######## spi_reg_ctrl ########
`src/rtl/spi_reg_ctrl.sv`:
```
// spi_reg_ctrl: validates decoded 16-bit SPI frames and either commits a write
// to the PWM configuration register bank or returns a register read.
// Ports:
//   clk, rst            - system clock, synchronous active-high reset
//   frame_valid/_data   - incoming frame: [15]=write, [14:8]=addr, [7:0]=data
//   frame_ready         - high only while idle (frame can be accepted)
//   rd_data/rd_valid    - read result, rd_valid is a one-cycle pulse
//   wr_pulse/err_pulse  - one-cycle write / rejected-frame indications
//   err_count           - saturating count of rejected frames
//   en_out_lo..pwm_duty - register bank contents (regs 0..4)
module spi_reg_ctrl #(
    parameter int unsigned DATA_W   = 8,
    parameter int unsigned ADDR_W   = 7,
    parameter int unsigned MAX_ADDR = 4,
    parameter int unsigned ERR_W    = 8
) (
    input  logic              clk,
    input  logic              rst,
    input  logic              frame_valid,
    input  logic [15:0]       frame_data,
    output logic              frame_ready,
    output logic [DATA_W-1:0] rd_data,
    output logic              rd_valid,
    output logic              wr_pulse,
    output logic              err_pulse,
    output logic [ERR_W-1:0]  err_count,
    output logic [DATA_W-1:0] en_out_lo,
    output logic [DATA_W-1:0] en_out_hi,
    output logic [DATA_W-1:0] en_pwm_lo,
    output logic [DATA_W-1:0] en_pwm_hi,
    output logic [DATA_W-1:0] pwm_duty
);

    localparam int unsigned     NUM_REGS   = MAX_ADDR + 1;
    localparam logic [ADDR_W-1:0] MAX_ADDR_C = ADDR_W'(MAX_ADDR);

    // 2'b10 is deliberately unused and recovers to IDLE
    typedef enum logic [1:0] {
        ST_IDLE   = 2'b00,
        ST_VALID  = 2'b01,
        ST_UPDATE = 2'b11
    } state_t;

    state_t            r_state;
    logic [15:0]       r_frame_q;
    logic [DATA_W-1:0] r_bank [NUM_REGS];

    logic              w_is_wr;
    logic [ADDR_W-1:0] w_addr;
    logic [DATA_W-1:0] w_wdata;
    logic [DATA_W-1:0] w_rd_mux;

    assign w_is_wr = r_frame_q[15];
    assign w_addr  = r_frame_q[8 +: ADDR_W];
    assign w_wdata = r_frame_q[DATA_W-1:0];

    // Read-back mux over the implemented registers
    always_comb begin
        w_rd_mux = '0;
        for (int i = 0; i < int'(NUM_REGS); i++) begin
            if (w_addr == ADDR_W'(i)) begin
                w_rd_mux = r_bank[i];
            end
        end
    end

    assign en_out_lo = r_bank[0];
    assign en_out_hi = r_bank[1];
    assign en_pwm_lo = r_bank[2];
    assign en_pwm_hi = r_bank[3];
    assign pwm_duty  = r_bank[4];

    // Frame sequencer: IDLE -> VALIDATION -> UPDATE, all outputs registered
    always_ff @(posedge clk) begin
        if (rst) begin
            r_state     <= ST_IDLE;
            r_frame_q   <= '0;
            frame_ready <= 1'b1;
            rd_data     <= '0;
            rd_valid    <= 1'b0;
            wr_pulse    <= 1'b0;
            err_pulse   <= 1'b0;
            err_count   <= '0;
            for (int i = 0; i < int'(NUM_REGS); i++) begin
                r_bank[i] <= '0;
            end
        end else begin
            rd_valid  <= 1'b0;
            wr_pulse  <= 1'b0;
            err_pulse <= 1'b0;
            case (r_state)
                ST_IDLE: begin
                    if (frame_valid && frame_ready) begin
                        r_frame_q   <= frame_data;
                        r_state     <= ST_VALID;
                        frame_ready <= 1'b0;
                    end
                end
                ST_VALID: begin
                    if (w_addr <= MAX_ADDR_C) begin
                        r_state <= ST_UPDATE;
                    end else begin
                        err_pulse <= 1'b1;
                        if (err_count != '1) begin
                            err_count <= err_count + ERR_W'(1);
                        end
                        r_state     <= ST_IDLE;
                        frame_ready <= 1'b1;
                    end
                end
                ST_UPDATE: begin
                    if (w_is_wr) begin
                        for (int i = 0; i < int'(NUM_REGS); i++) begin
                            if (w_addr == ADDR_W'(i)) begin
                                r_bank[i] <= w_wdata;
                            end
                        end
                        wr_pulse <= 1'b1;
                    end else begin
                        rd_data  <= w_rd_mux;
                        rd_valid <= 1'b1;
                    end
                    r_state     <= ST_IDLE;
                    frame_ready <= 1'b1;
                end
                default: begin
                    r_state     <= ST_IDLE;
                    frame_ready <= 1'b1;
                end
            endcase
        end
    end

endmodule

```
`config.mk`:
```
export PLATFORM = sky130hd
export DESIGN_NAME = spi_reg_ctrl
export DESIGN_NICKNAME = d
export VERILOG_FILES = /design/src/rtl/spi_reg_ctrl.sv
export SDC_FILE = /design/constraint.sdc
export NUM_CORES = 1
export LEC_CHECK = 0
export ABC_AREA = 1
export ABC_CLOCK_PERIOD_IN_PS = 3850
export CORE_ASPECT_RATIO = 1.25
export CORE_MARGIN = 2
export CORE_UTILIZATION = 53
export CTS_CLUSTER_SIZE = 24
export DETAILED_ROUTE_END_ITERATION = 7
export PLACE_DENSITY = 0.85
export SLEW_MARGIN = 30
export SYNTH_ARGS = -nofsm -noshare
export SYNTH_HDL_FRONTEND = slang
export SYNTH_SLANG_ARGS = --single-unit
```
`constraint.sdc`:
```
create_clock -name clk -period 3.85 [get_ports clk]
set_clock_uncertainty 0.1 [all_clocks]
set_input_delay 0.5775 -clock clk [delete_from_list [all_inputs] [get_ports clk]]
set_output_delay 0.5775 -clock clk [all_outputs]
set_load 0.01 [all_outputs]
```
######## park_slot_allocator ########
File: src/rtl/park_pkg.sv
// Shared types and helpers for the car-park occupancy logic.
// Slot codes are the bitwise inverse of the slot index.
package park_pkg;

    localparam int CODE_W    = 4;
    localparam int MAX_SLOTS = 16;

    typedef enum logic {
        StIdle,
        StAck
    } state_t;

    function automatic logic [CODE_W-1:0] slot_to_code(input logic [CODE_W-1:0] slot);
        return ~slot;
    endfunction

    function automatic logic [CODE_W-1:0] code_to_slot(input logic [CODE_W-1:0] code);
        return ~code;
    endfunction

endpackage

File: src/rtl/park_free_finder.sv
// Lowest-index free slot search over the occupancy bitmap, restricted to usable slots.
module park_free_finder
    import park_pkg::*;
(
    input  logic [MAX_SLOTS-1:0] occ,
    input  logic [MAX_SLOTS-1:0] mask,
    output logic                 found,
    output logic [CODE_W-1:0]    idx
);

    // Scan downwards so the lowest free index is the last one written.
    always_comb begin
        found = 1'b0;
        idx   = '0;
        for (int i = MAX_SLOTS - 1; i >= 0; i--) begin
            if (mask[i] && !occ[i]) begin
                found = 1'b1;
                idx   = CODE_W'(i);
            end
        end
    end

endmodule

File: src/rtl/park_slot_allocator.sv
// Occupancy controller: arbitrates two entry gates for the lowest free slot
// and releases slots on exit strobes.
module park_slot_allocator
    import park_pkg::*;
#(
    parameter int unsigned N_SLOTS = 16,
    parameter int unsigned RR_INIT = 0
) (
    input  logic                 clk,
    input  logic                 rst_n,
    input  logic [1:0]           ent_req,
    output logic [1:0]           ent_ack,
    output logic [CODE_W-1:0]    ent_code,
    output logic                 ent_full,
    input  logic                 exit_valid,
    input  logic [CODE_W-1:0]    exit_code,
    output logic                 exit_err,
    output logic [4:0]           free_cnt,
    output logic [MAX_SLOTS-1:0] occ
);

    localparam logic [MAX_SLOTS:0]   MASK_EXT  = (17'd1 << N_SLOTS) - 17'd1;
    localparam logic [MAX_SLOTS-1:0] SLOT_MASK = MASK_EXT[MAX_SLOTS-1:0];

    state_t                 state;
    logic                   rr;
    logic                   found;
    logic [CODE_W-1:0]      free_idx;
    logic [CODE_W-1:0]      ex_slot;
    logic                   exit_ok;
    logic                   grant;
    logic                   win;
    logic [MAX_SLOTS-1:0]   occ_d;
    logic [4:0]             cnt_d;

    park_free_finder u_finder (
        .occ   (occ),
        .mask  (SLOT_MASK),
        .found (found),
        .idx   (free_idx)
    );

    assign ent_full = (free_cnt == 5'd0);
    assign ex_slot  = code_to_slot(exit_code);
    assign exit_ok  = exit_valid && SLOT_MASK[ex_slot] && occ[ex_slot];
    assign grant    = (state == StIdle) && (|ent_req) && !ent_full && found;

    // Pointer only matters when both gates are requesting.
    always_comb begin
        if (ent_req == 2'b11) begin
            win = rr;
        end else begin
            win = ent_req[1];
        end
    end

    // A freed slot is occupied in registered occ, so it can never collide with the grant.
    always_comb begin
        occ_d = occ;
        if (grant) begin
            occ_d[free_idx] = 1'b1;
        end
        if (exit_ok) begin
            occ_d[ex_slot] = 1'b0;
        end
        cnt_d = free_cnt - 5'(grant) + 5'(exit_ok);
    end

    always_ff @(posedge clk or negedge rst_n) begin
        if (!rst_n) begin
            state    <= StIdle;
            rr       <= RR_INIT[0];
            occ      <= '0;
            free_cnt <= 5'(N_SLOTS);
            ent_ack  <= 2'b00;
            ent_code <= '0;
            exit_err <= 1'b0;
        end else begin
            occ      <= occ_d;
            free_cnt <= cnt_d;
            exit_err <= exit_valid && !exit_ok;
            case (state)
                StIdle: begin
                    if (grant) begin
                        state    <= StAck;
                        ent_ack  <= win ? 2'b10 : 2'b01;
                        ent_code <= slot_to_code(free_idx);
                        rr       <= ~win;
                    end
                end
                StAck: begin
                    state    <= StIdle;
                    ent_ack  <= 2'b00;
                    ent_code <= '0;
                end
            endcase
        end
    end

endmodule

File: config.mk
export PLATFORM = sky130hd
export DESIGN_NAME = park_slot_allocator
export DESIGN_NICKNAME = d
export VERILOG_FILES = /design/src/rtl/park_pkg.sv /design/src/rtl/park_free_finder.sv /design/src/rtl/park_slot_allocator.sv
export SDC_FILE = /design/constraint.sdc
export NUM_CORES = 1
export LEC_CHECK = 0
export ABC_CLOCK_PERIOD_IN_PS = 2600
export CORE_MARGIN = 3
export CORE_UTILIZATION = 40
export DETAILED_ROUTE_END_ITERATION = 7
export MAX_ROUTING_LAYER = met4
export PLACE_DENSITY = 0.67
export SYNTH_ARGS = -nofsm -noshare
export SYNTH_HDL_FRONTEND = slang
export SYNTH_HIERARCHICAL = 1
export SYNTH_SLANG_ARGS = --single-unit
File: constraint.sdc
create_clock -name clk -period 2.6 [get_ports clk]
set_input_delay 0.78 -clock clk [delete_from_list [all_inputs] [get_ports clk]]
set_output_delay 0.78 -clock clk [all_outputs]
set_load 0.03 [all_outputs]
spi_reg_ctrl, the clock network:
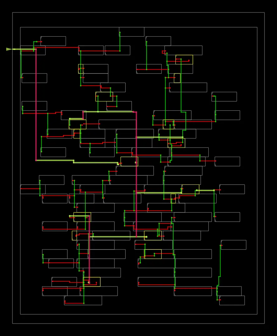
power of the clock network: 0.000537 W
count of clock tree sinks: 78
number of buffers created by CTS: 9

==> summary.json, spi_reg_ctrl <==
{
  "gr_util_met1": {"value": 28.8, "unit": "%"},
  "ys_top_cells_by_area": {"value": "sky130_fd_sc_hd__edfxtp_1 37%, sky130_fd_sc_hd__dfxtp_1 24%, sky130_fd_sc_hd__nand2_1 7.5%"},
  "pwr.group.combinational": {"value": 0.000287, "unit": "W"},
  "crit_family": {"value": "AND-OR/OR-AND gates"},
  "area_growth_syn_to_layout": {"value": 31.2, "unit": "%"},
  "grt_max_degree": {"value": 34},
  "fp_nets": {"value": 368},
  "netlist_logic_family_top": {"value": "simple AND/OR/NAND/NOR gates"},
  "placed_instance_count": {"value": 499},
  "max-cap-violations": {"value": 0},
  "outcome": {"value": "finished, final reports clean"},
  "power_report.internal_total": {"value": 0.00127, "unit": "W"},
  "flop_cell": {"value": "sky130_fd_sc_hd__edfxtp_1"},
  "tightestPinTransition": {"value": 0.733, "unit": "ns"},
  "clock_buffers": {"value": 12},
  "ff2ff_path_depth": {"value": 4},
  "tap-cell-count": {"value": 82},
  "route.final.wire_length": {"value": 7.34, "unit": "mm"},
  "n_antenna_cell": {"value": 0},
  "setup.worst_path.class": {"value": "reg -> reg"},
  "detail_route.drc_violations": {"value": 0},
  "netlist_instances": {"value": 348},
  "syn-mean-instance-area": {"value": 9.30, "unit": "µm²"},
  "grt_pass1_vias": {"value": 2576},
  "setup.worst_path.start_class": {"value": "register"},
  "gp_routability_congestion": {"value": 0.797}
}
==> spi_reg_ctrl: stage by stage <==
stage | cell area (µm²) | setup slack (ns) | hold WS, ns | util [%]
after CTS | 4240 | 1.25 | 0.355 | 72.4
after floorplan | 3240 | 1.83 | 0.330 | -
final | 4250 | 1.59 | 0.357 | 72.5
after global placement | 4080 | 1.13 | 0.339 | 69.6
after global routing | 4250 | 1.44 | 0.386 | 72.5
after detailed placement | 4080 | 0.934 | 0.343 | 69.6
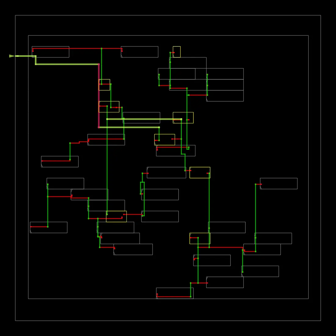
park_slot_allocator: the clock network
clk_skew: 0.00579 ns
number of buffers created by CTS: 5
clock latency (worst-skew pair): 0.28 ns
Seq cells: 30

==> summary.json, park_slot_allocator <==
{
  "outcome": {"value": "complete, but fails checks"},
  "violated_checks": {"value": "setup timing"},
  "min-delay-path-class": {"value": "reg -> reg"},
  "lay_top_count": {"value": "sky130_fd_sc_hd__buf_4"},
  "worst_r2r_endpoint": {"value": "free_cnt[4]$_DFF_PN1_"},
  "hold-path-cell-count": {"value": 1},
  "worst_slack": {"value": -0.146, "unit": "ns"},
  "post_synth_ao_oa_area_fraction": {"value": 20.6, "unit": "%"},
  "finalSetupViolCount": {"value": 2},
  "ir_drop_worst_vdd": {"value": 0.799, "unit": "mV"},
  "dieWidth": {"value": 75.7, "unit": "µm"},
  "holdPathEnd": {"value": "ent_ack[1]$_DFFE_PN0P_"},
  "gr_util_met1": {"value": 29.4, "unit": "%"},
  "ant_nets": {"value": 0},
  "edf_count": {"value": 0},
  "stdcell_count": {"value": 377}
}
-- park_slot_allocator: final cells by class --
type,instances,area share [%]
clock buffers,6,2.77
clock inverters,2,0.420
flip-flops and latches,30,25.4
inverters,18,2.35
repair buffers,84,24.1
well taps,65,2.73
multi-input cells,172,42.2
-- park_slot_allocator: power by group --
part           switching, W  internal, W  total [W]
Clock              0.000182     0.000213   0.000395
Sequential         0.000171     0.000702   0.000874
Combinational       0.00142      0.00121    0.00263

## Gallery

Zoomed window.
Plate I
Scale bar: 10 µm. Region (22, 31) to (52, 61) µm. Cells in gray, sequential cells in the stronger gray; small squares are vias.
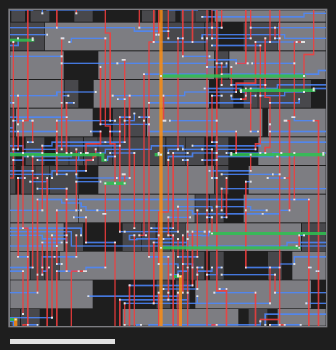
Plate II
Scale bar: 10 µm. Region (23, 23) to (53, 53) µm. Cells in gray, sequential cells in the stronger gray; small squares are vias.
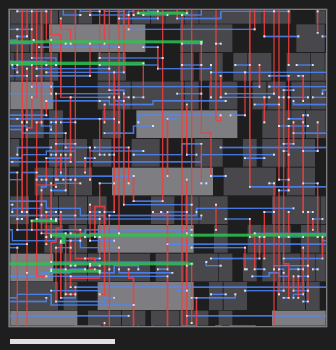
- largest die: Plate I
park_slot_allocator: Plate II
spi_reg_ctrl: Plate I


######## encoder_channel ########
encoder_channel, met1 routing:
Supply wires on this layer in gray.
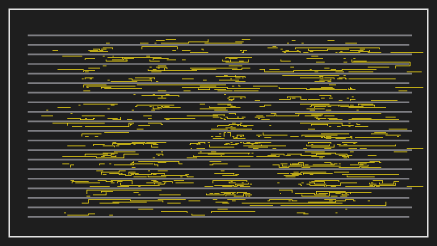

`config.mk`:
```
export PLATFORM = sky130hd
export DESIGN_NAME = encoder_channel
export DESIGN_NICKNAME = d
export VERILOG_FILES = /design/src/rtl/encoder_pkg.sv /design/src/rtl/pin_debounce.sv /design/src/rtl/encoder_channel.sv
export SDC_FILE = /design/constraint.sdc
export NUM_CORES = 1
export LEC_CHECK = 0
export CAP_MARGIN = 20
export CELL_PAD_IN_SITES_DETAIL_PLACEMENT = 1
export CELL_PAD_IN_SITES_GLOBAL_PLACEMENT = 2
export CORE_ASPECT_RATIO = 0.5
export CORE_MARGIN = 5
export CORE_UTILIZATION = 39
export DETAILED_ROUTE_END_ITERATION = 8
export PLACE_DENSITY_LB_ADDON = 0.25
export SLEW_MARGIN = 15
export SYNTH_ARGS = -nofsm -noshare
export SYNTH_HDL_FRONTEND = slang
export SYNTH_SLANG_ARGS = --single-unit
```
`constraint.sdc`:
```
create_clock -name clk -period 4.6 [get_ports clk]
set_input_delay 0.46 -clock clk [delete_from_list [all_inputs] [get_ports clk]]
set_output_delay 0.46 -clock clk [all_outputs]
set_load 0.01 [all_outputs]
```
`src/rtl/encoder_pkg.sv`:
```
// Shared quadrature encodings, direction type and transition classifier for encoder_channel.
package encoder_pkg;

  localparam logic [1:0] Q00 = 2'b00;
  localparam logic [1:0] Q10 = 2'b10;
  localparam logic [1:0] Q11 = 2'b11;
  localparam logic [1:0] Q01 = 2'b01;

  typedef enum logic [1:0] {
    DIR_NONE,
    DIR_CW,
    DIR_CCW,
    DIR_ERR
  } dir_e;

  // Classify a debounced {a,b} transition; CW order is 00->10->11->01->00.
  function automatic dir_e next_dir(input logic [1:0] prev, input logic [1:0] curr);
    logic [1:0] cw_next;
    case (prev)
      Q00:     cw_next = Q10;
      Q10:     cw_next = Q11;
      Q11:     cw_next = Q01;
      default: cw_next = Q00;
    endcase
    if (curr == prev) return DIR_NONE;
    if ((curr ^ prev) == 2'b11) return DIR_ERR;
    return (curr == cw_next) ? DIR_CW : DIR_CCW;
  endfunction

endpackage

```
`src/rtl/pin_debounce.sv`:
```
// Two-flop synchroniser plus strobe-sampled stability counter for one raw encoder pin.
module pin_debounce #(
  parameter int unsigned DEBOUNCE_SAMPLES = 4
) (
  input  logic clk,
  input  logic reset_n,
  input  logic strobe,
  input  logic pin_raw,
  output logic pin_db
);

  localparam int unsigned CntW = $clog2(DEBOUNCE_SAMPLES + 1);

  logic            sync1_q, sync2_q;
  logic            db_q, db_d;
  logic [CntW-1:0] cnt_q, cnt_d;

  always_ff @(posedge clk or negedge reset_n) begin
    if (!reset_n) begin
      sync1_q <= 1'b0;
      sync2_q <= 1'b0;
      db_q    <= 1'b0;
      cnt_q   <= '0;
    end else begin
      sync1_q <= pin_raw;
      sync2_q <= sync1_q;
      db_q    <= db_d;
      cnt_q   <= cnt_d;
    end
  end

  // A differing sample on the last needed strobe accepts the new value directly.
  always_comb begin
    db_d  = db_q;
    cnt_d = cnt_q;
    if (strobe) begin
      if (sync2_q != db_q) begin
        if (cnt_q == CntW'(DEBOUNCE_SAMPLES - 1)) begin
          db_d  = sync2_q;
          cnt_d = '0;
        end else begin
          cnt_d = cnt_q + CntW'(1);
        end
      end else begin
        cnt_d = '0;
      end
    end
  end

  assign pin_db = db_q;

endmodule

```
`src/rtl/encoder_channel.sv`:
```
// Rotary-encoder front-end for one colour channel: debounce, quadrature decode, detent, level.
// Define ENCODER_WRAP_EN to make the level wrap instead of saturating.
module encoder_channel
  import encoder_pkg::*;
#(
  parameter int unsigned     WIDTH            = 8,
  parameter int unsigned     PRESCALE         = 1000,
  parameter int unsigned     DEBOUNCE_SAMPLES = 4,
  parameter int unsigned     STEPS_PER_DETENT = 4,
  parameter logic [WIDTH-1:0] INIT_VALUE      = '0
) (
  input  logic             clk,
  input  logic             reset_n,
  input  logic             enc_a,
  input  logic             enc_b,
  input  logic             load_en,
  input  logic [WIDTH-1:0] load_value,
  output logic [WIDTH-1:0] level,
  output logic             step_up,
  output logic             step_down,
  output logic             quad_err
);

  localparam int unsigned       PreW   = $clog2(PRESCALE);
  localparam logic signed [3:0] SubMax = 4'(STEPS_PER_DETENT - 1);
  localparam logic signed [3:0] SubMin = -SubMax;

  logic [PreW-1:0]   pre_q, pre_d;
  logic              strobe, strobe_q;
  logic              db_a, db_b;
  logic [1:0]        ab, prev_q, prev_d;
  logic signed [3:0] sub_q, sub_d;
  logic [WIDTH-1:0]  level_q, level_d;
  logic              up_q, up_d, dn_q, dn_d, err_q, err_d;
  logic              up_evt, dn_evt;
  dir_e              dir;

  assign strobe = (pre_q == PreW'(PRESCALE - 1));
  assign pre_d  = strobe ? '0 : pre_q + PreW'(1);

  pin_debounce #(
    .DEBOUNCE_SAMPLES(DEBOUNCE_SAMPLES)
  ) u_deb_a (
    .clk    (clk),
    .reset_n(reset_n),
    .strobe (strobe),
    .pin_raw(enc_a),
    .pin_db (db_a)
  );

  pin_debounce #(
    .DEBOUNCE_SAMPLES(DEBOUNCE_SAMPLES)
  ) u_deb_b (
    .clk    (clk),
    .reset_n(reset_n),
    .strobe (strobe),
    .pin_raw(enc_b),
    .pin_db (db_b)
  );

  assign ab = {db_a, db_b};

  always_ff @(posedge clk or negedge reset_n) begin
    if (!reset_n) begin
      pre_q    <= '0;
      strobe_q <= 1'b0;
      prev_q   <= Q00;
      sub_q    <= '0;
      level_q  <= INIT_VALUE;
      up_q     <= 1'b0;
      dn_q     <= 1'b0;
      err_q    <= 1'b0;
    end else begin
      pre_q    <= pre_d;
      strobe_q <= strobe;
      prev_q   <= prev_d;
      sub_q    <= sub_d;
      level_q  <= level_d;
      up_q     <= up_d;
      dn_q     <= dn_d;
      err_q    <= err_d;
    end
  end

  // Decode runs the cycle after the strobe so it sees the freshly debounced pins.
  always_comb begin
    dir    = DIR_NONE;
    prev_d = prev_q;
    sub_d  = sub_q;
    err_d  = 1'b0;
    up_evt = 1'b0;
    dn_evt = 1'b0;
    if (strobe_q) begin
      dir    = next_dir(prev_q, ab);
      prev_d = ab;
    end
    case (dir)
      DIR_CW: begin
        if (sub_q == SubMax) begin
          up_evt = 1'b1;
          sub_d  = '0;
        end else begin
          sub_d = sub_q + 4'sd1;
        end
      end
      DIR_CCW: begin
        if (sub_q == SubMin) begin
          dn_evt = 1'b1;
          sub_d  = '0;
        end else begin
          sub_d = sub_q - 4'sd1;
        end
      end
      DIR_ERR: begin
        err_d = 1'b1;
        sub_d = '0;
      end
      default: ;
    endcase
  end

  always_comb begin
    level_d = level_q;
    up_d    = 1'b0;
    dn_d    = 1'b0;
    if (load_en) begin
      level_d = load_value;
    end else if (up_evt) begin
      up_d = 1'b1;
`ifdef ENCODER_WRAP_EN
      level_d = level_q + WIDTH'(1);
`else
      if (level_q != '1) level_d = level_q + WIDTH'(1);
`endif
    end else if (dn_evt) begin
      dn_d = 1'b1;
`ifdef ENCODER_WRAP_EN
      level_d = level_q - WIDTH'(1);
`else
      if (level_q != '0) level_d = level_q - WIDTH'(1);
`endif
    end
  end

  assign level     = level_q;
  assign step_up   = up_q;
  assign step_down = dn_q;
  assign quad_err  = err_q;

endmodule

```
######## dme_pwr_seq ########
==> src/rtl/dme_pkg.sv <==
// dme_pkg
// Shared definitions for the DME power sequencer: FSM state encoding
// (also exported on the DME_State debug port) and a helper that says which
// states are allowed to pass the synchronised power-good through.
package dme_pkg;

    localparam int DME_STATE_W = 3;

    typedef enum logic [DME_STATE_W-1:0] {
        ST_IDLE    = 3'd0,
        ST_WAIT_PG = 3'd1,
        ST_PG_DLY  = 3'd2,
        ST_RUN     = 3'd3,
        ST_FAULT   = 3'd4
    } dme_state_e;

    // Power-good is only reported downstream once the sequencer has seen it
    // and committed to powering up.
    function automatic logic pg_visible(input dme_state_e st);
        return (st == ST_PG_DLY) || (st == ST_RUN);
    endfunction

endpackage

==> src/rtl/dme_sync_deb.sv <==
// dme_sync_deb
// Two-flop synchroniser followed by a consecutive-sample debouncer.
// The debounced value changes only after DEB_CNT consecutive synced samples
// that disagree with it; any agreeing sample restarts the count.
// Ports:
//   clk    in  1  sampling clock
//   rst_n  in  1  async active-low reset; all flops load RST_VAL
//   raw    in  1  asynchronous input pin
//   deb    out 1  synchronised, debounced value (registered)
module dme_sync_deb #(
    parameter int   DEB_CNT = 4,
    parameter logic RST_VAL = 1'b0
) (
    input  logic clk,
    input  logic rst_n,
    input  logic raw,
    output logic deb
);

    localparam int CNT_W = (DEB_CNT > 2) ? $clog2(DEB_CNT) : 1;
    localparam logic [CNT_W-1:0] CNT_LAST = CNT_W'(DEB_CNT - 1);

    logic             meta;
    logic             sync;
    logic [CNT_W-1:0] cnt;

    always_ff @(posedge clk or negedge rst_n) begin
        if (!rst_n) begin
            meta <= RST_VAL;
            sync <= RST_VAL;
            deb  <= RST_VAL;
            cnt  <= '0;
        end else begin
            meta <= raw;
            sync <= meta;
            if (sync == deb) begin
                cnt <= '0;
            end else if (cnt == CNT_LAST) begin
                // this is the DEB_CNT-th consecutive differing sample
                deb <= sync;
                cnt <= '0;
            end else begin
                cnt <= cnt + 1'b1;
            end
        end
    end

endmodule

==> src/rtl/dme_pwr_seq.sv <==
// dme_pwr_seq
// Synchronises the DME presence / power-good pins and the PSU power-ok,
// debounces presence, and sequences DME power-up: wait for PG, hold off a
// settle delay, then declare ready. PG timeout or PG loss while running is
// latched as a fault until the supply or the card goes away.
// Ports:
//   CLK32768            in  1  system clock
//   ResetN              in  1  async active-low reset
//   PWRGD_PS_PWROK_3V3  in  1  PSU power ok (async)
//   DME_PRSNT_N_RAW     in  1  presence pin, low = present (async)
//   DME_PWRGD_RAW       in  1  DME power-good pin (async)
//   DME_Absent          out 1  debounced presence, 1 = absent
//   DME_PWRGD           out 1  synced PG, only in PG_DLY / RUN
//   DME_Rdy             out 1  high in RUN
//   DME_Fault           out 1  high in FAULT
//   DME_State           out 3  current FSM state (debug)
//
// state   | meaning
// IDLE    | supply off or card absent; waiting for both to be good
// WAIT_PG | powered, waiting for DME PG; times out after PG_TMO cycles
// PG_DLY  | PG seen; settling for PG_DLY cycles
// RUN     | DME ready
// FAULT   | PG timeout or PG lost in RUN; held until off
module dme_pwr_seq
    import dme_pkg::*;
#(
    parameter int DEB_CNT = 4,
    parameter int PG_DLY  = 100,
    parameter int PG_TMO  = 2000
) (
    input  logic                   CLK32768,
    input  logic                   ResetN,
    input  logic                   PWRGD_PS_PWROK_3V3,
    input  logic                   DME_PRSNT_N_RAW,
    input  logic                   DME_PWRGD_RAW,
    output logic                   DME_Absent,
    output logic                   DME_PWRGD,
    output logic                   DME_Rdy,
    output logic                   DME_Fault,
    output logic [DME_STATE_W-1:0] DME_State
);

    localparam int TMR_W = $clog2(PG_TMO);
    localparam logic [TMR_W-1:0] TMO_LAST = TMR_W'(PG_TMO - 1);
    localparam logic [TMR_W-1:0] DLY_LAST = TMR_W'(PG_DLY - 1);
    localparam logic [TMR_W-1:0] TMR_MAX  = '1;

    logic psok_meta, psok_s;
    logic pg_meta, pg_s;
    logic off;

    dme_state_e       state, state_nxt;
    logic [TMR_W-1:0] timer, timer_nxt;

    dme_sync_deb #(
        .DEB_CNT (DEB_CNT),
        .RST_VAL (1'b1)
    ) u_prsnt (
        .clk   (CLK32768),
        .rst_n (ResetN),
        .raw   (DME_PRSNT_N_RAW),
        .deb   (DME_Absent)
    );

    always_ff @(posedge CLK32768 or negedge ResetN) begin
        if (!ResetN) begin
            psok_meta <= 1'b0;
            psok_s    <= 1'b0;
            pg_meta   <= 1'b0;
            pg_s      <= 1'b0;
        end else begin
            psok_meta <= PWRGD_PS_PWROK_3V3;
            psok_s    <= psok_meta;
            pg_meta   <= DME_PWRGD_RAW;
            pg_s      <= pg_meta;
        end
    end

    assign off = !psok_s || DME_Absent;

    always_comb begin
        state_nxt = state;
        timer_nxt = timer;
        case (state)
            ST_IDLE: begin
                if (!off) state_nxt = ST_WAIT_PG;
            end
            ST_WAIT_PG: begin
                if (off)                    state_nxt = ST_IDLE;
                else if (pg_s)              state_nxt = ST_PG_DLY;
                else if (timer == TMO_LAST) state_nxt = ST_FAULT;
                else if (timer != TMR_MAX)  timer_nxt = timer + 1'b1;
            end
            ST_PG_DLY: begin
                if (off)                    state_nxt = ST_IDLE;
                else if (!pg_s)             state_nxt = ST_WAIT_PG;
                else if (timer == DLY_LAST) state_nxt = ST_RUN;
                else if (timer != TMR_MAX)  timer_nxt = timer + 1'b1;
            end
            ST_RUN: begin
                if (off)        state_nxt = ST_IDLE;
                else if (!pg_s) state_nxt = ST_FAULT;
            end
            ST_FAULT: begin
                if (off) state_nxt = ST_IDLE;
            end
            default: state_nxt = ST_IDLE;
        endcase
        if (state_nxt != state) timer_nxt = '0;
    end

    // Outputs are registered from the next-state values so they change on
    // the same edge as the state register. pg_meta is what pg_s becomes on
    // this edge.
    always_ff @(posedge CLK32768 or negedge ResetN) begin
        if (!ResetN) begin
            state     <= ST_IDLE;
            timer     <= '0;
            DME_PWRGD <= 1'b0;
            DME_Rdy   <= 1'b0;
            DME_Fault <= 1'b0;
        end else begin
            state     <= state_nxt;
            timer     <= timer_nxt;
            DME_PWRGD <= pg_meta && pg_visible(state_nxt);
            DME_Rdy   <= (state_nxt == ST_RUN);
            DME_Fault <= (state_nxt == ST_FAULT);
        end
    end

    assign DME_State = state;

endmodule

==> config.mk <==
export PLATFORM = sky130hd
export DESIGN_NAME = dme_pwr_seq
export DESIGN_NICKNAME = d
export VERILOG_FILES = /design/src/rtl/dme_pkg.sv /design/src/rtl/dme_sync_deb.sv /design/src/rtl/dme_pwr_seq.sv
export SDC_FILE = /design/constraint.sdc
export NUM_CORES = 1
export LEC_CHECK = 0
export CAP_MARGIN = 20
export CORE_ASPECT_RATIO = 1.1
export CORE_UTILIZATION = 56
export DETAILED_ROUTE_END_ITERATION = 8
export GPL_ROUTABILITY_DRIVEN = 0
export GPL_TIMING_DRIVEN = 0
export PLACE_DENSITY = 0.78
export SLEW_MARGIN = 10
export SYNTH_ARGS = -nofsm -noshare
export SYNTH_HDL_FRONTEND = slang
export SYNTH_SLANG_ARGS = --single-unit
==> constraint.sdc <==
create_clock -name CLK32768 -period 2.9 [get_ports CLK32768]
set_clock_uncertainty 0.15 [all_clocks]
set_input_delay 0.29 -clock CLK32768 [delete_from_list [all_inputs] [get_ports CLK32768]]
set_output_delay 0.29 -clock CLK32768 [all_outputs]
set_load 0.02 [all_outputs]
######## pio_tx_osr ########
**src/rtl/pio_tx_osr.sv**
```systemverilog
// pio_tx_osr: PIO transmit data path. A bus-written TX FIFO feeds the output
// shift register (OSR) that the state machine drains with PULL and OUT, with
// optional autopull refill, stall indication and sticky over/stall status.
// Ports:
//   clk, reset (async, active-high), sm_restart (sync OSR clear)
//   tx_wr/tx_wdata            bus write into the FIFO
//   tx_full/tx_empty/tx_level FIFO status; txover/txstall sticky flags (+ _clr)
//   shift_right/autopull/pull_thresh/out_bits  shift configuration
//   pull_req/pull_block/pull_ifempty/x_val -> pull_done
//   out_req -> out_data/out_valid
//   stall (combinational), osr_count, osre
// Optional: define PIO_TX_FJOIN_EN to add fjoin_tx, which doubles the FIFO
// depth by borrowing the RX storage; toggling it flushes the FIFO.
module pio_tx_osr #(
  parameter int unsigned DATA_W = 32,
  parameter int unsigned DEPTH  = 4
) (
  input  logic                      clk,
  input  logic                      reset,
  input  logic                      sm_restart,
`ifdef PIO_TX_FJOIN_EN
  input  logic                      fjoin_tx,
`endif
  input  logic                      tx_wr,
  input  logic [DATA_W-1:0]         tx_wdata,
  output logic                      tx_full,
  output logic                      tx_empty,
  output logic [3:0]                tx_level,
  output logic                      txover,
  input  logic                      txover_clr,
  output logic                      txstall,
  input  logic                      txstall_clr,
  input  logic                      shift_right,
  input  logic                      autopull,
  input  logic [$clog2(DATA_W)-1:0] pull_thresh,
  input  logic [DATA_W-1:0]         x_val,
  input  logic                      pull_req,
  input  logic                      pull_block,
  input  logic                      pull_ifempty,
  output logic                      pull_done,
  input  logic                      out_req,
  input  logic [$clog2(DATA_W)-1:0] out_bits,
  output logic [DATA_W-1:0]         out_data,
  output logic                      out_valid,
  output logic                      stall,
  output logic [$clog2(DATA_W):0]   osr_count,
  output logic                      osre
);

  localparam int unsigned CNT_W = $clog2(DATA_W) + 1;
  localparam int unsigned SUM_W = CNT_W + 1;
  localparam int unsigned LVL_W = 4;
`ifdef PIO_TX_FJOIN_EN
  localparam int unsigned MEM_DEPTH = 2 * DEPTH;
`else
  localparam int unsigned MEM_DEPTH = DEPTH;
`endif
  localparam int unsigned PTR_W = $clog2(MEM_DEPTH);

  logic [DATA_W-1:0] mem_q [MEM_DEPTH];
  logic [PTR_W-1:0]  wr_ptr_q, wr_ptr_d, rd_ptr_q, rd_ptr_d;
  logic [LVL_W-1:0]  level_q, level_d;
  logic [DATA_W-1:0] osr_q, osr_d;
  logic [CNT_W-1:0]  osr_count_q, osr_count_d;
  logic [DATA_W-1:0] out_data_q, out_data_d;
  logic              out_valid_q, out_valid_d;
  logic              pull_done_q, pull_done_d;
  logic              txover_q, txover_d;
  logic              txstall_q, txstall_d;

  logic              push_c, pop_c, stall_c, flush_c;
  logic              full_c, avail_c, osre_c;
  logic [PTR_W-1:0]  ptr_mask_c;
  logic [LVL_W-1:0]  eff_depth_c;
  logic [CNT_W-1:0]  thresh_c, n_c;
  logic [SUM_W-1:0]  sum_c;
  logic [DATA_W-1:0] head_c;

  // Effective FIFO geometry; a join-mode change discards the FIFO contents.
`ifdef PIO_TX_FJOIN_EN
  logic fjoin_q;
  assign flush_c     = fjoin_tx ^ fjoin_q;
  assign ptr_mask_c  = fjoin_q ? PTR_W'(MEM_DEPTH - 1) : PTR_W'(DEPTH - 1);
  assign eff_depth_c = fjoin_q ? LVL_W'(MEM_DEPTH) : LVL_W'(DEPTH);
`else
  assign flush_c     = 1'b0;
  assign ptr_mask_c  = PTR_W'(DEPTH - 1);
  assign eff_depth_c = LVL_W'(DEPTH);
`endif

  // A zero threshold or bit count encodes a full word.
  assign thresh_c = (pull_thresh == '0) ? CNT_W'(DATA_W) : CNT_W'(pull_thresh);
  assign n_c      = (out_bits == '0) ? CNT_W'(DATA_W) : CNT_W'(out_bits);
  assign osre_c   = (osr_count_q >= thresh_c);
  assign full_c   = (level_q == eff_depth_c);
  assign avail_c  = (level_q != '0) && !flush_c;
  assign head_c   = mem_q[rd_ptr_q];
  assign sum_c    = SUM_W'(osr_count_q) + SUM_W'(n_c);

  // Next-state: sm_restart > PULL > OUT > background autopull; one pop max.
  always_comb begin
    wr_ptr_d    = wr_ptr_q;
    rd_ptr_d    = rd_ptr_q;
    level_d     = level_q;
    osr_d       = osr_q;
    osr_count_d = osr_count_q;
    out_data_d  = out_data_q;
    out_valid_d = 1'b0;
    pull_done_d = 1'b0;
    txover_d    = txover_q & ~txover_clr;
    txstall_d   = txstall_q & ~txstall_clr;
    push_c      = 1'b0;
    pop_c       = 1'b0;
    stall_c     = 1'b0;

    if (tx_wr) begin
      if (full_c) txover_d = 1'b1;
      else if (!flush_c) push_c = 1'b1;
    end

    if (sm_restart) begin
      osr_d       = '0;
      osr_count_d = CNT_W'(DATA_W);
    end else if (pull_req) begin
      if ((pull_ifempty || autopull) && !osre_c) begin
        pull_done_d = 1'b1;
      end else if (avail_c) begin
        osr_d       = head_c;
        osr_count_d = '0;
        pop_c       = 1'b1;
        pull_done_d = 1'b1;
      end else if (pull_block) begin
        stall_c   = 1'b1;
        txstall_d = 1'b1;
      end else begin
        osr_d       = x_val;
        osr_count_d = '0;
        pull_done_d = 1'b1;
      end
    end else if (out_req) begin
      if (autopull && osre_c) begin
        // Refill first; the OUT itself is retried next cycle.
        stall_c = 1'b1;
        if (avail_c) begin
          osr_d       = head_c;
          osr_count_d = '0;
          pop_c       = 1'b1;
        end else begin
          txstall_d = 1'b1;
        end
      end else begin
        if (shift_right) begin
          out_data_d = osr_q & ({DATA_W{1'b1}} >> (CNT_W'(DATA_W) - n_c));
          osr_d      = osr_q >> n_c;
        end else begin
          out_data_d = osr_q >> (CNT_W'(DATA_W) - n_c);
          osr_d      = osr_q << n_c;
        end
        osr_count_d = (sum_c > SUM_W'(DATA_W)) ? CNT_W'(DATA_W) : CNT_W'(sum_c);
        out_valid_d = 1'b1;
      end
    end else if (autopull && osre_c && avail_c) begin
      osr_d       = head_c;
      osr_count_d = '0;
      pop_c       = 1'b1;
    end

    if (push_c) wr_ptr_d = (wr_ptr_q + 1'b1) & ptr_mask_c;
    if (pop_c)  rd_ptr_d = (rd_ptr_q + 1'b1) & ptr_mask_c;
    level_d = level_q + LVL_W'(push_c) - LVL_W'(pop_c);

    if (flush_c) begin
      wr_ptr_d = '0;
      rd_ptr_d = '0;
      level_d  = '0;
    end
  end

  // FIFO storage needs no reset: the pointers define validity.
  always_ff @(posedge clk) begin
    if (push_c) mem_q[wr_ptr_q] <= tx_wdata;
  end

  always_ff @(posedge clk or posedge reset) begin
    if (reset) begin
      wr_ptr_q    <= '0;
      rd_ptr_q    <= '0;
      level_q     <= '0;
      osr_q       <= '0;
      osr_count_q <= CNT_W'(DATA_W);
      out_data_q  <= '0;
      out_valid_q <= 1'b0;
      pull_done_q <= 1'b0;
      txover_q    <= 1'b0;
      txstall_q   <= 1'b0;
`ifdef PIO_TX_FJOIN_EN
      fjoin_q     <= 1'b0;
`endif
    end else begin
      wr_ptr_q    <= wr_ptr_d;
      rd_ptr_q    <= rd_ptr_d;
      level_q     <= level_d;
      osr_q       <= osr_d;
      osr_count_q <= osr_count_d;
      out_data_q  <= out_data_d;
      out_valid_q <= out_valid_d;
      pull_done_q <= pull_done_d;
      txover_q    <= txover_d;
      txstall_q   <= txstall_d;
`ifdef PIO_TX_FJOIN_EN
      fjoin_q     <= fjoin_tx;
`endif
    end
  end

  assign tx_level  = level_q;
  assign tx_empty  = (level_q == '0);
  assign tx_full   = full_c;
  assign txover    = txover_q;
  assign txstall   = txstall_q;
  assign pull_done = pull_done_q;
  assign out_data  = out_data_q;
  assign out_valid = out_valid_q;
  assign osr_count = osr_count_q;
  assign osre      = osre_c;
  // Stall is the only combinational status; held low while in reset.
  assign stall     = stall_c & ~reset;

endmodule

```
**config.mk**
```make
export PLATFORM = sky130hd
export DESIGN_NAME = pio_tx_osr
export DESIGN_NICKNAME = d
export VERILOG_FILES = /design/src/rtl/pio_tx_osr.sv
export SDC_FILE = /design/constraint.sdc
export NUM_CORES = 1
export LEC_CHECK = 0
export CAP_MARGIN = 20
export CORE_ASPECT_RATIO = 1.4
export CORE_MARGIN = 2
export CORE_UTILIZATION = 46
export CTS_CLUSTER_DIAMETER = 100
export DETAILED_ROUTE_END_ITERATION = 6
export GPL_ROUTABILITY_DRIVEN = 0
export PLACE_DENSITY = 0.68
export SLEW_MARGIN = 0
export SYNTH_ARGS = -nofsm -noshare
export SYNTH_HDL_FRONTEND = slang
export SYNTH_SLANG_ARGS = --single-unit
```
**constraint.sdc**
```tcl
create_clock -name clk -period 2.7 [get_ports clk]
set_input_delay 0.405 -clock clk [delete_from_list [all_inputs] [get_ports clk]]
set_output_delay 0.405 -clock clk [all_outputs]
set_load 0.05 [all_outputs]
```
######## conv1_pool_2x2 ########
## src/rtl/conv1_pool_2x2.sv

```systemverilog
// 2x2 stride-2 max-pool on a raster stream of ReLU beats; even rows fill a line buffer, odd rows emit pooled beats.
// Latency: one cycle from an odd-row input beat to its registered output; no backpressure, one beat per cycle.
module conv1_pool_2x2 #(
  parameter int NUM_INPUTS   = 4,
  parameter int INPUT_WIDTH  = 22,
  parameter int OUTPUT_WIDTH = INPUT_WIDTH,
  parameter int ROW_LEN      = 28,
  parameter int NUM_ROWS     = 28
) (
  input  logic                                               conv1_pool_clk,
  input  logic                                               conv1_pool_rst,
  input  logic [NUM_INPUTS-1:0][INPUT_WIDTH-1:0]             conv1_pool_in_i,
  input  logic                                               conv1_pool_in_valid_i,
  output logic [NUM_INPUTS/2-1:0][OUTPUT_WIDTH-1:0]          conv1_pool_out_o,
  output logic                                               conv1_pool_out_valid_o,
  output logic                                               conv1_pool_frame_done_o
);

  localparam int BEATS_PER_ROW = ROW_LEN / NUM_INPUTS;
  localparam int POOL_PER_BEAT = NUM_INPUTS / 2;
  localparam int COL_W = (BEATS_PER_ROW > 1) ? $clog2(BEATS_PER_ROW) : 1;
  localparam int ROW_W = (NUM_ROWS > 1) ? $clog2(NUM_ROWS) : 1;
  localparam logic [COL_W-1:0] LAST_COL = COL_W'(BEATS_PER_ROW - 1);
  localparam logic [ROW_W-1:0] LAST_ROW = ROW_W'(NUM_ROWS - 1);

  localparam logic [0:0] ST_FILL = 1'b0;
  localparam logic [0:0] ST_POOL = 1'b1;

  typedef logic [POOL_PER_BEAT-1:0][INPUT_WIDTH-1:0]  hpair_t;
  typedef logic [POOL_PER_BEAT-1:0][OUTPUT_WIDTH-1:0] opair_t;

  logic [0:0]       state_q, state_d;
  logic [COL_W-1:0] col_cnt_q, col_cnt_d;
  logic [ROW_W-1:0] row_cnt_q, row_cnt_d;
  opair_t           out_q, out_d;
  logic             out_vld_q, out_vld_d;
  logic             frame_done_q, frame_done_d;
  hpair_t           lb_q [BEATS_PER_ROW];
  hpair_t           lb_d [BEATS_PER_ROW];

  hpair_t h_max;
  hpair_t lb_rd;
  opair_t pooled;
  logic   last_col;
  logic   last_row;

  // Narrower outputs clamp to all-ones rather than wrapping.
  function automatic logic [OUTPUT_WIDTH-1:0] resize_val(input logic [INPUT_WIDTH-1:0] v);
    if ((OUTPUT_WIDTH < INPUT_WIDTH) && ((v >> OUTPUT_WIDTH) != '0)) begin
      resize_val = '1;
    end else begin
      resize_val = OUTPUT_WIDTH'(v);
    end
  endfunction

  assign last_col = (col_cnt_q == LAST_COL);
  assign last_row = (row_cnt_q == LAST_ROW);
  assign lb_rd    = lb_q[col_cnt_q];

  always_comb begin
    h_max  = '0;
    pooled = '0;
    for (int k = 0; k < POOL_PER_BEAT; k++) begin
      h_max[k] = (conv1_pool_in_i[2*k] >= conv1_pool_in_i[2*k+1]) ?
                 conv1_pool_in_i[2*k] : conv1_pool_in_i[2*k+1];
      pooled[k] = resize_val((lb_rd[k] >= h_max[k]) ? lb_rd[k] : h_max[k]);
    end
  end

  always_comb begin
    state_d      = state_q;
    col_cnt_d    = col_cnt_q;
    row_cnt_d    = row_cnt_q;
    out_d        = out_q;
    out_vld_d    = 1'b0;
    frame_done_d = 1'b0;
    for (int e = 0; e < BEATS_PER_ROW; e++) begin
      lb_d[e] = lb_q[e];
    end

    if (conv1_pool_in_valid_i) begin
      if (last_col) begin
        col_cnt_d = '0;
        row_cnt_d = last_row ? '0 : row_cnt_q + ROW_W'(1);
      end else begin
        col_cnt_d = col_cnt_q + COL_W'(1);
      end

      case (state_q)
        ST_FILL: begin
          lb_d[col_cnt_q] = h_max;
          if (last_col) begin
            state_d = ST_POOL;
          end
        end
        ST_POOL: begin
          out_d        = pooled;
          out_vld_d    = 1'b1;
          frame_done_d = last_col && last_row;
          if (last_col) begin
            state_d = ST_FILL;
          end
        end
        default: begin
          state_d = ST_FILL;
        end
      endcase
    end
  end

  always_ff @(posedge conv1_pool_clk) begin
    if (conv1_pool_rst) begin
      state_q      <= ST_FILL;
      col_cnt_q    <= '0;
      row_cnt_q    <= '0;
      out_q        <= '0;
      out_vld_q    <= 1'b0;
      frame_done_q <= 1'b0;
    end else begin
      state_q      <= state_d;
      col_cnt_q    <= col_cnt_d;
      row_cnt_q    <= row_cnt_d;
      out_q        <= out_d;
      out_vld_q    <= out_vld_d;
      frame_done_q <= frame_done_d;
    end
  end

  // Line buffer is never read before a FILL row rewrites it, so it needs no reset.
  always_ff @(posedge conv1_pool_clk) begin
    for (int e = 0; e < BEATS_PER_ROW; e++) begin
      lb_q[e] <= lb_d[e];
    end
  end

  assign conv1_pool_out_o        = out_q;
  assign conv1_pool_out_valid_o  = out_vld_q;
  assign conv1_pool_frame_done_o = frame_done_q;

endmodule

```

## config.mk

```make
export PLATFORM = sky130hd
export DESIGN_NAME = conv1_pool_2x2
export DESIGN_NICKNAME = d
export VERILOG_FILES = /design/src/rtl/conv1_pool_2x2.sv
export SDC_FILE = /design/constraint.sdc
export NUM_CORES = 1
export LEC_CHECK = 0
export CAP_MARGIN = 20
export CORE_ASPECT_RATIO = 2
export CORE_MARGIN = 1.5
export CORE_UTILIZATION = 58
export DETAILED_ROUTE_END_ITERATION = 8
export GPL_ROUTABILITY_DRIVEN = 0
export GPL_TIMING_DRIVEN = 0
export PLACE_DENSITY = 0.84
export SLEW_MARGIN = 20
export SYNTH_ARGS = -nofsm -noshare
export SYNTH_HDL_FRONTEND = slang
export SYNTH_SLANG_ARGS = --single-unit
```

## constraint.sdc

```tcl
create_clock -name conv1_pool_clk -period 8.4 [get_ports conv1_pool_clk]
set_input_delay 1.68 -clock conv1_pool_clk [delete_from_list [all_inputs] [get_ports conv1_pool_clk]]
set_output_delay 1.68 -clock conv1_pool_clk [all_outputs]
set_load 0.01 [all_outputs]
```

encoder_channel, routed metal, one color a layer:
Only two layers are drawn.
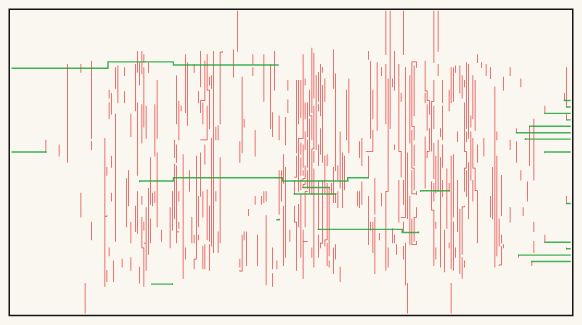
Green is M3, wire length 230 µm. Red is M2, wire length 2,580 µm.
routed length per instance: 16.0 µm
gr usage total: 14.6%
wirelength, routed: 5.15 mm
total number of vias: 1,743

About 'met1 routing' of encoder_channel:
The layer holds 44% of the routed length. The wires run mostly horizontal. The longest straight run is 29.9 µm. The layer carries 2,290 µm of wire. 251 nets have wire on it.
GR Util met1: 16.5%

==> summary.json, encoder_channel <==
{
  "final_core_util": {"value": 49.0, "unit": "%"},
  "unrepaired_setup_endpoints_after_global_routing": {"value": "false"},
  "setup.reg_to_reg.worst_slack": {"value": 1.44, "unit": "ns"},
  "die_h": {"value": 64.3, "unit": "µm"},
  "ys_top_cells_by_count": {"value": "40 x sky130_fd_sc_hd__dfrtp_1, 24 x sky130_fd_sc_hd__nor2_1, 13 x sky130_fd_sc_hd__a21oi_1, 13 x sky130_fd_sc_hd__ha_1, 12 x sky130_fd_sc_hd__nand2_1"},
  "async_flop_share": {"value": 100, "unit": "%"},
  "critPathRequiredTime": {"value": 4.77, "unit": "ns"},
  "post-cts-setup-buffer-count": {"value": 0},
  "fin_crit_sh": {"value": 68.6, "unit": "%"},
  "placed_instance_count": {"value": 314},
  "detail_route.drc_violations": {"value": 0},
  "post_synth_and_or_nand_nor_area_fraction": {"value": 20.1, "unit": "%"},
  "ys_types": {"value": 59},
  "max_flop_register": {"value": "pre_q"},
  "outcome": {"value": "finished, final reports clean"},
  "power.largest_group": {"value": "the clock network"},
  "final.min_clock_period": {"value": 3.16, "unit": "ns"}
}
encoder_channel: worst max-delay path, stage by stage (launching register included):
cell and delay, ns:
sky130_fd_sc_hd__dfrtp_1 0.46, sky130_fd_sc_hd__ha_1 0.28, sky130_fd_sc_hd__nor3b_2 0.29, sky130_fd_sc_hd__nand4_2 0.34, sky130_fd_sc_hd__ha_1 0.47, sky130_fd_sc_hd__and2_1 0.20
sky130_fd_sc_hd__a311o_1 0.35, sky130_fd_sc_hd__o211ai_1 0.22, sky130_fd_sc_hd__a21oi_1 0.09, sky130_fd_sc_hd__o32a_1 0.34
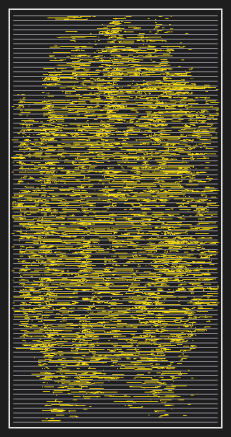
conv1_pool_2x2: met1 routing
Supply wires on this layer in gray.
1,440 nets have wire on it. The longest straight run is 34.0 µm. The layer holds 33% of the routed length.
total number of vias: 11.1k
GR Util met1: 31.1%
wirelength, routed: 43.1 mm

==> summary.json, conv1_pool_2x2 <==
{
  "holdCritStartpoint": {"value": "conv1_pool_out_o[34]$_SDFFE_PP0P_"},
  "wl_met1": {"value": 14.0, "unit": "mm"},
  "postSynthSeqShare": {"value": 62.5, "unit": "%"},
  "endpoint_kind": {"value": "register"},
  "clk_lat_worst_skew": {"value": 0.57, "unit": "ns"},
  "tritoncts_clock_tree": {"value": "yes"},
  "stdcell_count": {"value": 1747},
  "worst_slew_margin_rel": {"value": 29.6, "unit": "%"},
  "critPathArrivalTime": {"value": 7.61, "unit": "ns"},
  "outcome": {"value": "finished, final reports clean"},
  "drt-wirelength-per-cell": {"value": 24.7, "unit": "µm"},
  "cp_slowest_cell": {"value": "sky130_fd_sc_hd__a221oi_1"},
  "critPathRequiredTime": {"value": 8.85, "unit": "ns"},
  "placement.cell_area": {"value": 18900, "unit": "µm²"},
  "power_switching_share": {"value": 24.9, "unit": "%"},
  "detailedRoute.firstIterationViolations": {"value": 883},
  "power_density": {"value": 208, "unit": "nW/µm²"},
  "gr-usage-met3": {"value": 3.74, "unit": "%"},
  "edf_count": {"value": 308},
  "worst-path-buf-inv": {"value": 5},
  "finalSetupViolCount": {"value": 0},
  "cts_buffers": {"value": 28},
  "report.power.total": {"value": 0.00414, "unit": "W"},
  "finClkSkew": {"value": 0.0117, "unit": "ns"},
  "dieWidth": {"value": 123, "unit": "µm"},
  "totalNegativeSetupSlack": {"value": 0, "unit": "ns"},
  "detail_route.drc_violations": {"value": 0},
  "power.switching": {"value": 0.00103, "unit": "W"}
}
[conv1_pool_2x2: cell type report]
type,instances,area (µm²),area share [%]
inverter,91,342,1.72
clock buffer,36,782,3.94
sequential,366,10400,52.5
tap,356,445,2.24
timing repair buffer,172,1710,8.62
buffer,57,287,1.44
clock inverter,16,191,0.965
multi-input combinational,653,5680,28.6
[conv1_pool_2x2: registers in the layout, summed over array words and instances, names as in the netlist, named ones only]
signal and cells:
state_q 1, conv1_pool_out_valid_o 1, row_cnt_q 5, lb_q 308, conv1_pool_out_o 44, col_cnt_q 3
conv1_pool_frame_done_o 1
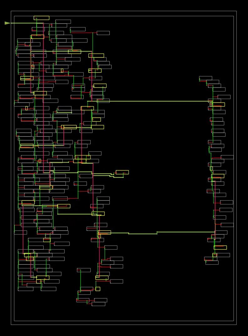
pio_tx_osr: the clock network
clock latency (worst-skew pair): 0.54 ns
number of clock buffers in the layout: 26
Seq cells: 210

==> summary.json, pio_tx_osr <==
{
  "finalSetupViolCount": {"value": 12},
  "critPathRequiredTime": {"value": 2.30, "unit": "ns"},
  "final_core_util": {"value": 60.8, "unit": "%"},
  "power_frac_comb": {"value": 52.8, "unit": "%"},
  "yosys.area.top_type_share": {"value": 23.6, "unit": "%"},
  "power.clock.total": {"value": 0.00319, "unit": "W"},
  "pin_count": {"value": 136},
  "violated_checks": {"value": "setup timing"},
  "seqPwrFrac": {"value": 29.1, "unit": "%"},
  "yosys-stat-cells": {"value": 1492},
  "crit_family": {"value": "AND-OR/OR-AND gates"},
  "ctsRootBufferMaster": {"value": "sky130_fd_sc_hd__clkbuf_16"},
  "outcome": {"value": "complete, but fails checks"},
  "stdcell_count": {"value": 2276},
  "worst_slack": {"value": -0.224, "unit": "ns"},
  "seq_cell_power": {"value": 0.00514, "unit": "W"},
  "power_density": {"value": 830, "unit": "nW/µm²"},
  "post-cts-setup-buffer-count": {"value": 3}
}
## pio_tx_osr: flip-flops by register name (all words and copies together) (netlist names)
signal,flops
out_valid,1
wr_ptr_q,2
osr_count,6
txstall,1
osr_q,32
txover,1
mem_q,128
tx_level,4
pull_done,1
rd_ptr_q,2
out_data,32
## pio_tx_osr: final cells by class
type                       count  area share (%)
clock buffer                  26            2.86
clock inverter                14           0.760
sequential                   210            27.8
inverter                      38           0.689
tap                          456            2.69
multi-input combinational   1081            46.3
timing repair buffer         451            18.9
## pio_tx_osr: worst min-delay path: cells and delay by family
kind	cells	cell delay, ns
buffers and inverters	3	0.91
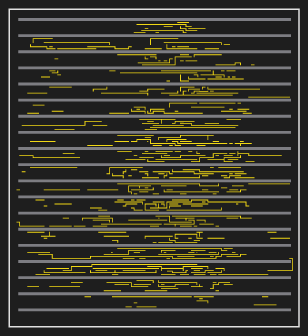
dme_pwr_seq: met1 routing
Supply wires on this layer in gray.
The longest straight run is 17.7 µm. The layer holds 44% of the routed length. The wires run mostly horizontal. The layer carries 1,150 µm of wire. 139 nets have wire on it.
total number of vias: 1,091
GR Util met1: 26.2%
wirelength, routed: 2.62 mm

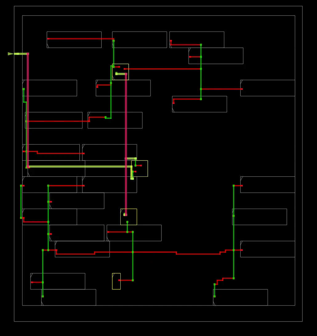
dme_pwr_seq: the clock network
number of buffers created by CTS: 3
clock latency (worst-skew pair): 0.32 ns

==> summary.json, dme_pwr_seq <==
{
  "fp_nets": {"value": 137},
  "n_multi_input_combinational_cell": {"value": 98},
  "max_flop_register": {"value": "timer"},
  "ys_chip_area": {"value": 1340, "unit": "µm²"},
  "ir_drop_worst_vdd": {"value": 0.451, "unit": "mV"},
  "tritoncts_num_sinks": {"value": 26},
  "async_flop_share": {"value": 100, "unit": "%"},
  "power_switching_share": {"value": 32.2, "unit": "%"},
  "ys_sh_adder": {"value": 1.87, "unit": "%"},
  "ant_nets": {"value": 0},
  "placement_rows": {"value": 18},
  "xor_share": {"value": 2.62, "unit": "%"},
  "fin_crit_sh": {"value": 85.0, "unit": "%"},
  "outcome": {"value": "finished, final reports clean"},
  "cp_slowest_cell": {"value": "sky130_fd_sc_hd__dfrtp_1"},
  "seq_cell_power": {"value": 0.000435, "unit": "W"},
  "grt_max_degree": {"value": 27},
  "seqAreaFraction": {"value": 43.1, "unit": "%"},
  "final_non_clock_buffer_share": {"value": 10.4, "unit": "%"},
  "final_net_count": {"value": 154},
  "stdcell_count": {"value": 176},
  "die_h": {"value": 53.3, "unit": "µm"},
  "die_area": {"value": 2590, "unit": "µm²"}
}
dme_pwr_seq: worst register-to-register path, cell delays in order (launching register included):
cell	delay, ns
sky130_fd_sc_hd__dfrtp_1	0.49
sky130_fd_sc_hd__or3b_1	0.40
sky130_fd_sc_hd__buf_2	0.16
sky130_fd_sc_hd__or3_4	0.42
sky130_fd_sc_hd__buf_6	0.16
sky130_fd_sc_hd__or4_4	0.48
sky130_fd_sc_hd__a21oi_2	0.14

######## wb_port_arbiter ########
wb_port_arbiter, the clock network:
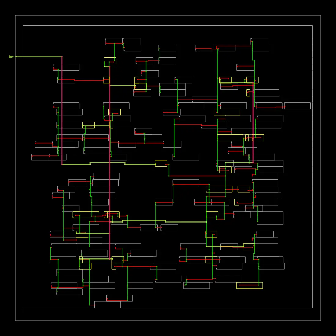

### src/rtl/wb_pkg.sv
// Shared write-back definitions.
//   DW, RW    : default data / register-index widths
//   ZERO_REG  : hard-wired zero register, never written
//   wb_req_t  : {rd, data} write request, used by both producers and the skid FIFO
package wb_pkg;

    localparam int DW = 32;
    localparam int RW = 5;

    localparam logic [RW-1:0] ZERO_REG = '0;

    typedef struct packed {
        logic [RW-1:0] rd;
        logic [DW-1:0] data;
    } wb_req_t;

endpackage

### src/rtl/wb_mux2.sv
// Generic 2:1 mux cell.
//   sel : 0 selects a, 1 selects b
//   a,b : W-bit inputs
//   y   : W-bit output
module wb_mux2 #(
    parameter int W = 32
) (
    input  logic         sel,
    input  logic [W-1:0] a,
    input  logic [W-1:0] b,
    output logic [W-1:0] y
);

    assign y = sel ? b : a;

endmodule

### src/rtl/wb_skid_fifo.sv
// In-order skid FIFO for EXE results that lost the register-file port.
//   clk, reset         : clock, synchronous active-high reset
//   push, pushData     : enqueue at tail (caller guarantees !full)
//   pop                : dequeue head (caller guarantees !empty)
//   head               : current head entry (valid when !empty)
//   count, full, empty : occupancy status, all from registered state
// DEPTH need not be a power of two; pointers wrap explicitly.
module wb_skid_fifo
    import wb_pkg::*;
#(
    parameter int  DEPTH = 2,
    parameter type T     = wb_req_t,
    localparam int CW    = $clog2(DEPTH + 1),
    localparam int PW    = (DEPTH > 1) ? $clog2(DEPTH) : 1
) (
    input  logic          clk,
    input  logic          reset,
    input  logic          push,
    input  T              pushData,
    input  logic          pop,
    output T              head,
    output logic [CW-1:0] count,
    output logic          full,
    output logic          empty
);

    T              mem [DEPTH];
    logic [PW-1:0] wrPtr;
    logic [PW-1:0] rdPtr;

    function automatic logic [PW-1:0] nextPtr(input logic [PW-1:0] p);
        return (p == PW'(DEPTH - 1)) ? '0 : p + PW'(1);
    endfunction

    assign head  = mem[rdPtr];
    assign full  = (count == CW'(DEPTH));
    assign empty = (count == '0);

    always_ff @(posedge clk) begin
        if (reset) begin
            wrPtr <= '0;
            rdPtr <= '0;
            count <= '0;
        end else begin
            if (push) begin
                mem[wrPtr] <= pushData;
                wrPtr      <= nextPtr(wrPtr);
            end
            if (pop)
                rdPtr <= nextPtr(rdPtr);
            case ({push, pop})
                2'b10:   count <= count + CW'(1);
                2'b01:   count <= count - CW'(1);
                default: count <= count;
            endcase
        end
    end

endmodule

### src/rtl/wb_port_arbiter.sv
// Register-file write-port arbiter.
// Load returns cannot be back-pressured and always win the port; a colliding
// EXE result is parked in an in-order skid FIFO. Issue stalls only when the
// FIFO is full.
//   clk, reset                        : clock, synchronous active-high reset
//   exe_valid/exe_rd/exe_data         : EXE result, handshake with exe_ready
//   exe_ready, stall                  : accept / stall (stall = ~exe_ready)
//   mem_valid/mem_rd/mem_data         : load return, always consumed
//   wb_we/wb_rd/wb/Mem2Reg            : registered write-back outputs
//   fifo_count                        : skid FIFO occupancy
module wb_port_arbiter
    import wb_pkg::*;
#(
    parameter int  DEPTH = 2,
    parameter int  DW    = wb_pkg::DW,
    parameter int  RW    = wb_pkg::RW,
    localparam int CW    = $clog2(DEPTH + 1)
) (
    input  logic          clk,
    input  logic          reset,
    input  logic          exe_valid,
    input  logic [RW-1:0] exe_rd,
    input  logic [DW-1:0] exe_data,
    output logic          exe_ready,
    input  logic          mem_valid,
    input  logic [RW-1:0] mem_rd,
    input  logic [DW-1:0] mem_data,
    output logic          wb_we,
    output logic [RW-1:0] wb_rd,
    output logic [DW-1:0] wb,
    output logic          Mem2Reg,
    output logic          stall,
    output logic [CW-1:0] fifo_count
);

    // Same layout as wb_req_t, but sized by this instance's parameters.
    typedef struct packed {
        logic [RW-1:0] rd;
        logic [DW-1:0] data;
    } reqT;

    reqT     exeReq;
    reqT     fifoHead;
    logic    fifoFull;
    logic    fifoEmpty;
    logic    memHit;
    logic    exeAcc;
    logic    directWr;
    logic    fifoPush;
    logic    fifoPop;
    logic    weNext;
    logic [RW-1:0] rdNext;
    logic [DW-1:0] exeSideData;
    logic [DW-1:0] dataNext;

    assign exeReq = '{rd: exe_rd, data: exe_data};

    // Ready comes only from FIFO occupancy: no path from exe_*/mem_*.
    assign exe_ready = ~fifoFull;
    assign stall     = fifoFull;

    // Register 0 writes are filtered before arbitration.
    assign memHit   = mem_valid && (mem_rd != RW'(ZERO_REG));
    assign exeAcc   = exe_valid && exe_ready && (exe_rd != RW'(ZERO_REG));

    assign fifoPop  = !memHit && !fifoEmpty;
    assign directWr = !memHit && fifoEmpty && exeAcc;
    assign fifoPush = exeAcc && !directWr;

    assign weNext      = memHit || !fifoEmpty || exeAcc;
    assign rdNext      = memHit ? mem_rd : (!fifoEmpty ? fifoHead.rd : exe_rd);
    assign exeSideData = !fifoEmpty ? fifoHead.data : exe_data;

    wb_skid_fifo #(
        .DEPTH (DEPTH),
        .T     (reqT)
    ) uSkid (
        .clk      (clk),
        .reset    (reset),
        .push     (fifoPush),
        .pushData (exeReq),
        .pop      (fifoPop),
        .head     (fifoHead),
        .count    (fifo_count),
        .full     (fifoFull),
        .empty    (fifoEmpty)
    );

    // Select is the next-cycle Mem2Reg value.
    wb_mux2 #(
        .W (DW)
    ) uDataMux (
        .sel (memHit),
        .a   (exeSideData),
        .b   (mem_data),
        .y   (dataNext)
    );

    // wb/wb_rd/Mem2Reg hold on idle cycles; only wb_we drops.
    always_ff @(posedge clk) begin
        if (reset) begin
            wb_we   <= 1'b0;
            wb_rd   <= '0;
            wb      <= '0;
            Mem2Reg <= 1'b0;
        end else begin
            wb_we <= weNext;
            if (weNext) begin
                wb_rd   <= rdNext;
                wb      <= dataNext;
                Mem2Reg <= memHit;
            end
        end
    end

endmodule

### config.mk
export PLATFORM = sky130hd
export DESIGN_NAME = wb_port_arbiter
export DESIGN_NICKNAME = d
export VERILOG_FILES = /design/src/rtl/wb_pkg.sv /design/src/rtl/wb_mux2.sv /design/src/rtl/wb_skid_fifo.sv /design/src/rtl/wb_port_arbiter.sv
export SDC_FILE = /design/constraint.sdc
export NUM_CORES = 1
export LEC_CHECK = 0
export ABC_AREA = 1
export CORE_MARGIN = 3
export CORE_UTILIZATION = 40
export CTS_BUF_LIST = sky130_fd_sc_hd__clkbuf_8
export CTS_CLUSTER_SIZE = 12
export DETAILED_ROUTE_END_ITERATION = 8
export GPL_ROUTABILITY_DRIVEN = 0
export MAX_ROUTING_LAYER = met4
export PLACE_DENSITY = 0.72
export RECOVER_POWER = 25
export SLEW_MARGIN = 20
export SYNTH_ARGS = -nofsm -noshare
export SYNTH_HDL_FRONTEND = slang
export SYNTH_HIERARCHICAL = 1
export SYNTH_SLANG_ARGS = --single-unit
### constraint.sdc
create_clock -name clk -period 5.5 [get_ports clk]
set_clock_uncertainty 0.05 [all_clocks]
set_input_delay 0.825 -clock clk [delete_from_list [all_inputs] [get_ports clk]]
set_output_delay 0.825 -clock clk [all_outputs]
set_load 0.05 [all_outputs]
######## spi_master_ctrl ########
$ cat config.mk
export PLATFORM = sky130hd
export DESIGN_NAME = spi_master_ctrl
export DESIGN_NICKNAME = d
export VERILOG_FILES = /design/src/rtl/spi_master_ctrl.sv
export SDC_FILE = /design/constraint.sdc
export NUM_CORES = 1
export LEC_CHECK = 0
export CELL_PAD_IN_SITES_DETAIL_PLACEMENT = 1
export CELL_PAD_IN_SITES_GLOBAL_PLACEMENT = 2
export CORE_ASPECT_RATIO = 1.25
export CORE_MARGIN = 5
export CORE_UTILIZATION = 34
export CTS_CLUSTER_DIAMETER = 50
export DETAILED_ROUTE_END_ITERATION = 16
export HOLD_SLACK_MARGIN = 0.03
export PLACE_DENSITY_LB_ADDON = 0.1
export SLEW_MARGIN = 15
export SYNTH_ARGS = -nofsm -noshare
export SYNTH_HDL_FRONTEND = slang
export SYNTH_SLANG_ARGS = --single-unit
$ cat constraint.sdc
create_clock -name clk -period 1.9 [get_ports clk]
set_input_delay 0.38 -clock clk [delete_from_list [all_inputs] [get_ports clk]]
set_output_delay 0.38 -clock clk [all_outputs]
set_load 0.005 [all_outputs]
$ cat src/rtl/spi_master_ctrl.sv
// SPI mode-0 master, one DATA_W-bit MSB-first transfer per start; optional SPI_LOOPBACK_EN adds a loopback input.
// Latency 1+(2*DATA_W+1)*CLK_DIV cycles from accept to done; start is ignored (not queued) while busy or done.
module spi_master_ctrl #(
  parameter int DATA_W  = 8,
  parameter int CLK_DIV = 2
) (
  input  logic              clk,
  input  logic              rst,
  input  logic              start,
  input  logic [DATA_W-1:0] tx_data,
`ifdef SPI_LOOPBACK_EN
  input  logic              loopback,
`endif
  output logic              busy,
  output logic              done,
  output logic [DATA_W-1:0] rx_data,
  output logic              ss,
  output logic              sclk,
  output logic              mosi,
  input  logic              miso
);

  localparam int DIV_W = (CLK_DIV > 1) ? $clog2(CLK_DIV) : 1;
  localparam int BIT_W = $clog2(DATA_W) + 1;
  localparam logic [DIV_W-1:0] DIV_LAST = DIV_W'(CLK_DIV - 1);
  localparam logic [BIT_W-1:0] BIT_LAST = BIT_W'(DATA_W - 1);

  localparam logic [2:0] ST_IDLE  = 3'd0;
  localparam logic [2:0] ST_SETUP = 3'd1;
  localparam logic [2:0] ST_SHIFT = 3'd2;
  localparam logic [2:0] ST_HOLD  = 3'd3;
  localparam logic [2:0] ST_DONE  = 3'd4;

  logic [2:0]        state_q, state_d;
  logic [DIV_W-1:0]  div_q, div_d;
  logic [BIT_W-1:0]  bit_q, bit_d;
  logic [DATA_W-1:0] tx_sh_q, tx_sh_d;
  logic [DATA_W-1:0] rx_sh_q, rx_sh_d;
  logic [DATA_W-1:0] rx_data_q, rx_data_d;
  logic              sclk_q, sclk_d;
  logic              ss_q, ss_d;
  logic              busy_q, busy_d;
  logic              done_q, done_d;
  logic              div_end;
  logic              ser_in;

  // mosi is the MSB of the transmit shifter, so it holds the LSB once shifting stops.
`ifdef SPI_LOOPBACK_EN
  logic lb_q, lb_d;
  assign ser_in = lb_q ? tx_sh_q[DATA_W-1] : miso;
`else
  assign ser_in = miso;
`endif

  assign div_end = (div_q == DIV_LAST);

  always_comb begin
    state_d   = state_q;
    div_d     = div_q;
    bit_d     = bit_q;
    tx_sh_d   = tx_sh_q;
    rx_sh_d   = rx_sh_q;
    rx_data_d = rx_data_q;
    sclk_d    = sclk_q;
    ss_d      = ss_q;
    busy_d    = busy_q;
    done_d    = 1'b0;
`ifdef SPI_LOOPBACK_EN
    lb_d      = lb_q;
`endif
    case (state_q)
      ST_IDLE: begin
        if (start) begin
          state_d = ST_SETUP;
          ss_d    = 1'b0;
          busy_d  = 1'b1;
          tx_sh_d = tx_data;
          div_d   = '0;
          bit_d   = '0;
`ifdef SPI_LOOPBACK_EN
          lb_d    = loopback;
`endif
        end
      end
      ST_SETUP: begin
        if (div_end) begin
          div_d   = '0;
          state_d = ST_SHIFT;
          sclk_d  = 1'b1;
          rx_sh_d = {rx_sh_q[DATA_W-2:0], ser_in};
        end else begin
          div_d = div_q + 1'b1;
        end
      end
      ST_SHIFT: begin
        if (div_end) begin
          div_d = '0;
          if (sclk_q) begin
            sclk_d = 1'b0;
            if (bit_q == BIT_LAST) begin
              state_d = ST_HOLD;
            end else begin
              bit_d   = bit_q + 1'b1;
              tx_sh_d = tx_sh_q << 1;
            end
          end else begin
            sclk_d  = 1'b1;
            rx_sh_d = {rx_sh_q[DATA_W-2:0], ser_in};
          end
        end else begin
          div_d = div_q + 1'b1;
        end
      end
      ST_HOLD: begin
        if (div_end) begin
          div_d     = '0;
          state_d   = ST_DONE;
          ss_d      = 1'b1;
          busy_d    = 1'b0;
          done_d    = 1'b1;
          rx_data_d = rx_sh_q;
        end else begin
          div_d = div_q + 1'b1;
        end
      end
      ST_DONE: state_d = ST_IDLE;
      default: state_d = ST_IDLE;
    endcase
  end

  always_ff @(posedge clk or posedge rst) begin
    if (rst) begin
      state_q   <= ST_IDLE;
      div_q     <= '0;
      bit_q     <= '0;
      tx_sh_q   <= '0;
      rx_sh_q   <= '0;
      rx_data_q <= '0;
      sclk_q    <= 1'b0;
      ss_q      <= 1'b1;
      busy_q    <= 1'b0;
      done_q    <= 1'b0;
`ifdef SPI_LOOPBACK_EN
      lb_q      <= 1'b0;
`endif
    end else begin
      state_q   <= state_d;
      div_q     <= div_d;
      bit_q     <= bit_d;
      tx_sh_q   <= tx_sh_d;
      rx_sh_q   <= rx_sh_d;
      rx_data_q <= rx_data_d;
      sclk_q    <= sclk_d;
      ss_q      <= ss_d;
      busy_q    <= busy_d;
      done_q    <= done_d;
`ifdef SPI_LOOPBACK_EN
      lb_q      <= lb_d;
`endif
    end
  end

  assign busy    = busy_q;
  assign done    = done_q;
  assign rx_data = rx_data_q;
  assign ss      = ss_q;
  assign sclk    = sclk_q;
  assign mosi    = tx_sh_q[DATA_W-1];

endmodule

######## motion_compensator_flat ########
### src/rtl/mc_pkg.sv
// Shared definitions for the motion compensator: geometry constants, the
// controller state type and the search-window address helper.
// Optional feature macro: MC_RESIDUAL_OUT_EN (adds reference port and residual).
package mc_pkg;

  localparam int BLOCK_DIM  = 16;
  localparam int WINDOW_DIM = 32;
  localparam int WIN_OFFSET = 8;

  localparam int PIX_W  = 8;   // pixel width
  localparam int ADDR_W = 10;  // search-window byte address (32x32)
  localparam int IDX_W  = 8;   // raster index inside the 16x16 block
  localparam int RES_W  = 9;   // signed residual width

  typedef enum logic [1:0] {
    IDLE  = 2'd0,
    FETCH = 2'd1,
    DRAIN = 2'd2,
    DONE  = 2'd3
  } mc_state_t;

  // Window byte address of block pixel (r, c) displaced by (mvx, mvy).
  // The offset keeps every legal vector inside the window, so the 11-bit
  // signed sum is always 0..990 and the truncation to 10 bits is lossless.
  function automatic logic [ADDR_W-1:0] mc_search_addr(
    input logic        [3:0] r,
    input logic        [3:0] c,
    input logic signed [3:0] mvx,
    input logic signed [3:0] mvy
  );
    logic signed [10:0] row;
    logic signed [10:0] col;
    row = $signed(11'(WIN_OFFSET)) + $signed({7'b0, r}) + $signed({{7{mvy[3]}}, mvy});
    col = $signed(11'(WIN_OFFSET)) + $signed({7'b0, c}) + $signed({{7{mvx[3]}}, mvx});
    return ADDR_W'((row <<< 5) + col);
  endfunction

endpackage

### src/rtl/motion_compensator_if.sv
// Bus bundle of the motion compensator: start/vector request, search-memory
// read port, predicted-pixel stream and completion flag.
// Optional feature macro: MC_RESIDUAL_OUT_EN (reference read port + residual).
interface motion_compensator_if;
  import mc_pkg::*;

  logic                    start_signal;
  logic [3:0]              motion_vector_x;
  logic [3:0]              motion_vector_y;
  logic [ADDR_W-1:0]       address_search;
  logic [PIX_W-1:0]        search_data;
  logic                    pred_valid;
  logic [IDX_W-1:0]        pred_address;
  logic [PIX_W-1:0]        pred_data;
  logic                    process_completed;
`ifdef MC_RESIDUAL_OUT_EN
  logic [IDX_W-1:0]        address_ref;
  logic [PIX_W-1:0]        ref_data;
  logic signed [RES_W-1:0] residual;
`endif

  // Compensator side.
  modport master (
`ifdef MC_RESIDUAL_OUT_EN
    input  ref_data,
    output address_ref, residual,
`endif
    input  start_signal, motion_vector_x, motion_vector_y, search_data,
    output address_search, pred_valid, pred_address, pred_data, process_completed
  );

  // Requester / memory side.
  modport slave (
`ifdef MC_RESIDUAL_OUT_EN
    output ref_data,
    input  address_ref, residual,
`endif
    output start_signal, motion_vector_x, motion_vector_y, search_data,
    input  address_search, pred_valid, pred_address, pred_data, process_completed
  );

endinterface

### src/rtl/mc_addr_gen.sv
// Address generator: pixel counter, latched motion vector and the registered
// search-memory address for the pixel currently being fetched.
module mc_addr_gen
  import mc_pkg::*;
(
  input  logic              clk,
  input  logic              reset,
  input  logic              load,     // IDLE -> FETCH: latch vectors, restart count
  input  logic              fetch,    // FETCH: step to the next pixel
  input  logic [3:0]        mvx_in,
  input  logic [3:0]        mvy_in,
  output logic [IDX_W-1:0]  count,    // raster index of the address on the bus
  output logic              last,     // last pixel of the block is on the bus
  output logic [ADDR_W-1:0] address
);

  logic signed [3:0] mvx_q;
  logic signed [3:0] mvy_q;
  logic [IDX_W-1:0]  count_next;

  assign count_next = count + IDX_W'(1);
  assign last       = (count == IDX_W'(BLOCK_DIM * BLOCK_DIM - 1));

  // Counter, vector latch and address register; address is 0 outside a fetch.
  always_ff @(posedge clk) begin
    // NOTE: state is updated with non-blocking assignments so every register
    // samples pre-edge values, exactly like the flops it describes.
    if (reset) begin
      count   <= '0;
      mvx_q   <= '0;
      mvy_q   <= '0;
      address <= '0;
    end else if (load) begin
      count   <= '0;
      mvx_q   <= mvx_in;
      mvy_q   <= mvy_in;
      address <= mc_search_addr(4'd0, 4'd0, mvx_in, mvy_in);
    end else if (fetch) begin
      count   <= count_next;
      address <= last ? '0
                      : mc_search_addr(count_next[7:4], count_next[3:0], mvx_q, mvy_q);
    end else begin
      address <= '0;
    end
  end

endmodule

### src/rtl/motion_compensator.sv
// Motion compensator: walks the 32x32 search window at the latched motion
// vector and streams the 16x16 predicted block in raster order.
// Optional feature macro: MC_RESIDUAL_OUT_EN (reference read + residual output).
module motion_compensator
  import mc_pkg::*;
(
  input  logic               clk,
  input  logic               reset,
  motion_compensator_if.master bus
);

  mc_state_t        state_q;
  mc_state_t        state_d;
  logic             load;
  logic             fetch;
  logic             last;
  logic [IDX_W-1:0] count;
  logic             pred_valid_q;
  logic [IDX_W-1:0] pred_address_q;

  assign load  = (state_q == IDLE) && bus.start_signal;
  assign fetch = (state_q == FETCH);

  mc_addr_gen u_addr_gen (
    .clk     (clk),
    .reset   (reset),
    .load    (load),
    .fetch   (fetch),
    .mvx_in  (bus.motion_vector_x),
    .mvy_in  (bus.motion_vector_y),
    .count   (count),
    .last    (last),
    .address (bus.address_search)
  );

  // Controller state register.
  always_ff @(posedge clk) begin
    if (reset) state_q <= IDLE;
    else       state_q <= state_d;
  end

  // Next-state logic.
  always_comb begin
    // NOTE: the default assignment first keeps every path assigned, so no
    // latch is inferred when a branch does not mention state_d.
    state_d = state_q;
    case (state_q)
      IDLE:    if (bus.start_signal)  state_d = FETCH;
      FETCH:   if (last)              state_d = DRAIN;
      DRAIN:                          state_d = DONE;
      DONE:    if (!bus.start_signal) state_d = IDLE;
      default:                        state_d = IDLE;
    endcase
  end

  // Valid/index pipeline: one cycle behind the address, matching the memory's
  // read latency so the returning byte and its index line up.
  always_ff @(posedge clk) begin
    if (reset) begin
      pred_valid_q   <= 1'b0;
      pred_address_q <= '0;
    end else begin
      pred_valid_q   <= fetch;
      pred_address_q <= fetch ? count : '0;
    end
  end

  // The memory's own read register supplies the data stage; the byte is
  // forwarded while valid and forced to 0 otherwise.
  assign bus.pred_valid        = pred_valid_q;
  assign bus.pred_address      = pred_address_q;
  assign bus.pred_data         = pred_valid_q ? bus.search_data : '0;
  assign bus.process_completed = (state_q == DONE);

`ifdef MC_RESIDUAL_OUT_EN
  // Reference pixels are read in lockstep with the search pixels, so the
  // residual pairs bytes of the same raster index.
  assign bus.address_ref = count;
  assign bus.residual    = pred_valid_q
                         ? $signed({1'b0, bus.ref_data} - {1'b0, bus.search_data})
                         : '0;
`endif

endmodule

### src/flat_wrapper.sv
// flat-port wrapper written by rule: the top's interface ports become plain ports
module motion_compensator_flat import mc_pkg::*;
  (clk, reset, bus_start_signal, bus_motion_vector_x, bus_motion_vector_y, bus_search_data, bus_address_search, bus_pred_valid, bus_pred_address, bus_pred_data, bus_process_completed);
  motion_compensator_if bus_i ();
  input  logic clk;
  input  logic reset;
  input wire logic [$bits(bus_i.start_signal)-1:0] bus_start_signal;
  input wire logic [$bits(bus_i.motion_vector_x)-1:0] bus_motion_vector_x;
  input wire logic [$bits(bus_i.motion_vector_y)-1:0] bus_motion_vector_y;
  input wire logic [$bits(bus_i.search_data)-1:0] bus_search_data;
  output wire logic [$bits(bus_i.address_search)-1:0] bus_address_search;
  output wire logic [$bits(bus_i.pred_valid)-1:0] bus_pred_valid;
  output wire logic [$bits(bus_i.pred_address)-1:0] bus_pred_address;
  output wire logic [$bits(bus_i.pred_data)-1:0] bus_pred_data;
  output wire logic [$bits(bus_i.process_completed)-1:0] bus_process_completed;
  assign bus_i.start_signal = bus_start_signal;
  assign bus_i.motion_vector_x = bus_motion_vector_x;
  assign bus_i.motion_vector_y = bus_motion_vector_y;
  assign bus_i.search_data = bus_search_data;
  assign bus_address_search = bus_i.address_search;
  assign bus_pred_valid = bus_i.pred_valid;
  assign bus_pred_address = bus_i.pred_address;
  assign bus_pred_data = bus_i.pred_data;
  assign bus_process_completed = bus_i.process_completed;
  motion_compensator u_core (.clk(clk), .reset(reset), .bus(bus_i));
endmodule
### config.mk
export PLATFORM = sky130hd
export DESIGN_NAME = motion_compensator_flat
export DESIGN_NICKNAME = d
export VERILOG_FILES = /design/src/rtl/mc_pkg.sv /design/src/rtl/motion_compensator_if.sv /design/src/rtl/mc_addr_gen.sv /design/src/rtl/motion_compensator.sv /design/src/flat_wrapper.sv
export SDC_FILE = /design/constraint.sdc
export NUM_CORES = 1
export LEC_CHECK = 0
export CAP_MARGIN = 25
export CORE_AREA = 4 4 78 65
export CTS_CLUSTER_SIZE = 16
export DETAILED_ROUTE_END_ITERATION = 8
export DIE_AREA = 0 0 82 69
export GPL_TIMING_DRIVEN = 0
export PLACE_DENSITY = 0.79
export SLEW_MARGIN = 15
export SYNTH_ARGS = -nofsm -noshare
export SYNTH_HDL_FRONTEND = slang
export SYNTH_SLANG_ARGS = --single-unit
### constraint.sdc
create_clock -name clk -period 5.4 [get_ports clk]
set_input_delay 1.08 -clock clk [delete_from_list [all_inputs] [get_ports clk]]
set_output_delay 1.08 -clock clk [all_outputs]
set_load 0.01 [all_outputs]
######## dual_port_ram_ctrl ########
## src/rtl/dual_port_ram_ctrl.sv

```systemverilog
// -----------------------------------------------------------------------------
// dual_port_ram_ctrl
//   Single-clock true dual-port RAM shared by two masters. Each port can read
//   or write one word per cycle with byte enables. Same-address writes from
//   both ports in one cycle are merged byte by byte, with the configured
//   winner taking precedence. A read on one port that hits the address being
//   written by the other port returns either the old word or the merged new
//   word. After reset an optional sequencer clears every word to zero before
//   the RAM starts accepting requests.
//
// Parameters
//   DATA_W   data width per port (multiple of 8)
//   ADDR_W   address width, DEPTH = 2**ADDR_W words
//   OUT_REG  0: read latency 1 cycle, 1: read latency 2 cycles
//   RDW_MODE cross-port read of a word written the same cycle:
//            0 returns old data, 1 returns the merged new data
//   PRIORITY write-write collision winner: 0 port A, 1 port B
//   INIT_CLR 1: clear the array after reset, 0: ready right after reset
//
// Ports
//   clk, rst            clock (rising edge), asynchronous active-high reset
//   enA/enB             port request enable
//   wrA/wrB             1 write, 0 read (qualified by en)
//   beA/beB             byte enables for writes
//   addA/addB           word address
//   dinA/dinB           write data
//   doutA/doutB         read data, holds the last completed read
//   vldA/vldB           one-cycle pulse when dout carries a completed read
//   ready               1 while requests are accepted
//   collision           one-cycle pulse after a write-write collision
//   coll_cnt            saturating count of write-write collisions
// -----------------------------------------------------------------------------
module dual_port_ram_ctrl #(
  parameter int DATA_W   = 16,
  parameter int ADDR_W   = 4,
  parameter int OUT_REG  = 0,
  parameter int RDW_MODE = 0,
  parameter int PRIORITY = 0,
  parameter int INIT_CLR = 1
) (
  input  logic                clk,
  input  logic                rst,
  input  logic                enA,
  input  logic                wrA,
  input  logic [DATA_W/8-1:0] beA,
  input  logic [ADDR_W-1:0]   addA,
  input  logic [DATA_W-1:0]   dinA,
  input  logic                enB,
  input  logic                wrB,
  input  logic [DATA_W/8-1:0] beB,
  input  logic [ADDR_W-1:0]   addB,
  input  logic [DATA_W-1:0]   dinB,
  output logic [DATA_W-1:0]   doutA,
  output logic [DATA_W-1:0]   doutB,
  output logic                vldA,
  output logic                vldB,
  output logic                ready,
  output logic                collision,
  output logic [15:0]         coll_cnt
);

  localparam int NB    = DATA_W / 8;
  localparam int DEPTH = 1 << ADDR_W;

  typedef enum logic [0:0] {
    ST_INIT  = 1'b0,
    ST_READY = 1'b1
  } state_t;

  // Overlay the bytes of din selected by be onto base.
  function automatic logic [DATA_W-1:0] merge_bytes(
    input logic [DATA_W-1:0] base,
    input logic [DATA_W-1:0] din,
    input logic [NB-1:0]     be
  );
    logic [DATA_W-1:0] res;
    res = base;
    for (int i = 0; i < NB; i++) begin
      if (be[i]) begin
        res[8*i +: 8] = din[8*i +: 8];
      end else begin
        res[8*i +: 8] = base[8*i +: 8];
      end
    end
    return res;
  endfunction

  logic [DATA_W-1:0] mem [DEPTH];

  state_t            state_q, state_d;
  logic [ADDR_W-1:0] clr_ptr_q, clr_ptr_d;
  logic              ready_q, ready_d;

  logic              pipe_vld_a_q, pipe_vld_a_d;
  logic              pipe_vld_b_q, pipe_vld_b_d;
  logic [DATA_W-1:0] pipe_data_a_q, pipe_data_a_d;
  logic [DATA_W-1:0] pipe_data_b_q, pipe_data_b_d;

  logic              vld_a_q, vld_a_d;
  logic              vld_b_q, vld_b_d;
  logic [DATA_W-1:0] dout_a_q, dout_a_d;
  logic [DATA_W-1:0] dout_b_q, dout_b_d;

  logic              collision_q, collision_d;
  logic [15:0]       coll_cnt_q, coll_cnt_d;

  logic              accept_s;
  logic              wr_a_s, wr_b_s, rd_a_s, rd_b_s;
  logic              same_addr_s, coll_s;
  logic [DATA_W-1:0] old_a_s, old_b_s;
  logic [DATA_W-1:0] word_a_s, word_b_s, coll_word_s;
  logic [DATA_W-1:0] rdata_a_s, rdata_b_s;
  logic              fin_vld_a_s, fin_vld_b_s;
  logic [DATA_W-1:0] fin_data_a_s, fin_data_b_s;

  // Request decode, write merging and read-data selection.
  always_comb begin
    accept_s    = (state_q == ST_READY);
    wr_a_s      = accept_s & enA & wrA;
    wr_b_s      = accept_s & enB & wrB;
    rd_a_s      = accept_s & enA & ~wrA;
    rd_b_s      = accept_s & enB & ~wrB;
    same_addr_s = (addA == addB);
    coll_s      = wr_a_s & wr_b_s & same_addr_s;

    old_a_s  = mem[addA];
    old_b_s  = mem[addB];
    word_a_s = merge_bytes(old_a_s, dinA, beA);
    word_b_s = merge_bytes(old_b_s, dinB, beB);

    // Loser's bytes go down first, winner's bytes are laid over them, so a
    // byte only the loser enables still lands.
    if (PRIORITY != 0) begin
      coll_word_s = merge_bytes(word_a_s, dinB, beB);
    end else begin
      coll_word_s = merge_bytes(word_b_s, dinA, beA);
    end

    // A reading port can only collide with a write from the other port.
    if ((RDW_MODE != 0) && wr_b_s && same_addr_s) begin
      rdata_a_s = word_b_s;
    end else begin
      rdata_a_s = old_a_s;
    end
    if ((RDW_MODE != 0) && wr_a_s && same_addr_s) begin
      rdata_b_s = word_a_s;
    end else begin
      rdata_b_s = old_b_s;
    end
  end

  // Next-state for the clear sequencer, read pipeline and collision tracking.
  always_comb begin
    state_d   = state_q;
    clr_ptr_d = clr_ptr_q;
    case (state_q)
      ST_INIT: begin
        if (clr_ptr_q == {ADDR_W{1'b1}}) begin
          state_d   = ST_READY;
          clr_ptr_d = {ADDR_W{1'b0}};
        end else begin
          state_d   = ST_INIT;
          clr_ptr_d = clr_ptr_q + {{(ADDR_W-1){1'b0}}, 1'b1};
        end
      end
      ST_READY: begin
        state_d = ST_READY;
      end
      default: begin
        state_d   = ST_INIT;
        clr_ptr_d = {ADDR_W{1'b0}};
      end
    endcase
    // ready follows the state one cycle late so it rises after the last clear.
    ready_d = (state_d == ST_READY);

    pipe_vld_a_d = rd_a_s;
    pipe_vld_b_d = rd_b_s;
    if (rd_a_s) begin
      pipe_data_a_d = rdata_a_s;
    end else begin
      pipe_data_a_d = pipe_data_a_q;
    end
    if (rd_b_s) begin
      pipe_data_b_d = rdata_b_s;
    end else begin
      pipe_data_b_d = pipe_data_b_q;
    end

    if (OUT_REG != 0) begin
      fin_vld_a_s  = pipe_vld_a_q;
      fin_vld_b_s  = pipe_vld_b_q;
      fin_data_a_s = pipe_data_a_q;
      fin_data_b_s = pipe_data_b_q;
    end else begin
      fin_vld_a_s  = rd_a_s;
      fin_vld_b_s  = rd_b_s;
      fin_data_a_s = rdata_a_s;
      fin_data_b_s = rdata_b_s;
    end

    vld_a_d = fin_vld_a_s;
    vld_b_d = fin_vld_b_s;
    // dout only moves when a read completes; writes leave it alone.
    if (fin_vld_a_s) begin
      dout_a_d = fin_data_a_s;
    end else begin
      dout_a_d = dout_a_q;
    end
    if (fin_vld_b_s) begin
      dout_b_d = fin_data_b_s;
    end else begin
      dout_b_d = dout_b_q;
    end

    collision_d = coll_s;
    if (coll_s && (coll_cnt_q != 16'hFFFF)) begin
      coll_cnt_d = coll_cnt_q + 16'd1;
    end else begin
      coll_cnt_d = coll_cnt_q;
    end
  end

  // Control state and registered outputs.
  always_ff @(posedge clk or posedge rst) begin
    if (rst) begin
      state_q       <= (INIT_CLR != 0) ? ST_INIT : ST_READY;
      clr_ptr_q     <= {ADDR_W{1'b0}};
      ready_q       <= 1'b0;
      pipe_vld_a_q  <= 1'b0;
      pipe_vld_b_q  <= 1'b0;
      pipe_data_a_q <= {DATA_W{1'b0}};
      pipe_data_b_q <= {DATA_W{1'b0}};
      vld_a_q       <= 1'b0;
      vld_b_q       <= 1'b0;
      dout_a_q      <= {DATA_W{1'b0}};
      dout_b_q      <= {DATA_W{1'b0}};
      collision_q   <= 1'b0;
      coll_cnt_q    <= 16'h0000;
    end else begin
      state_q       <= state_d;
      clr_ptr_q     <= clr_ptr_d;
      ready_q       <= ready_d;
      pipe_vld_a_q  <= pipe_vld_a_d;
      pipe_vld_b_q  <= pipe_vld_b_d;
      pipe_data_a_q <= pipe_data_a_d;
      pipe_data_b_q <= pipe_data_b_d;
      vld_a_q       <= vld_a_d;
      vld_b_q       <= vld_b_d;
      dout_a_q      <= dout_a_d;
      dout_b_q      <= dout_b_d;
      collision_q   <= collision_d;
      coll_cnt_q    <= coll_cnt_d;
    end
  end

  // Storage array: clear sweep during INIT, otherwise port writes.
  always_ff @(posedge clk) begin
    if ((state_q == ST_INIT) && !rst) begin
      mem[clr_ptr_q] <= {DATA_W{1'b0}};
    end else if (coll_s) begin
      mem[addA] <= coll_word_s;
    end else begin
      if (wr_a_s) begin
        mem[addA] <= word_a_s;
      end
      if (wr_b_s) begin
        mem[addB] <= word_b_s;
      end
    end
  end

  assign doutA     = dout_a_q;
  assign doutB     = dout_b_q;
  assign vldA      = vld_a_q;
  assign vldB      = vld_b_q;
  assign ready     = ready_q;
  assign collision = collision_q;
  assign coll_cnt  = coll_cnt_q;

endmodule

```

## config.mk

```make
export PLATFORM = sky130hd
export DESIGN_NAME = dual_port_ram_ctrl
export DESIGN_NICKNAME = d
export VERILOG_FILES = /design/src/rtl/dual_port_ram_ctrl.sv
export SDC_FILE = /design/constraint.sdc
export NUM_CORES = 1
export LEC_CHECK = 0
export ABC_AREA = 1
export CAP_MARGIN = 5
export CORE_ASPECT_RATIO = 1.2
export CORE_MARGIN = 4
export CORE_UTILIZATION = 50
export CTS_BUF_LIST = sky130_fd_sc_hd__clkbuf_8 sky130_fd_sc_hd__clkbuf_16
export DETAILED_ROUTE_END_ITERATION = 6
export PLACE_DENSITY_LB_ADDON = 0.08
export SLEW_MARGIN = 20
export SYNTH_ARGS = -nofsm -noshare
export SYNTH_HDL_FRONTEND = slang
export SYNTH_SLANG_ARGS = --single-unit
```

## constraint.sdc

```tcl
create_clock -name clk -period 6.5 [get_ports clk]
set_clock_uncertainty 0.1 [all_clocks]
set_input_delay 0.65 -clock clk [delete_from_list [all_inputs] [get_ports clk]]
set_output_delay 0.65 -clock clk [all_outputs]
set_load 0.02 [all_outputs]
```

wb_port_arbiter, zoomed window:
Scale bar: 10 µm. Region (50, 50) to (80, 80) µm. Cells in gray, sequential cells in the stronger gray; small squares are vias.
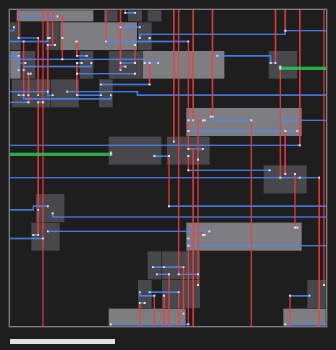
Green is M3. Red is M2. Blue is M1.
Most frequent: buf_4 (4). 25 logic cells have their middle in the window. Sequential cells in the window: 6. Netlist names of flops here include uSkid/mem (2), wb (2).

About 'the clock network' of wb_port_arbiter:
Seq cells: 118
power of the clock network: 0.000877 W
count of clock tree sinks: 118
number of clock buffers in the layout: 18
number of buffers created by CTS: 17

==> summary.json, wb_port_arbiter <==
{
  "timing_hold_violations_final": {"value": 0},
  "dr_wl_met2": {"value": 6.73, "unit": "mm"},
  "n_multi_input_combinational_cell": {"value": 377},
  "most-common-layout-cells": {"value": "179 x sky130_fd_sc_hd__nand2_1, 124 x sky130_fd_sc_hd__inv_1, 91 x sky130_fd_sc_hd__clkdlybuf4s50_1, 74 x sky130_fd_sc_hd__edfxtp_1, 56 x sky130_fd_sc_hd__nor2_1"},
  "h-tree-depth": {"value": 4},
  "outcome": {"value": "finished, final reports clean"},
  "ys_top_cells_by_area": {"value": "sky130_fd_sc_hd__edfxtp_1 36%, sky130_fd_sc_hd__dfxtp_1 14%, sky130_fd_sc_hd__nand2_1 11%"},
  "warning_count": {"value": 26},
  "stdcell_count": {"value": 960},
  "top_cell": {"value": "sky130_fd_sc_hd__nand2_1"},
  "totalNegativeSetupSlack": {"value": 0, "unit": "ns"},
  "fin_crit_sh": {"value": 57.5, "unit": "%"},
  "fmax": {"value": 316, "unit": "MHz"},
  "comb_area_share": {"value": 29.0, "unit": "%"},
  "top_area_cell_class": {"value": "registers"},
  "flop_cell": {"value": "sky130_fd_sc_hd__edfxtp_1"},
  "die_h": {"value": 129, "unit": "µm"},
  "max-cap-violations": {"value": 0},
  "cp_slowest_cell": {"value": "sky130_fd_sc_hd__inv_1"},
  "power.switching": {"value": 0.00137, "unit": "W"},
  "post_synth_ao_oa_area_fraction": {"value": 0.841, "unit": "%"},
  "nFillCells": {"value": 1336},
  "worst_r2r_endpoint": {"value": "uSkid/count[1]$_SDFFE_PP0P_"},
  "drt-wirelength-per-cell": {"value": 15.0, "unit": "µm"},
  "ys_types": {"value": 28},
  "leakage": {"value": 3.50, "unit": "nW"},
  "ctsRootBufferMaster": {"value": "sky130_fd_sc_hd__clkbuf_8"}
}
[wb_port_arbiter: state kept, by name, indices dropped and copies added, names as in the netlist, named ones only]
| register | cells |
|---|---|
| wb_we | 1 |
| uSkid/rdPtr | 1 |
| wb | 32 |
| wb_rd | 5 |
| Mem2Reg | 1 |
| uSkid/wrPtr | 1 |
| uSkid/mem | 74 |
| uSkid/count | 2 |
[wb_port_arbiter: tightest hold or removal path, delay by kind of cell, from the launching register on]
family             cells  cell delay [ns]
DFF                    1             0.31
and+or+nand+nor        1             0.06
AOI/OAI and AO/OA      1             0.06
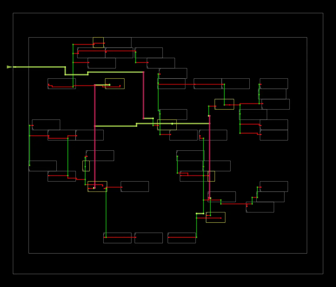
motion_compensator_flat: the clock network
number of buffers created by CTS: 5
power of the clock network: 0.000189 W
Seq cells: 37
clk_skew: 0.00384 ns

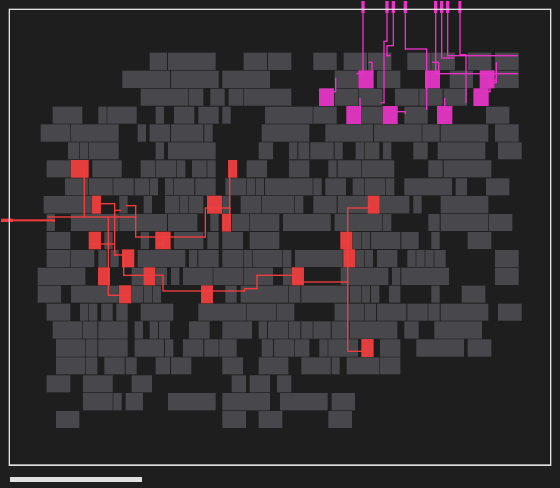
motion_compensator_flat: nets reached from selected ports
Scale bar: 20 µm.
Red is reset, direction input, edge left, end cells 17, buffers 2, wire 166 µm. Magenta is bus_pred_data, direction output, edge top, end cells 8, buffers 8, wire 135 µm.
Port Buf Inserts: 45
ports placed on the boundary: 47

==> summary.json, motion_compensator_flat <==
{
  "ys_top_cells_by_count": {"value": "37 x sky130_fd_sc_hd__dfxtp_1, 31 x sky130_fd_sc_hd__ha_1, 26 x sky130_fd_sc_hd__nand2_1"},
  "fin_crit_sh": {"value": 60.4, "unit": "%"},
  "critPathRequiredTime": {"value": 4.32, "unit": "ns"},
  "netlist_logic_family_top": {"value": "adder cells"},
  "outcome": {"value": "finished, final reports clean"},
  "power_report.internal_total": {"value": 0.000579, "unit": "W"},
  "ant_nets": {"value": 0},
  "power_switching_share": {"value": 35.8, "unit": "%"},
  "grt_busiest_layer": {"value": "met2"},
  "detailedPlacementHpwl": {"value": 3.37, "unit": "mm"},
  "placed_instance_count": {"value": 342},
  "drive_gt1_share": {"value": 4.10, "unit": "%"},
  "ys.flops": {"value": 37},
  "placement.cell_area": {"value": 2660, "unit": "µm²"},
  "async_flop_share": {"value": 0, "unit": "%"},
  "post-cts-setup-buffer-count": {"value": 0},
  "worst_r2r_endpoint": {"value": "u_core.u_addr_gen.address[9]$_SDFF_PP0_"},
  "n_all_inverters": {"value": 15},
  "syn-mean-instance-area": {"value": 8.92, "unit": "µm²"},
  "report.power.total": {"value": 0.000903, "unit": "W"},
  "fp_nets": {"value": 292},
  "clkPwrFrac": {"value": 21.0, "unit": "%"},
  "reg2reg_from": {"value": "u_core.u_addr_gen.count[0]$_SDFFE_PP0P_"},
  "final-comb-area": {"value": 1310, "unit": "µm²"}
}
-- motion_compensator_flat: cells by family (layout without fill, tap and decap cells) --
family                   Yosys count  count (layout)
AND/OR/NAND/NOR                   80              80
flip-flops                        37              37
AND-OR/OR-AND                     40              40
adder cells (fa/ha/maj)           33              33
XOR/XNOR                          25              25
multiplexers                       2               2
buffers and inverters             23              76
-- motion_compensator_flat: critical path: cells and delay by family --
kind	cells	cell delay (ns)
simple gates	1	0.11
buf+inv	2	0.99
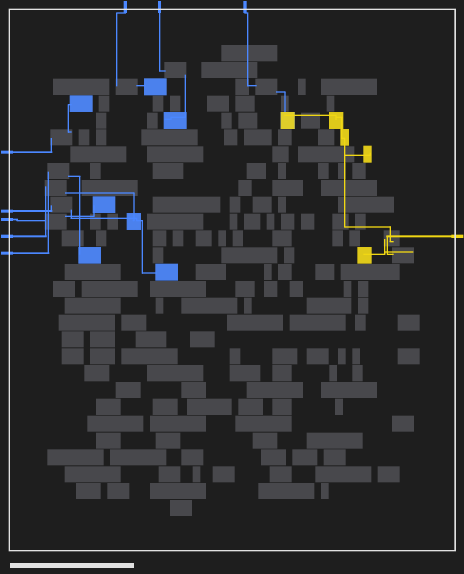
spi_master_ctrl: nets reached from selected ports
Scale bar: 20 µm.
Blue is tx_data, direction input, edge 5 left, 3 top, end cells 8, buffers 8, wire 175 µm. Yellow is start, direction input, edge right, end cells 5, buffers 2, wire 67.5 µm.
Port Buf Inserts: 24
ports placed on the boundary: 25

==> summary.json, spi_master_ctrl <==
{
  "netlist_logic_family_top": {"value": "multiplexers"},
  "ff2ff_path_depth": {"value": 5},
  "dieWidth": {"value": 71.8, "unit": "µm"},
  "detailedRoute.firstIterationViolations": {"value": 63},
  "worst_slack": {"value": 0.196, "unit": "ns"},
  "cts-hold-fix-buffers": {"value": 0},
  "drive_gt1_share": {"value": 21.5, "unit": "%"},
  "gr-usage-met3": {"value": 3.81, "unit": "%"},
  "route.final.wire_length": {"value": 3.62, "unit": "mm"},
  "power_density": {"value": 1750, "unit": "nW/µm²"},
  "placement_rows": {"value": 28},
  "leakage": {"value": 0.896, "unit": "nW"},
  "setup.worst_path.class": {"value": "reg -> out"},
  "outcome": {"value": "finished, final reports clean"},
  "ir_drop_worst_vdd": {"value": 0.694, "unit": "mV"},
  "critical_path_cell_count": {"value": 1},
  "critPathArrivalTime": {"value": 1.32, "unit": "ns"},
  "async_flop_share": {"value": 100, "unit": "%"},
  "worst_r2r_endpoint": {"value": "tx_sh_q[7]$_DFFE_PP0P_"},
  "clk_lat_worst_skew": {"value": 0.28, "unit": "ns"},
  "drt-wirelength-per-cell": {"value": 15.6, "unit": "µm"},
  "critical_path_max_stage_delay": {"value": 0.55, "unit": "ns"},
  "tritoncts_clock_tree": {"value": "yes"},
  "clk_path_buf_depth": {"value": 2},
  "postSynthSeqShare": {"value": 55.6, "unit": "%"},
  "wl_met1": {"value": 1.55, "unit": "mm"},
  "min-delay-path-class": {"value": "in -> async"},
  "crit_family": {"value": "buffers and inverters"},
  "fin_area": {"value": 2080, "unit": "µm²"}
}
spi_master_ctrl: report_power, final:
part,internal (W),switching [W]
sequential,0.00115,0.000299
clock,0.000388,0.000279
combinational,0.000824,0.000701
total,0.00236,0.00128
spi_master_ctrl: cell type report:
class / count / area, µm² / share of cell area, %
clock buffers: 5 / 68.8 / 3.32
clock inverters: 3 / 42.5 / 2.05
inverters: 5 / 18.8 / 0.904
multi-input cells: 94 / 666 / 32.1
flip-flops and latches: 36 / 902 / 43.5
well taps: 60 / 75.1 / 3.62
repair buffers: 29 / 303 / 14.6
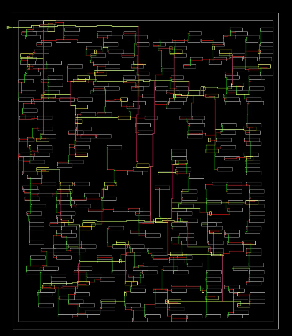
dual_port_ram_ctrl: the clock network
power of the clock network: 0.00203 W
number of buffers created by CTS: 37
number of clock buffers in the layout: 43
clock latency (worst-skew pair): 0.58 ns

==> summary.json, dual_port_ram_ctrl <==
{
  "grt.total_usage": {"value": 37.6, "unit": "%"},
  "fp_nets": {"value": 3112},
  "nFillCells": {"value": 4004},
  "ys_top_cells_by_area": {"value": "sky130_fd_sc_hd__edfxtp_1 36%, sky130_fd_sc_hd__nand2_1 27%, sky130_fd_sc_hd__nand3_1 10%"},
  "outcome": {"value": "finished, final reports clean"},
  "setup.worst_path.class": {"value": "in -> reg"},
  "final.min_clock_period": {"value": 3.91, "unit": "ns"},
  "placement_rows": {"value": 82},
  "postSynthSeqShare": {"value": 42.7, "unit": "%"},
  "worst_setup_path_endpoint": {"value": "mem[11][15]$_DFFE_PP_"},
  "gr-usage-met2": {"value": 56.9, "unit": "%"},
  "grt_antenna_before_repair": {"value": 0},
  "routed_via_count_divided_by_cell_count": {"value": 5.88},
  "grt_pass1_vias": {"value": 19500},
  "most-common-layout-cells": {"value": "1,524 x sky130_fd_sc_hd__nand2_1, 435 x sky130_fd_sc_hd__nand3_1, 256 x sky130_fd_sc_hd__edfxtp_1, 251 x sky130_fd_sc_hd__inv_1, 96 x sky130_fd_sc_hd__clkdlybuf4s50_1"},
  "max-cap-violations": {"value": 0},
  "post_synth_ao_oa_area_fraction": {"value": 3.40, "unit": "%"},
  "synthesis.yosys.warnings": {"value": 0},
  "stdcell_count": {"value": 3617},
  "post_synth_and_or_nand_nor_area_fraction": {"value": 42.6, "unit": "%"},
  "top_signal_layer_used": {"value": "met4"},
  "gr_util_met1": {"value": 47.5, "unit": "%"},
  "pwr.group.combinational": {"value": 0.000982, "unit": "W"}
}
[dual_port_ram_ctrl: layout make-up]
cell class              instances  area [µm²]  area share [%]
multi-input cells            2262        9970            42.7
repair buffers                153        1390            5.93
well taps                     546         683            2.93
clock buffers                  43        1030            4.42
clock inverters                19         108           0.461
inverters                     282        1070            4.61
flip-flops and latches        312        9090            38.9
[dual_port_ram_ctrl: critical path, delay by kind of cell]
family,cells,cell delay [ns]
buf+inv,4,1.78
simple gates,8,1.63

## Gallery

Routed metal, one color a layer.
Only two layers are drawn.
image #1
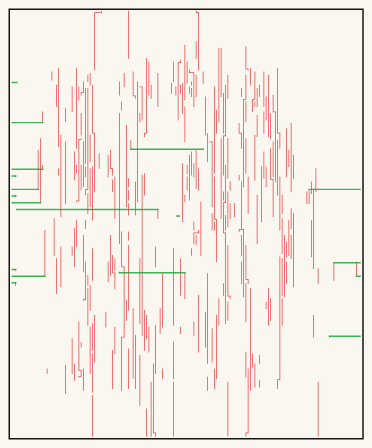
image #2
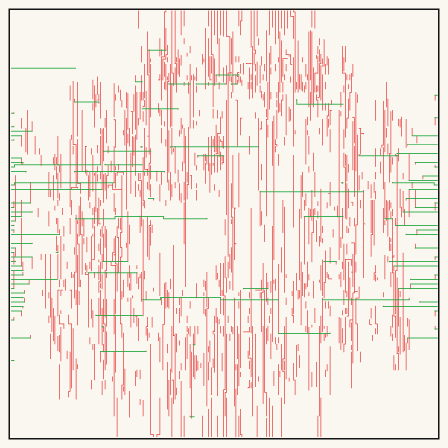
image #3
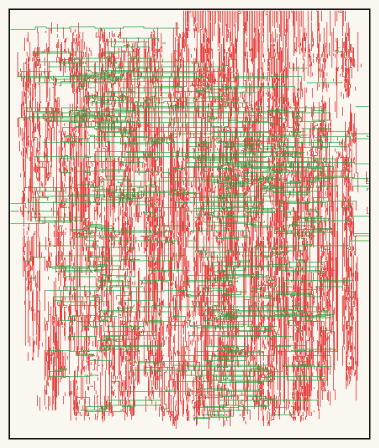
image #4
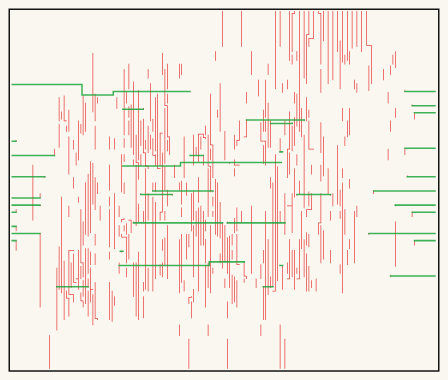
- least wire: image #1
spi_master_ctrl: image #1
motion_compensator_flat: image #4
wb_port_arbiter: image #2
dual_port_ram_ctrl: image #3

Key to image #2:
Red is M2, wire length 6,730 µm. Green is M3, wire length 855 µm.


######## votacao_dia ########
votacao_dia, zoomed window:
Scale bar: 10 µm. Region (42, 42) to (72, 72) µm. Cells in gray, sequential cells in the stronger gray; small squares are vias.
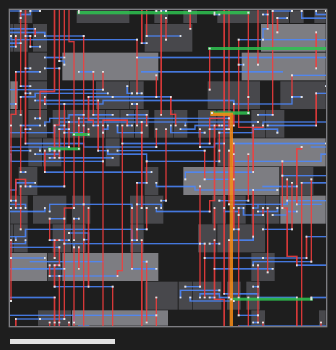

[src/rtl/votacao_dia.sv]
// votacao_dia: day-phase vote controller for the werewolf game.
// Serves each living player once as voter, tallies the votes and names the eliminated player.
module votacao_dia #(
    parameter int N_JOGADORES = 5,
    parameter int TIMEOUT     = 1000
) (
    input  logic                   clock,
    input  logic                   reset,
    input  logic                   iniciar,
    input  logic [N_JOGADORES-1:0] vivos,
    input  logic                   voto_valido,
    input  logic [2:0]             voto,
    input  logic                   passa,
    output logic [2:0]             eleitor_atual,
    output logic                   aguardando_voto,
    output logic                   pronto,
    output logic [2:0]             eliminado,
    output logic                   houve_eliminacao,
    output logic [3:0]             db_estado
);

    localparam int TW = $clog2(TIMEOUT) + 1;

    typedef enum logic [3:0] {
        OCIOSO  = 4'd0,
        PROCURA = 4'd1,
        ESPERA  = 4'd2,
        APURA   = 4'd3,
        FIM     = 4'd4
    } estado_t;

    estado_t                state_r, state_s;
    logic [N_JOGADORES-1:0] vivos_r;
    logic [2:0]             contagem_r [N_JOGADORES];
    logic [TW-1:0]          timer_r;
    logic [2:0]             scan_r, max_r, idx_r;
    logic                   empate_r;

    logic [2:0]  eleitor_r, eleitor_s;
    logic        aguardando_r, aguardando_s;
    logic        pronto_r, pronto_s;
    logic [2:0]  eliminado_r, eliminado_s;
    logic        houve_r, houve_s;

    logic [7:0]  vivos_ext_s;
    logic [23:0] cont_flat_s;
    logic [2:0]  cnt_scan_s, max_s, idx_s;
    logic        empate_s;
    logic        fim_procura_s, eleitor_vivo_s, voto_ok_s, estouro_s, sai_espera_s, ultimo_scan_s;

    // Decode of the current voter, the vote qualification and the exit conditions
    always_comb begin
        vivos_ext_s    = 8'(vivos_r);
        fim_procura_s  = (eleitor_r == 3'(N_JOGADORES));
        eleitor_vivo_s = vivos_ext_s[eleitor_r];
        voto_ok_s      = voto_valido && ({5'd0, voto} < 8'(N_JOGADORES))
                         && vivos_ext_s[voto] && (voto != eleitor_r);
        estouro_s      = (timer_r == TW'(TIMEOUT - 1));
        sai_espera_s   = voto_ok_s || passa || estouro_s;
        ultimo_scan_s  = (scan_r == 3'(N_JOGADORES - 1));
    end

    // Scan step: fold the counter under scan_r into the running max / index / tie state
    always_comb begin
        cont_flat_s = 24'd0;
        for (int i = 0; i < N_JOGADORES; i++) begin
            cont_flat_s[i*3 +: 3] = contagem_r[i];
        end
        cnt_scan_s = cont_flat_s[scan_r*3 +: 3];
        max_s      = max_r;
        idx_s      = idx_r;
        empate_s   = empate_r;
        if (cnt_scan_s > max_r) begin
            max_s    = cnt_scan_s;
            idx_s    = scan_r;
            empate_s = 1'b0;
        end else if ((cnt_scan_s == max_r) && (max_r != 3'd0)) begin
            empate_s = 1'b1;
        end else begin
            empate_s = empate_r;
        end
    end

    // State register
    always_ff @(posedge clock or posedge reset) begin
        if (reset) begin
            state_r <= OCIOSO;
        end else begin
            state_r <= state_s;
        end
    end

    // Next-state logic
    always_comb begin
        state_s = state_r;
        case (state_r)
            OCIOSO: begin
                if (iniciar) state_s = PROCURA;
                else         state_s = OCIOSO;
            end
            PROCURA: begin
                if (fim_procura_s)       state_s = APURA;
                else if (eleitor_vivo_s) state_s = ESPERA;
                else                     state_s = PROCURA;
            end
            ESPERA: begin
                if (sai_espera_s) state_s = PROCURA;
                else              state_s = ESPERA;
            end
            APURA: begin
                if (ultimo_scan_s) state_s = FIM;
                else               state_s = APURA;
            end
            FIM:     state_s = OCIOSO;
            default: state_s = OCIOSO;
        endcase
    end

    // Output logic: next values of the registered outputs
    always_comb begin
        aguardando_s = (state_s == ESPERA);
        pronto_s     = (state_s == FIM);
        eleitor_s    = eleitor_r;
        eliminado_s  = eliminado_r;
        houve_s      = houve_r;
        case (state_r)
            OCIOSO: begin
                if (iniciar) begin
                    eleitor_s   = 3'd0;
                    eliminado_s = 3'd7;
                    houve_s     = 1'b0;
                end else begin
                    eleitor_s = eleitor_r;
                end
            end
            PROCURA: begin
                if (!fim_procura_s && !eleitor_vivo_s) eleitor_s = eleitor_r + 3'd1;
                else                                   eleitor_s = eleitor_r;
            end
            ESPERA: begin
                if (sai_espera_s) eleitor_s = eleitor_r + 3'd1;
                else              eleitor_s = eleitor_r;
            end
            APURA: begin
                // The last scan result is folded in here so the verdict lands with pronto
                if (ultimo_scan_s && (max_s != 3'd0) && !empate_s) begin
                    eliminado_s = idx_s;
                    houve_s     = 1'b1;
                end else if (ultimo_scan_s) begin
                    eliminado_s = 3'd7;
                    houve_s     = 1'b0;
                end else begin
                    eliminado_s = eliminado_r;
                end
            end
            default: eleitor_s = eleitor_r;
        endcase
    end

    // Output registers
    always_ff @(posedge clock or posedge reset) begin
        if (reset) begin
            eleitor_r    <= 3'd0;
            aguardando_r <= 1'b0;
            pronto_r     <= 1'b0;
            eliminado_r  <= 3'd7;
            houve_r      <= 1'b0;
        end else begin
            eleitor_r    <= eleitor_s;
            aguardando_r <= aguardando_s;
            pronto_r     <= pronto_s;
            eliminado_r  <= eliminado_s;
            houve_r      <= houve_s;
        end
    end

    // Datapath: latched mask, tally counters, timeout timer and scan registers
    always_ff @(posedge clock or posedge reset) begin
        if (reset) begin
            vivos_r  <= '0;
            timer_r  <= '0;
            scan_r   <= 3'd0;
            max_r    <= 3'd0;
            idx_r    <= 3'd0;
            empate_r <= 1'b0;
            for (int i = 0; i < N_JOGADORES; i++) contagem_r[i] <= 3'd0;
        end else begin
            case (state_r)
                OCIOSO: begin
                    if (iniciar) begin
                        vivos_r  <= vivos;
                        scan_r   <= 3'd0;
                        max_r    <= 3'd0;
                        idx_r    <= 3'd0;
                        empate_r <= 1'b0;
                        for (int i = 0; i < N_JOGADORES; i++) contagem_r[i] <= 3'd0;
                    end
                end
                PROCURA: begin
                    timer_r <= '0;
                    scan_r  <= 3'd0;
                end
                ESPERA: begin
                    timer_r <= timer_r + TW'(1);
                    for (int i = 0; i < N_JOGADORES; i++) begin
                        if (voto_ok_s && (voto == 3'(i))) contagem_r[i] <= contagem_r[i] + 3'd1;
                    end
                end
                APURA: begin
                    scan_r   <= scan_r + 3'd1;
                    max_r    <= max_s;
                    idx_r    <= idx_s;
                    empate_r <= empate_s;
                end
                default: scan_r <= scan_r;
            endcase
        end
    end

    assign eleitor_atual    = eleitor_r;
    assign aguardando_voto  = aguardando_r;
    assign pronto           = pronto_r;
    assign eliminado        = eliminado_r;
    assign houve_eliminacao = houve_r;
    assign db_estado        = state_r;

endmodule

[config.mk]
export PLATFORM = sky130hd
export DESIGN_NAME = votacao_dia
export DESIGN_NICKNAME = d
export VERILOG_FILES = /design/src/rtl/votacao_dia.sv
export SDC_FILE = /design/constraint.sdc
export NUM_CORES = 1
export LEC_CHECK = 0
export ABC_AREA = 1
export CAP_MARGIN = 40
export CORE_AREA = 4 4 109 111
export DETAILED_ROUTE_END_ITERATION = 8
export DIE_AREA = 0 0 113 115
export GPL_TIMING_DRIVEN = 0
export PLACE_DENSITY = 0.55
export RECOVER_POWER = 25
export SYNTH_ARGS = -nofsm -noshare
export SYNTH_HDL_FRONTEND = slang
export SYNTH_SLANG_ARGS = --single-unit
[constraint.sdc]
create_clock -name clock -period 3.4 [get_ports clock]
set_input_delay 0.68 -clock clock [delete_from_list [all_inputs] [get_ports clock]]
set_output_delay 0.68 -clock clock [all_outputs]
set_load 0.005 [all_outputs]
######## neuron_mac ########
`src/rtl/neuron_mac.sv`:
```
// Signed multiply-accumulate over a window of selection-table entries, followed by
// a ReLU with clamp to 8 bits. Handshake is start / busy / done.
module neuron_mac #(
  parameter int IDX_W  = 16,
  parameter int DATA_W = 8,
  parameter int ACC_W  = 24,
  parameter int SHIFT  = 0
) (
  input  logic              clk,
  input  logic              rst,
  input  logic              start,
  input  logic [IDX_W-1:0]  base_index,
  input  logic [IDX_W-1:0]  count,
  output logic [IDX_W-1:0]  index,
  input  logic [DATA_W-1:0] in_data,
  input  logic [DATA_W-1:0] weight_data,
  output logic              busy,
  output logic              done,
  output logic [ACC_W-1:0]  acc_out,
  output logic [7:0]        act_out,
  output logic              overflow
);

  localparam int PROD_W = 2 * DATA_W;
  localparam logic [IDX_W-1:0] IDX_ONE = IDX_W'(1);
  localparam logic signed [ACC_W-1:0] ACC_MAX = {1'b0, {(ACC_W-1){1'b1}}};
  localparam logic signed [ACC_W-1:0] ACC_MIN = {1'b1, {(ACC_W-1){1'b0}}};

  typedef enum logic [1:0] {S_IDLE, S_RUN, S_DRAIN, S_DONE} state_t;

  state_t                    state_q, state_d;
  logic [IDX_W-1:0]          index_q, index_d;
  logic [IDX_W-1:0]          remaining_q, remaining_d;
  logic signed [PROD_W-1:0]  prod_q, prod_d;
  logic                      prod_valid_q, prod_valid_d;
  logic signed [ACC_W-1:0]   acc_q, acc_d;
  logic signed [ACC_W-1:0]   acc_out_q, acc_out_d;
  logic [7:0]                act_q, act_d;
  logic                      busy_q, busy_d;
  logic                      done_q, done_d;
  logic                      overflow_q, overflow_d;

  logic signed [ACC_W:0]     sum;
  logic signed [ACC_W-1:0]   shifted;
  logic                      accept;

  // One guard bit: the top two sum bits disagreeing means the add left range.
  assign sum     = {acc_q[ACC_W-1], acc_q}
                 + {{(ACC_W+1-PROD_W){prod_q[PROD_W-1]}}, prod_q};
  assign shifted = acc_q >>> SHIFT;
  // A start in the done cycle is dropped; the FSM is only really idle afterwards.
  assign accept  = (state_q == S_IDLE) && start && !done_q;

  always_comb begin
    state_d      = state_q;
    index_d      = index_q;
    remaining_d  = remaining_q;
    prod_d       = prod_q;
    prod_valid_d = prod_valid_q;
    acc_d        = acc_q;
    acc_out_d    = acc_out_q;
    act_d        = act_q;
    busy_d       = busy_q;
    done_d       = 1'b0;
    overflow_d   = overflow_q;

    if (prod_valid_q) begin
      if (sum[ACC_W:ACC_W-1] == 2'b01) begin
        acc_d      = ACC_MAX;
        overflow_d = 1'b1;
      end else if (sum[ACC_W:ACC_W-1] == 2'b10) begin
        acc_d      = ACC_MIN;
        overflow_d = 1'b1;
      end else begin
        acc_d = sum[ACC_W-1:0];
      end
    end

    case (state_q)
      S_IDLE: begin
        if (accept) begin
          acc_d      = '0;
          overflow_d = 1'b0;
          busy_d     = 1'b1;
          if (count != '0) begin
            index_d     = base_index;
            remaining_d = count;
            state_d     = S_RUN;
          end else begin
            state_d = S_DONE;
          end
        end
      end
      S_RUN: begin
        prod_d       = $signed(in_data) * $signed(weight_data);
        prod_valid_d = 1'b1;
        index_d      = index_q + IDX_ONE;
        remaining_d  = remaining_q - IDX_ONE;
        if (remaining_q == IDX_ONE) state_d = S_DRAIN;
      end
      S_DRAIN: begin
        prod_valid_d = 1'b0;
        state_d      = S_DONE;
      end
      S_DONE: begin
        acc_out_d = acc_q;
        if (acc_q[ACC_W-1] || (acc_q == '0)) act_d = 8'd0;
        else if (|shifted[ACC_W-1:8])        act_d = 8'hFF;
        else                                 act_d = shifted[7:0];
        done_d  = 1'b1;
        busy_d  = 1'b0;
        state_d = S_IDLE;
      end
      default: state_d = S_IDLE;
    endcase
  end

  always_ff @(posedge clk) begin
    if (rst) begin
      state_q      <= S_IDLE;
      index_q      <= '0;
      remaining_q  <= '0;
      prod_q       <= '0;
      prod_valid_q <= 1'b0;
      acc_q        <= '0;
      acc_out_q    <= '0;
      act_q        <= '0;
      busy_q       <= 1'b0;
      done_q       <= 1'b0;
      overflow_q   <= 1'b0;
    end else begin
      state_q      <= state_d;
      index_q      <= index_d;
      remaining_q  <= remaining_d;
      prod_q       <= prod_d;
      prod_valid_q <= prod_valid_d;
      acc_q        <= acc_d;
      acc_out_q    <= acc_out_d;
      act_q        <= act_d;
      busy_q       <= busy_d;
      done_q       <= done_d;
      overflow_q   <= overflow_d;
    end
  end

  assign index    = index_q;
  assign busy     = busy_q;
  assign done     = done_q;
  assign acc_out  = acc_out_q;
  assign act_out  = act_q;
  assign overflow = overflow_q;

endmodule

```
`config.mk`:
```
export PLATFORM = sky130hd
export DESIGN_NAME = neuron_mac
export DESIGN_NICKNAME = d
export VERILOG_FILES = /design/src/rtl/neuron_mac.sv
export SDC_FILE = /design/constraint.sdc
export NUM_CORES = 1
export LEC_CHECK = 0
export CAP_MARGIN = 10
export CORE_ASPECT_RATIO = 1.4
export CORE_MARGIN = 5
export CORE_UTILIZATION = 37
export CTS_CLUSTER_SIZE = 14
export DETAILED_ROUTE_END_ITERATION = 10
export MAX_ROUTING_LAYER = met4
export SETUP_SLACK_MARGIN = 0.15
export SYNTH_ARGS = -nofsm -noshare
export SYNTH_HDL_FRONTEND = slang
export SYNTH_SLANG_ARGS = --single-unit
```
`constraint.sdc`:
```
create_clock -name clk -period 5.7 [get_ports clk]
set_input_delay 0.855 -clock clk [delete_from_list [all_inputs] [get_ports clk]]
set_output_delay 0.855 -clock clk [all_outputs]
set_load 0.1 [all_outputs]
```
votacao_dia, routed metal, one color a layer:
Only two layers are drawn.
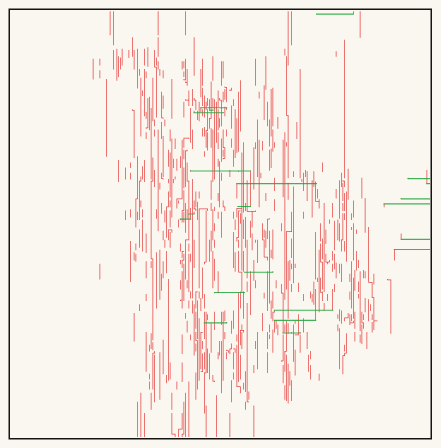
Red is M2, wire length 3,290 µm. Green is M3, wire length 167 µm.
gr usage total: 11.1%
total number of vias: 2,614
routed length per instance: 12.0 µm
wirelength, routed: 6.88 mm

About 'zoomed window' of votacao_dia:
Green is M3. Orange is M4. Red is M2. Blue is M1.
61 logic cells have their middle in the window. Netlist names of flops here include cont_flat_s (5), scan_r (2). Most frequent: nand2_1 (25), nand3_1 (14), dfrtp_1 (7). Sequential cells in the window: 7.

==> summary.json, votacao_dia <==
{
  "seqAreaFraction": {"value": 37.9, "unit": "%"},
  "power_report.internal_total": {"value": 0.00138, "unit": "W"},
  "finalSetupViolCount": {"value": 0},
  "worst_slack": {"value": 0.849, "unit": "ns"},
  "final_max_slew_viol_count": {"value": 0},
  "clkCellAreaFrac": {"value": 3.17, "unit": "%"},
  "worst_setup_path_endpoint": {"value": "eliminado[0]$_DFFE_PP1P_"},
  "non_clock_buffer_count": {"value": 32},
  "ant_nets": {"value": 0},
  "worst_path_most_repeated_cell": {"value": "sky130_fd_sc_hd__nand2_1"},
  "tap-cell-count": {"value": 140},
  "detailedPlacementHpwl": {"value": 5.14, "unit": "mm"},
  "placement_rows": {"value": 38},
  "fp_density": {"value": 27.7, "unit": "%"},
  "most-common-layout-cells": {"value": "126 x sky130_fd_sc_hd__nand2_1, 50 x sky130_fd_sc_hd__nand3_1, 50 x sky130_fd_sc_hd__dfrtp_1, 44 x sky130_fd_sc_hd__inv_1, 31 x sky130_fd_sc_hd__nor2_1"},
  "tritoncts_num_sinks": {"value": 53},
  "outcome": {"value": "finished, final reports clean"}
}
## votacao_dia: cell families (layout without fill, tap and decap cells)
family | after synthesis | in the layout | synth area share (%)
XOR/XNOR | 8 | 8 | 2.34
AND-OR/OR-AND | 45 | 45 | 8.12
adder cells (fa/ha/maj) | 13 | 13 | 5.44
other | 1 | 1 | 0.126
buffers and inverters | 54 | 86 | 7.24
AND/OR/NAND/NOR | 226 | 226 | 32.2
flip-flops | 53 | 53 | 44.5
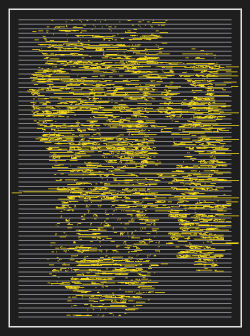
neuron_mac: met1 routing
Supply wires on this layer in gray.
The longest straight run is 36.8 µm. 1,183 nets have wire on it.
wirelength, routed: 21.3 mm
GR Util met1: 18.6%
total number of vias: 7,378

==> summary.json, neuron_mac <==
{
  "drt-wirelength-per-cell": {"value": 14.8, "unit": "µm"},
  "outcome": {"value": "finished, final reports clean"},
  "ys_top_cells_by_area": {"value": "sky130_fd_sc_hd__dfxtp_1 25%, sky130_fd_sc_hd__fa_1 13%, sky130_fd_sc_hd__ha_1 8.8%"},
  "worst-path-buf-inv": {"value": 5},
  "n_antenna_cell": {"value": 0},
  "power.switching": {"value": 0.00257, "unit": "W"},
  "grt_max_degree": {"value": 84},
  "pre_cts_slack": {"value": -0.195, "unit": "ns"},
  "gr-usage-met2": {"value": 30.9, "unit": "%"},
  "worst_slew_margin_rel": {"value": 33.4, "unit": "%"},
  "worst_setup_path_startpoint": {"value": "weight_data[4]"},
  "cts_buffers": {"value": 9},
  "netlist_instances": {"value": 1021},
  "layout.area.seq": {"value": 2200, "unit": "µm²"},
  "cp_slowest_cell": {"value": "sky130_fd_sc_hd__fa_1"}
}
[neuron_mac: stage by stage]
step / instance area [µm²] / std cells / TNS (ns)
floorplan: 8650 / 1021 / 0
global placement: 10100 / 1415 / -0.128
detailed placement: 10100 / 1415 / -0.195
CTS: 10400 / 1431 / 0
global route: 10400 / 1432 / 0
finish: 10400 / 1432 / 0
[neuron_mac: area by class of cell]
type	count	share of cell area [%]
multi-input cells	768	56.7
flip-flops and latches	110	21.1
repair buffers	131	11.9
well taps	306	3.67
inverters	101	3.64
clock buffers	9	2.16
clock inverters	7	0.900


==> gallery <==
Zoomed window.
shot_01.png
Scale bar: 10 µm. Region (46, 106) to (76, 136) µm. Cells in gray, sequential cells in the stronger gray; small squares are vias.
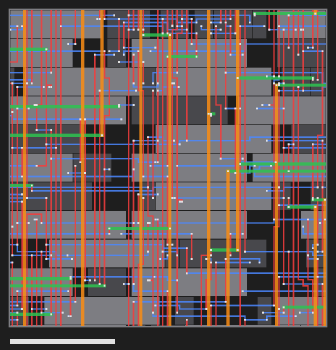
shot_02.png
Scale bar: 10 µm. Region (83, 102) to (113, 132) µm. Cells in gray, sequential cells in the stronger gray; small squares are vias.
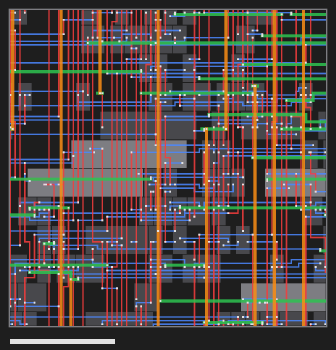
shot_03.png
Scale bar: 10 µm. Region (26, 20) to (56, 50) µm. Cells in gray, sequential cells in the stronger gray; small squares are vias.
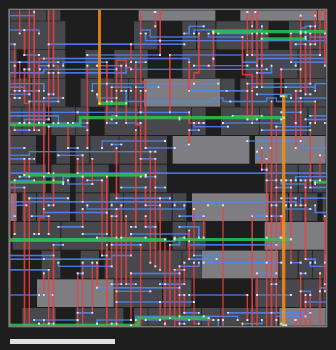
shot_04.png
Scale bar: 10 µm. Region (67, 98) to (97, 128) µm. Cells in gray, sequential cells in the stronger gray; small squares are vias.
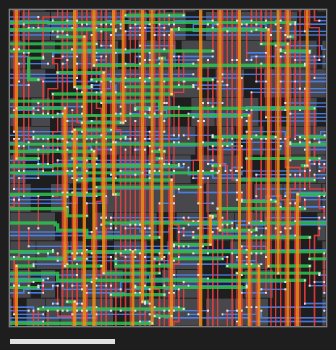
shot_05.png
Scale bar: 10 µm. Region (44, 17) to (74, 47) µm. Cells in gray, sequential cells in the stronger gray; small squares are vias.
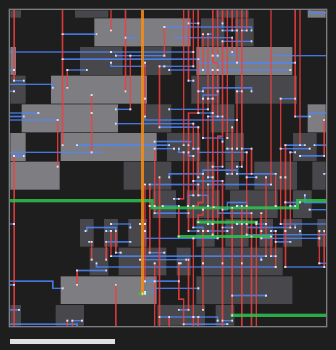
shot_06.png
Scale bar: 10 µm. Region (9, 12) to (39, 42) µm. Cells in gray, sequential cells in the stronger gray; small squares are vias.
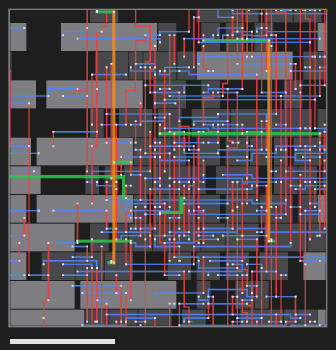
Of these, largest die: shot_02.png
dual_port_ram_ctrl is shot_02.png.
pio_tx_osr is shot_04.png.
dme_pwr_seq is shot_06.png.
encoder_channel is shot_05.png.
motion_compensator_flat is shot_03.png.
conv1_pool_2x2 is shot_01.png.


==> screenshots <==
Routed metal, one color a layer.
Only two layers are drawn.
picture 1
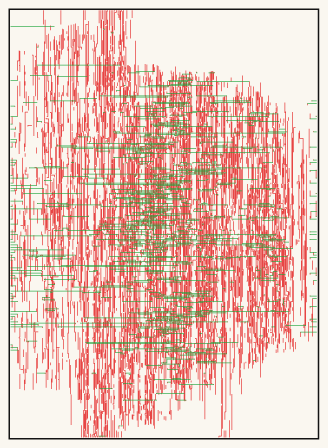
picture 2
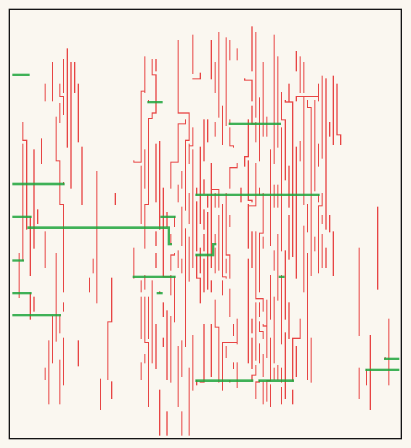
picture 3
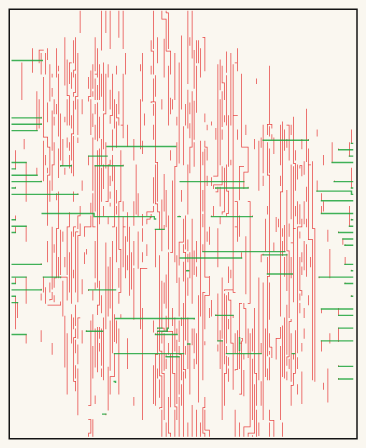
picture 4
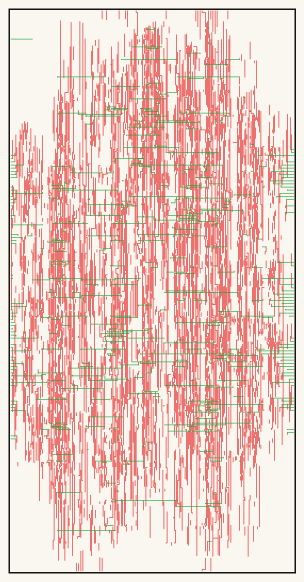
picture 5
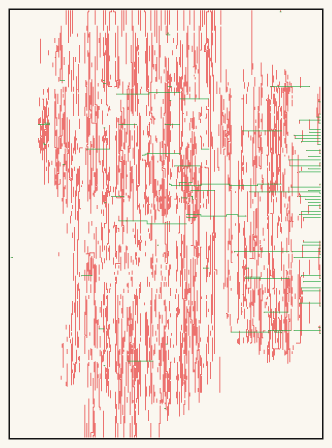
picture 6
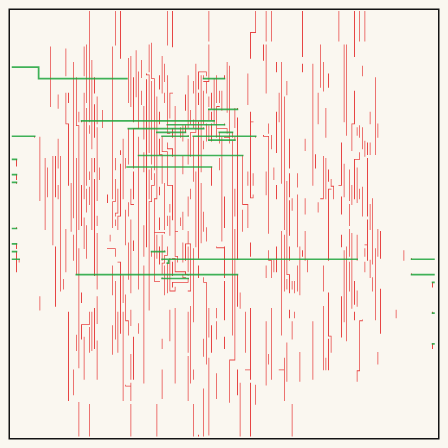
The one with the most wire is picture 1.
- pio_tx_osr = picture 1
- park_slot_allocator = picture 6
- conv1_pool_2x2 = picture 4
- dme_pwr_seq = picture 2
- spi_reg_ctrl = picture 3
- neuron_mac = picture 5

Power and IR drop assume default switching activity.
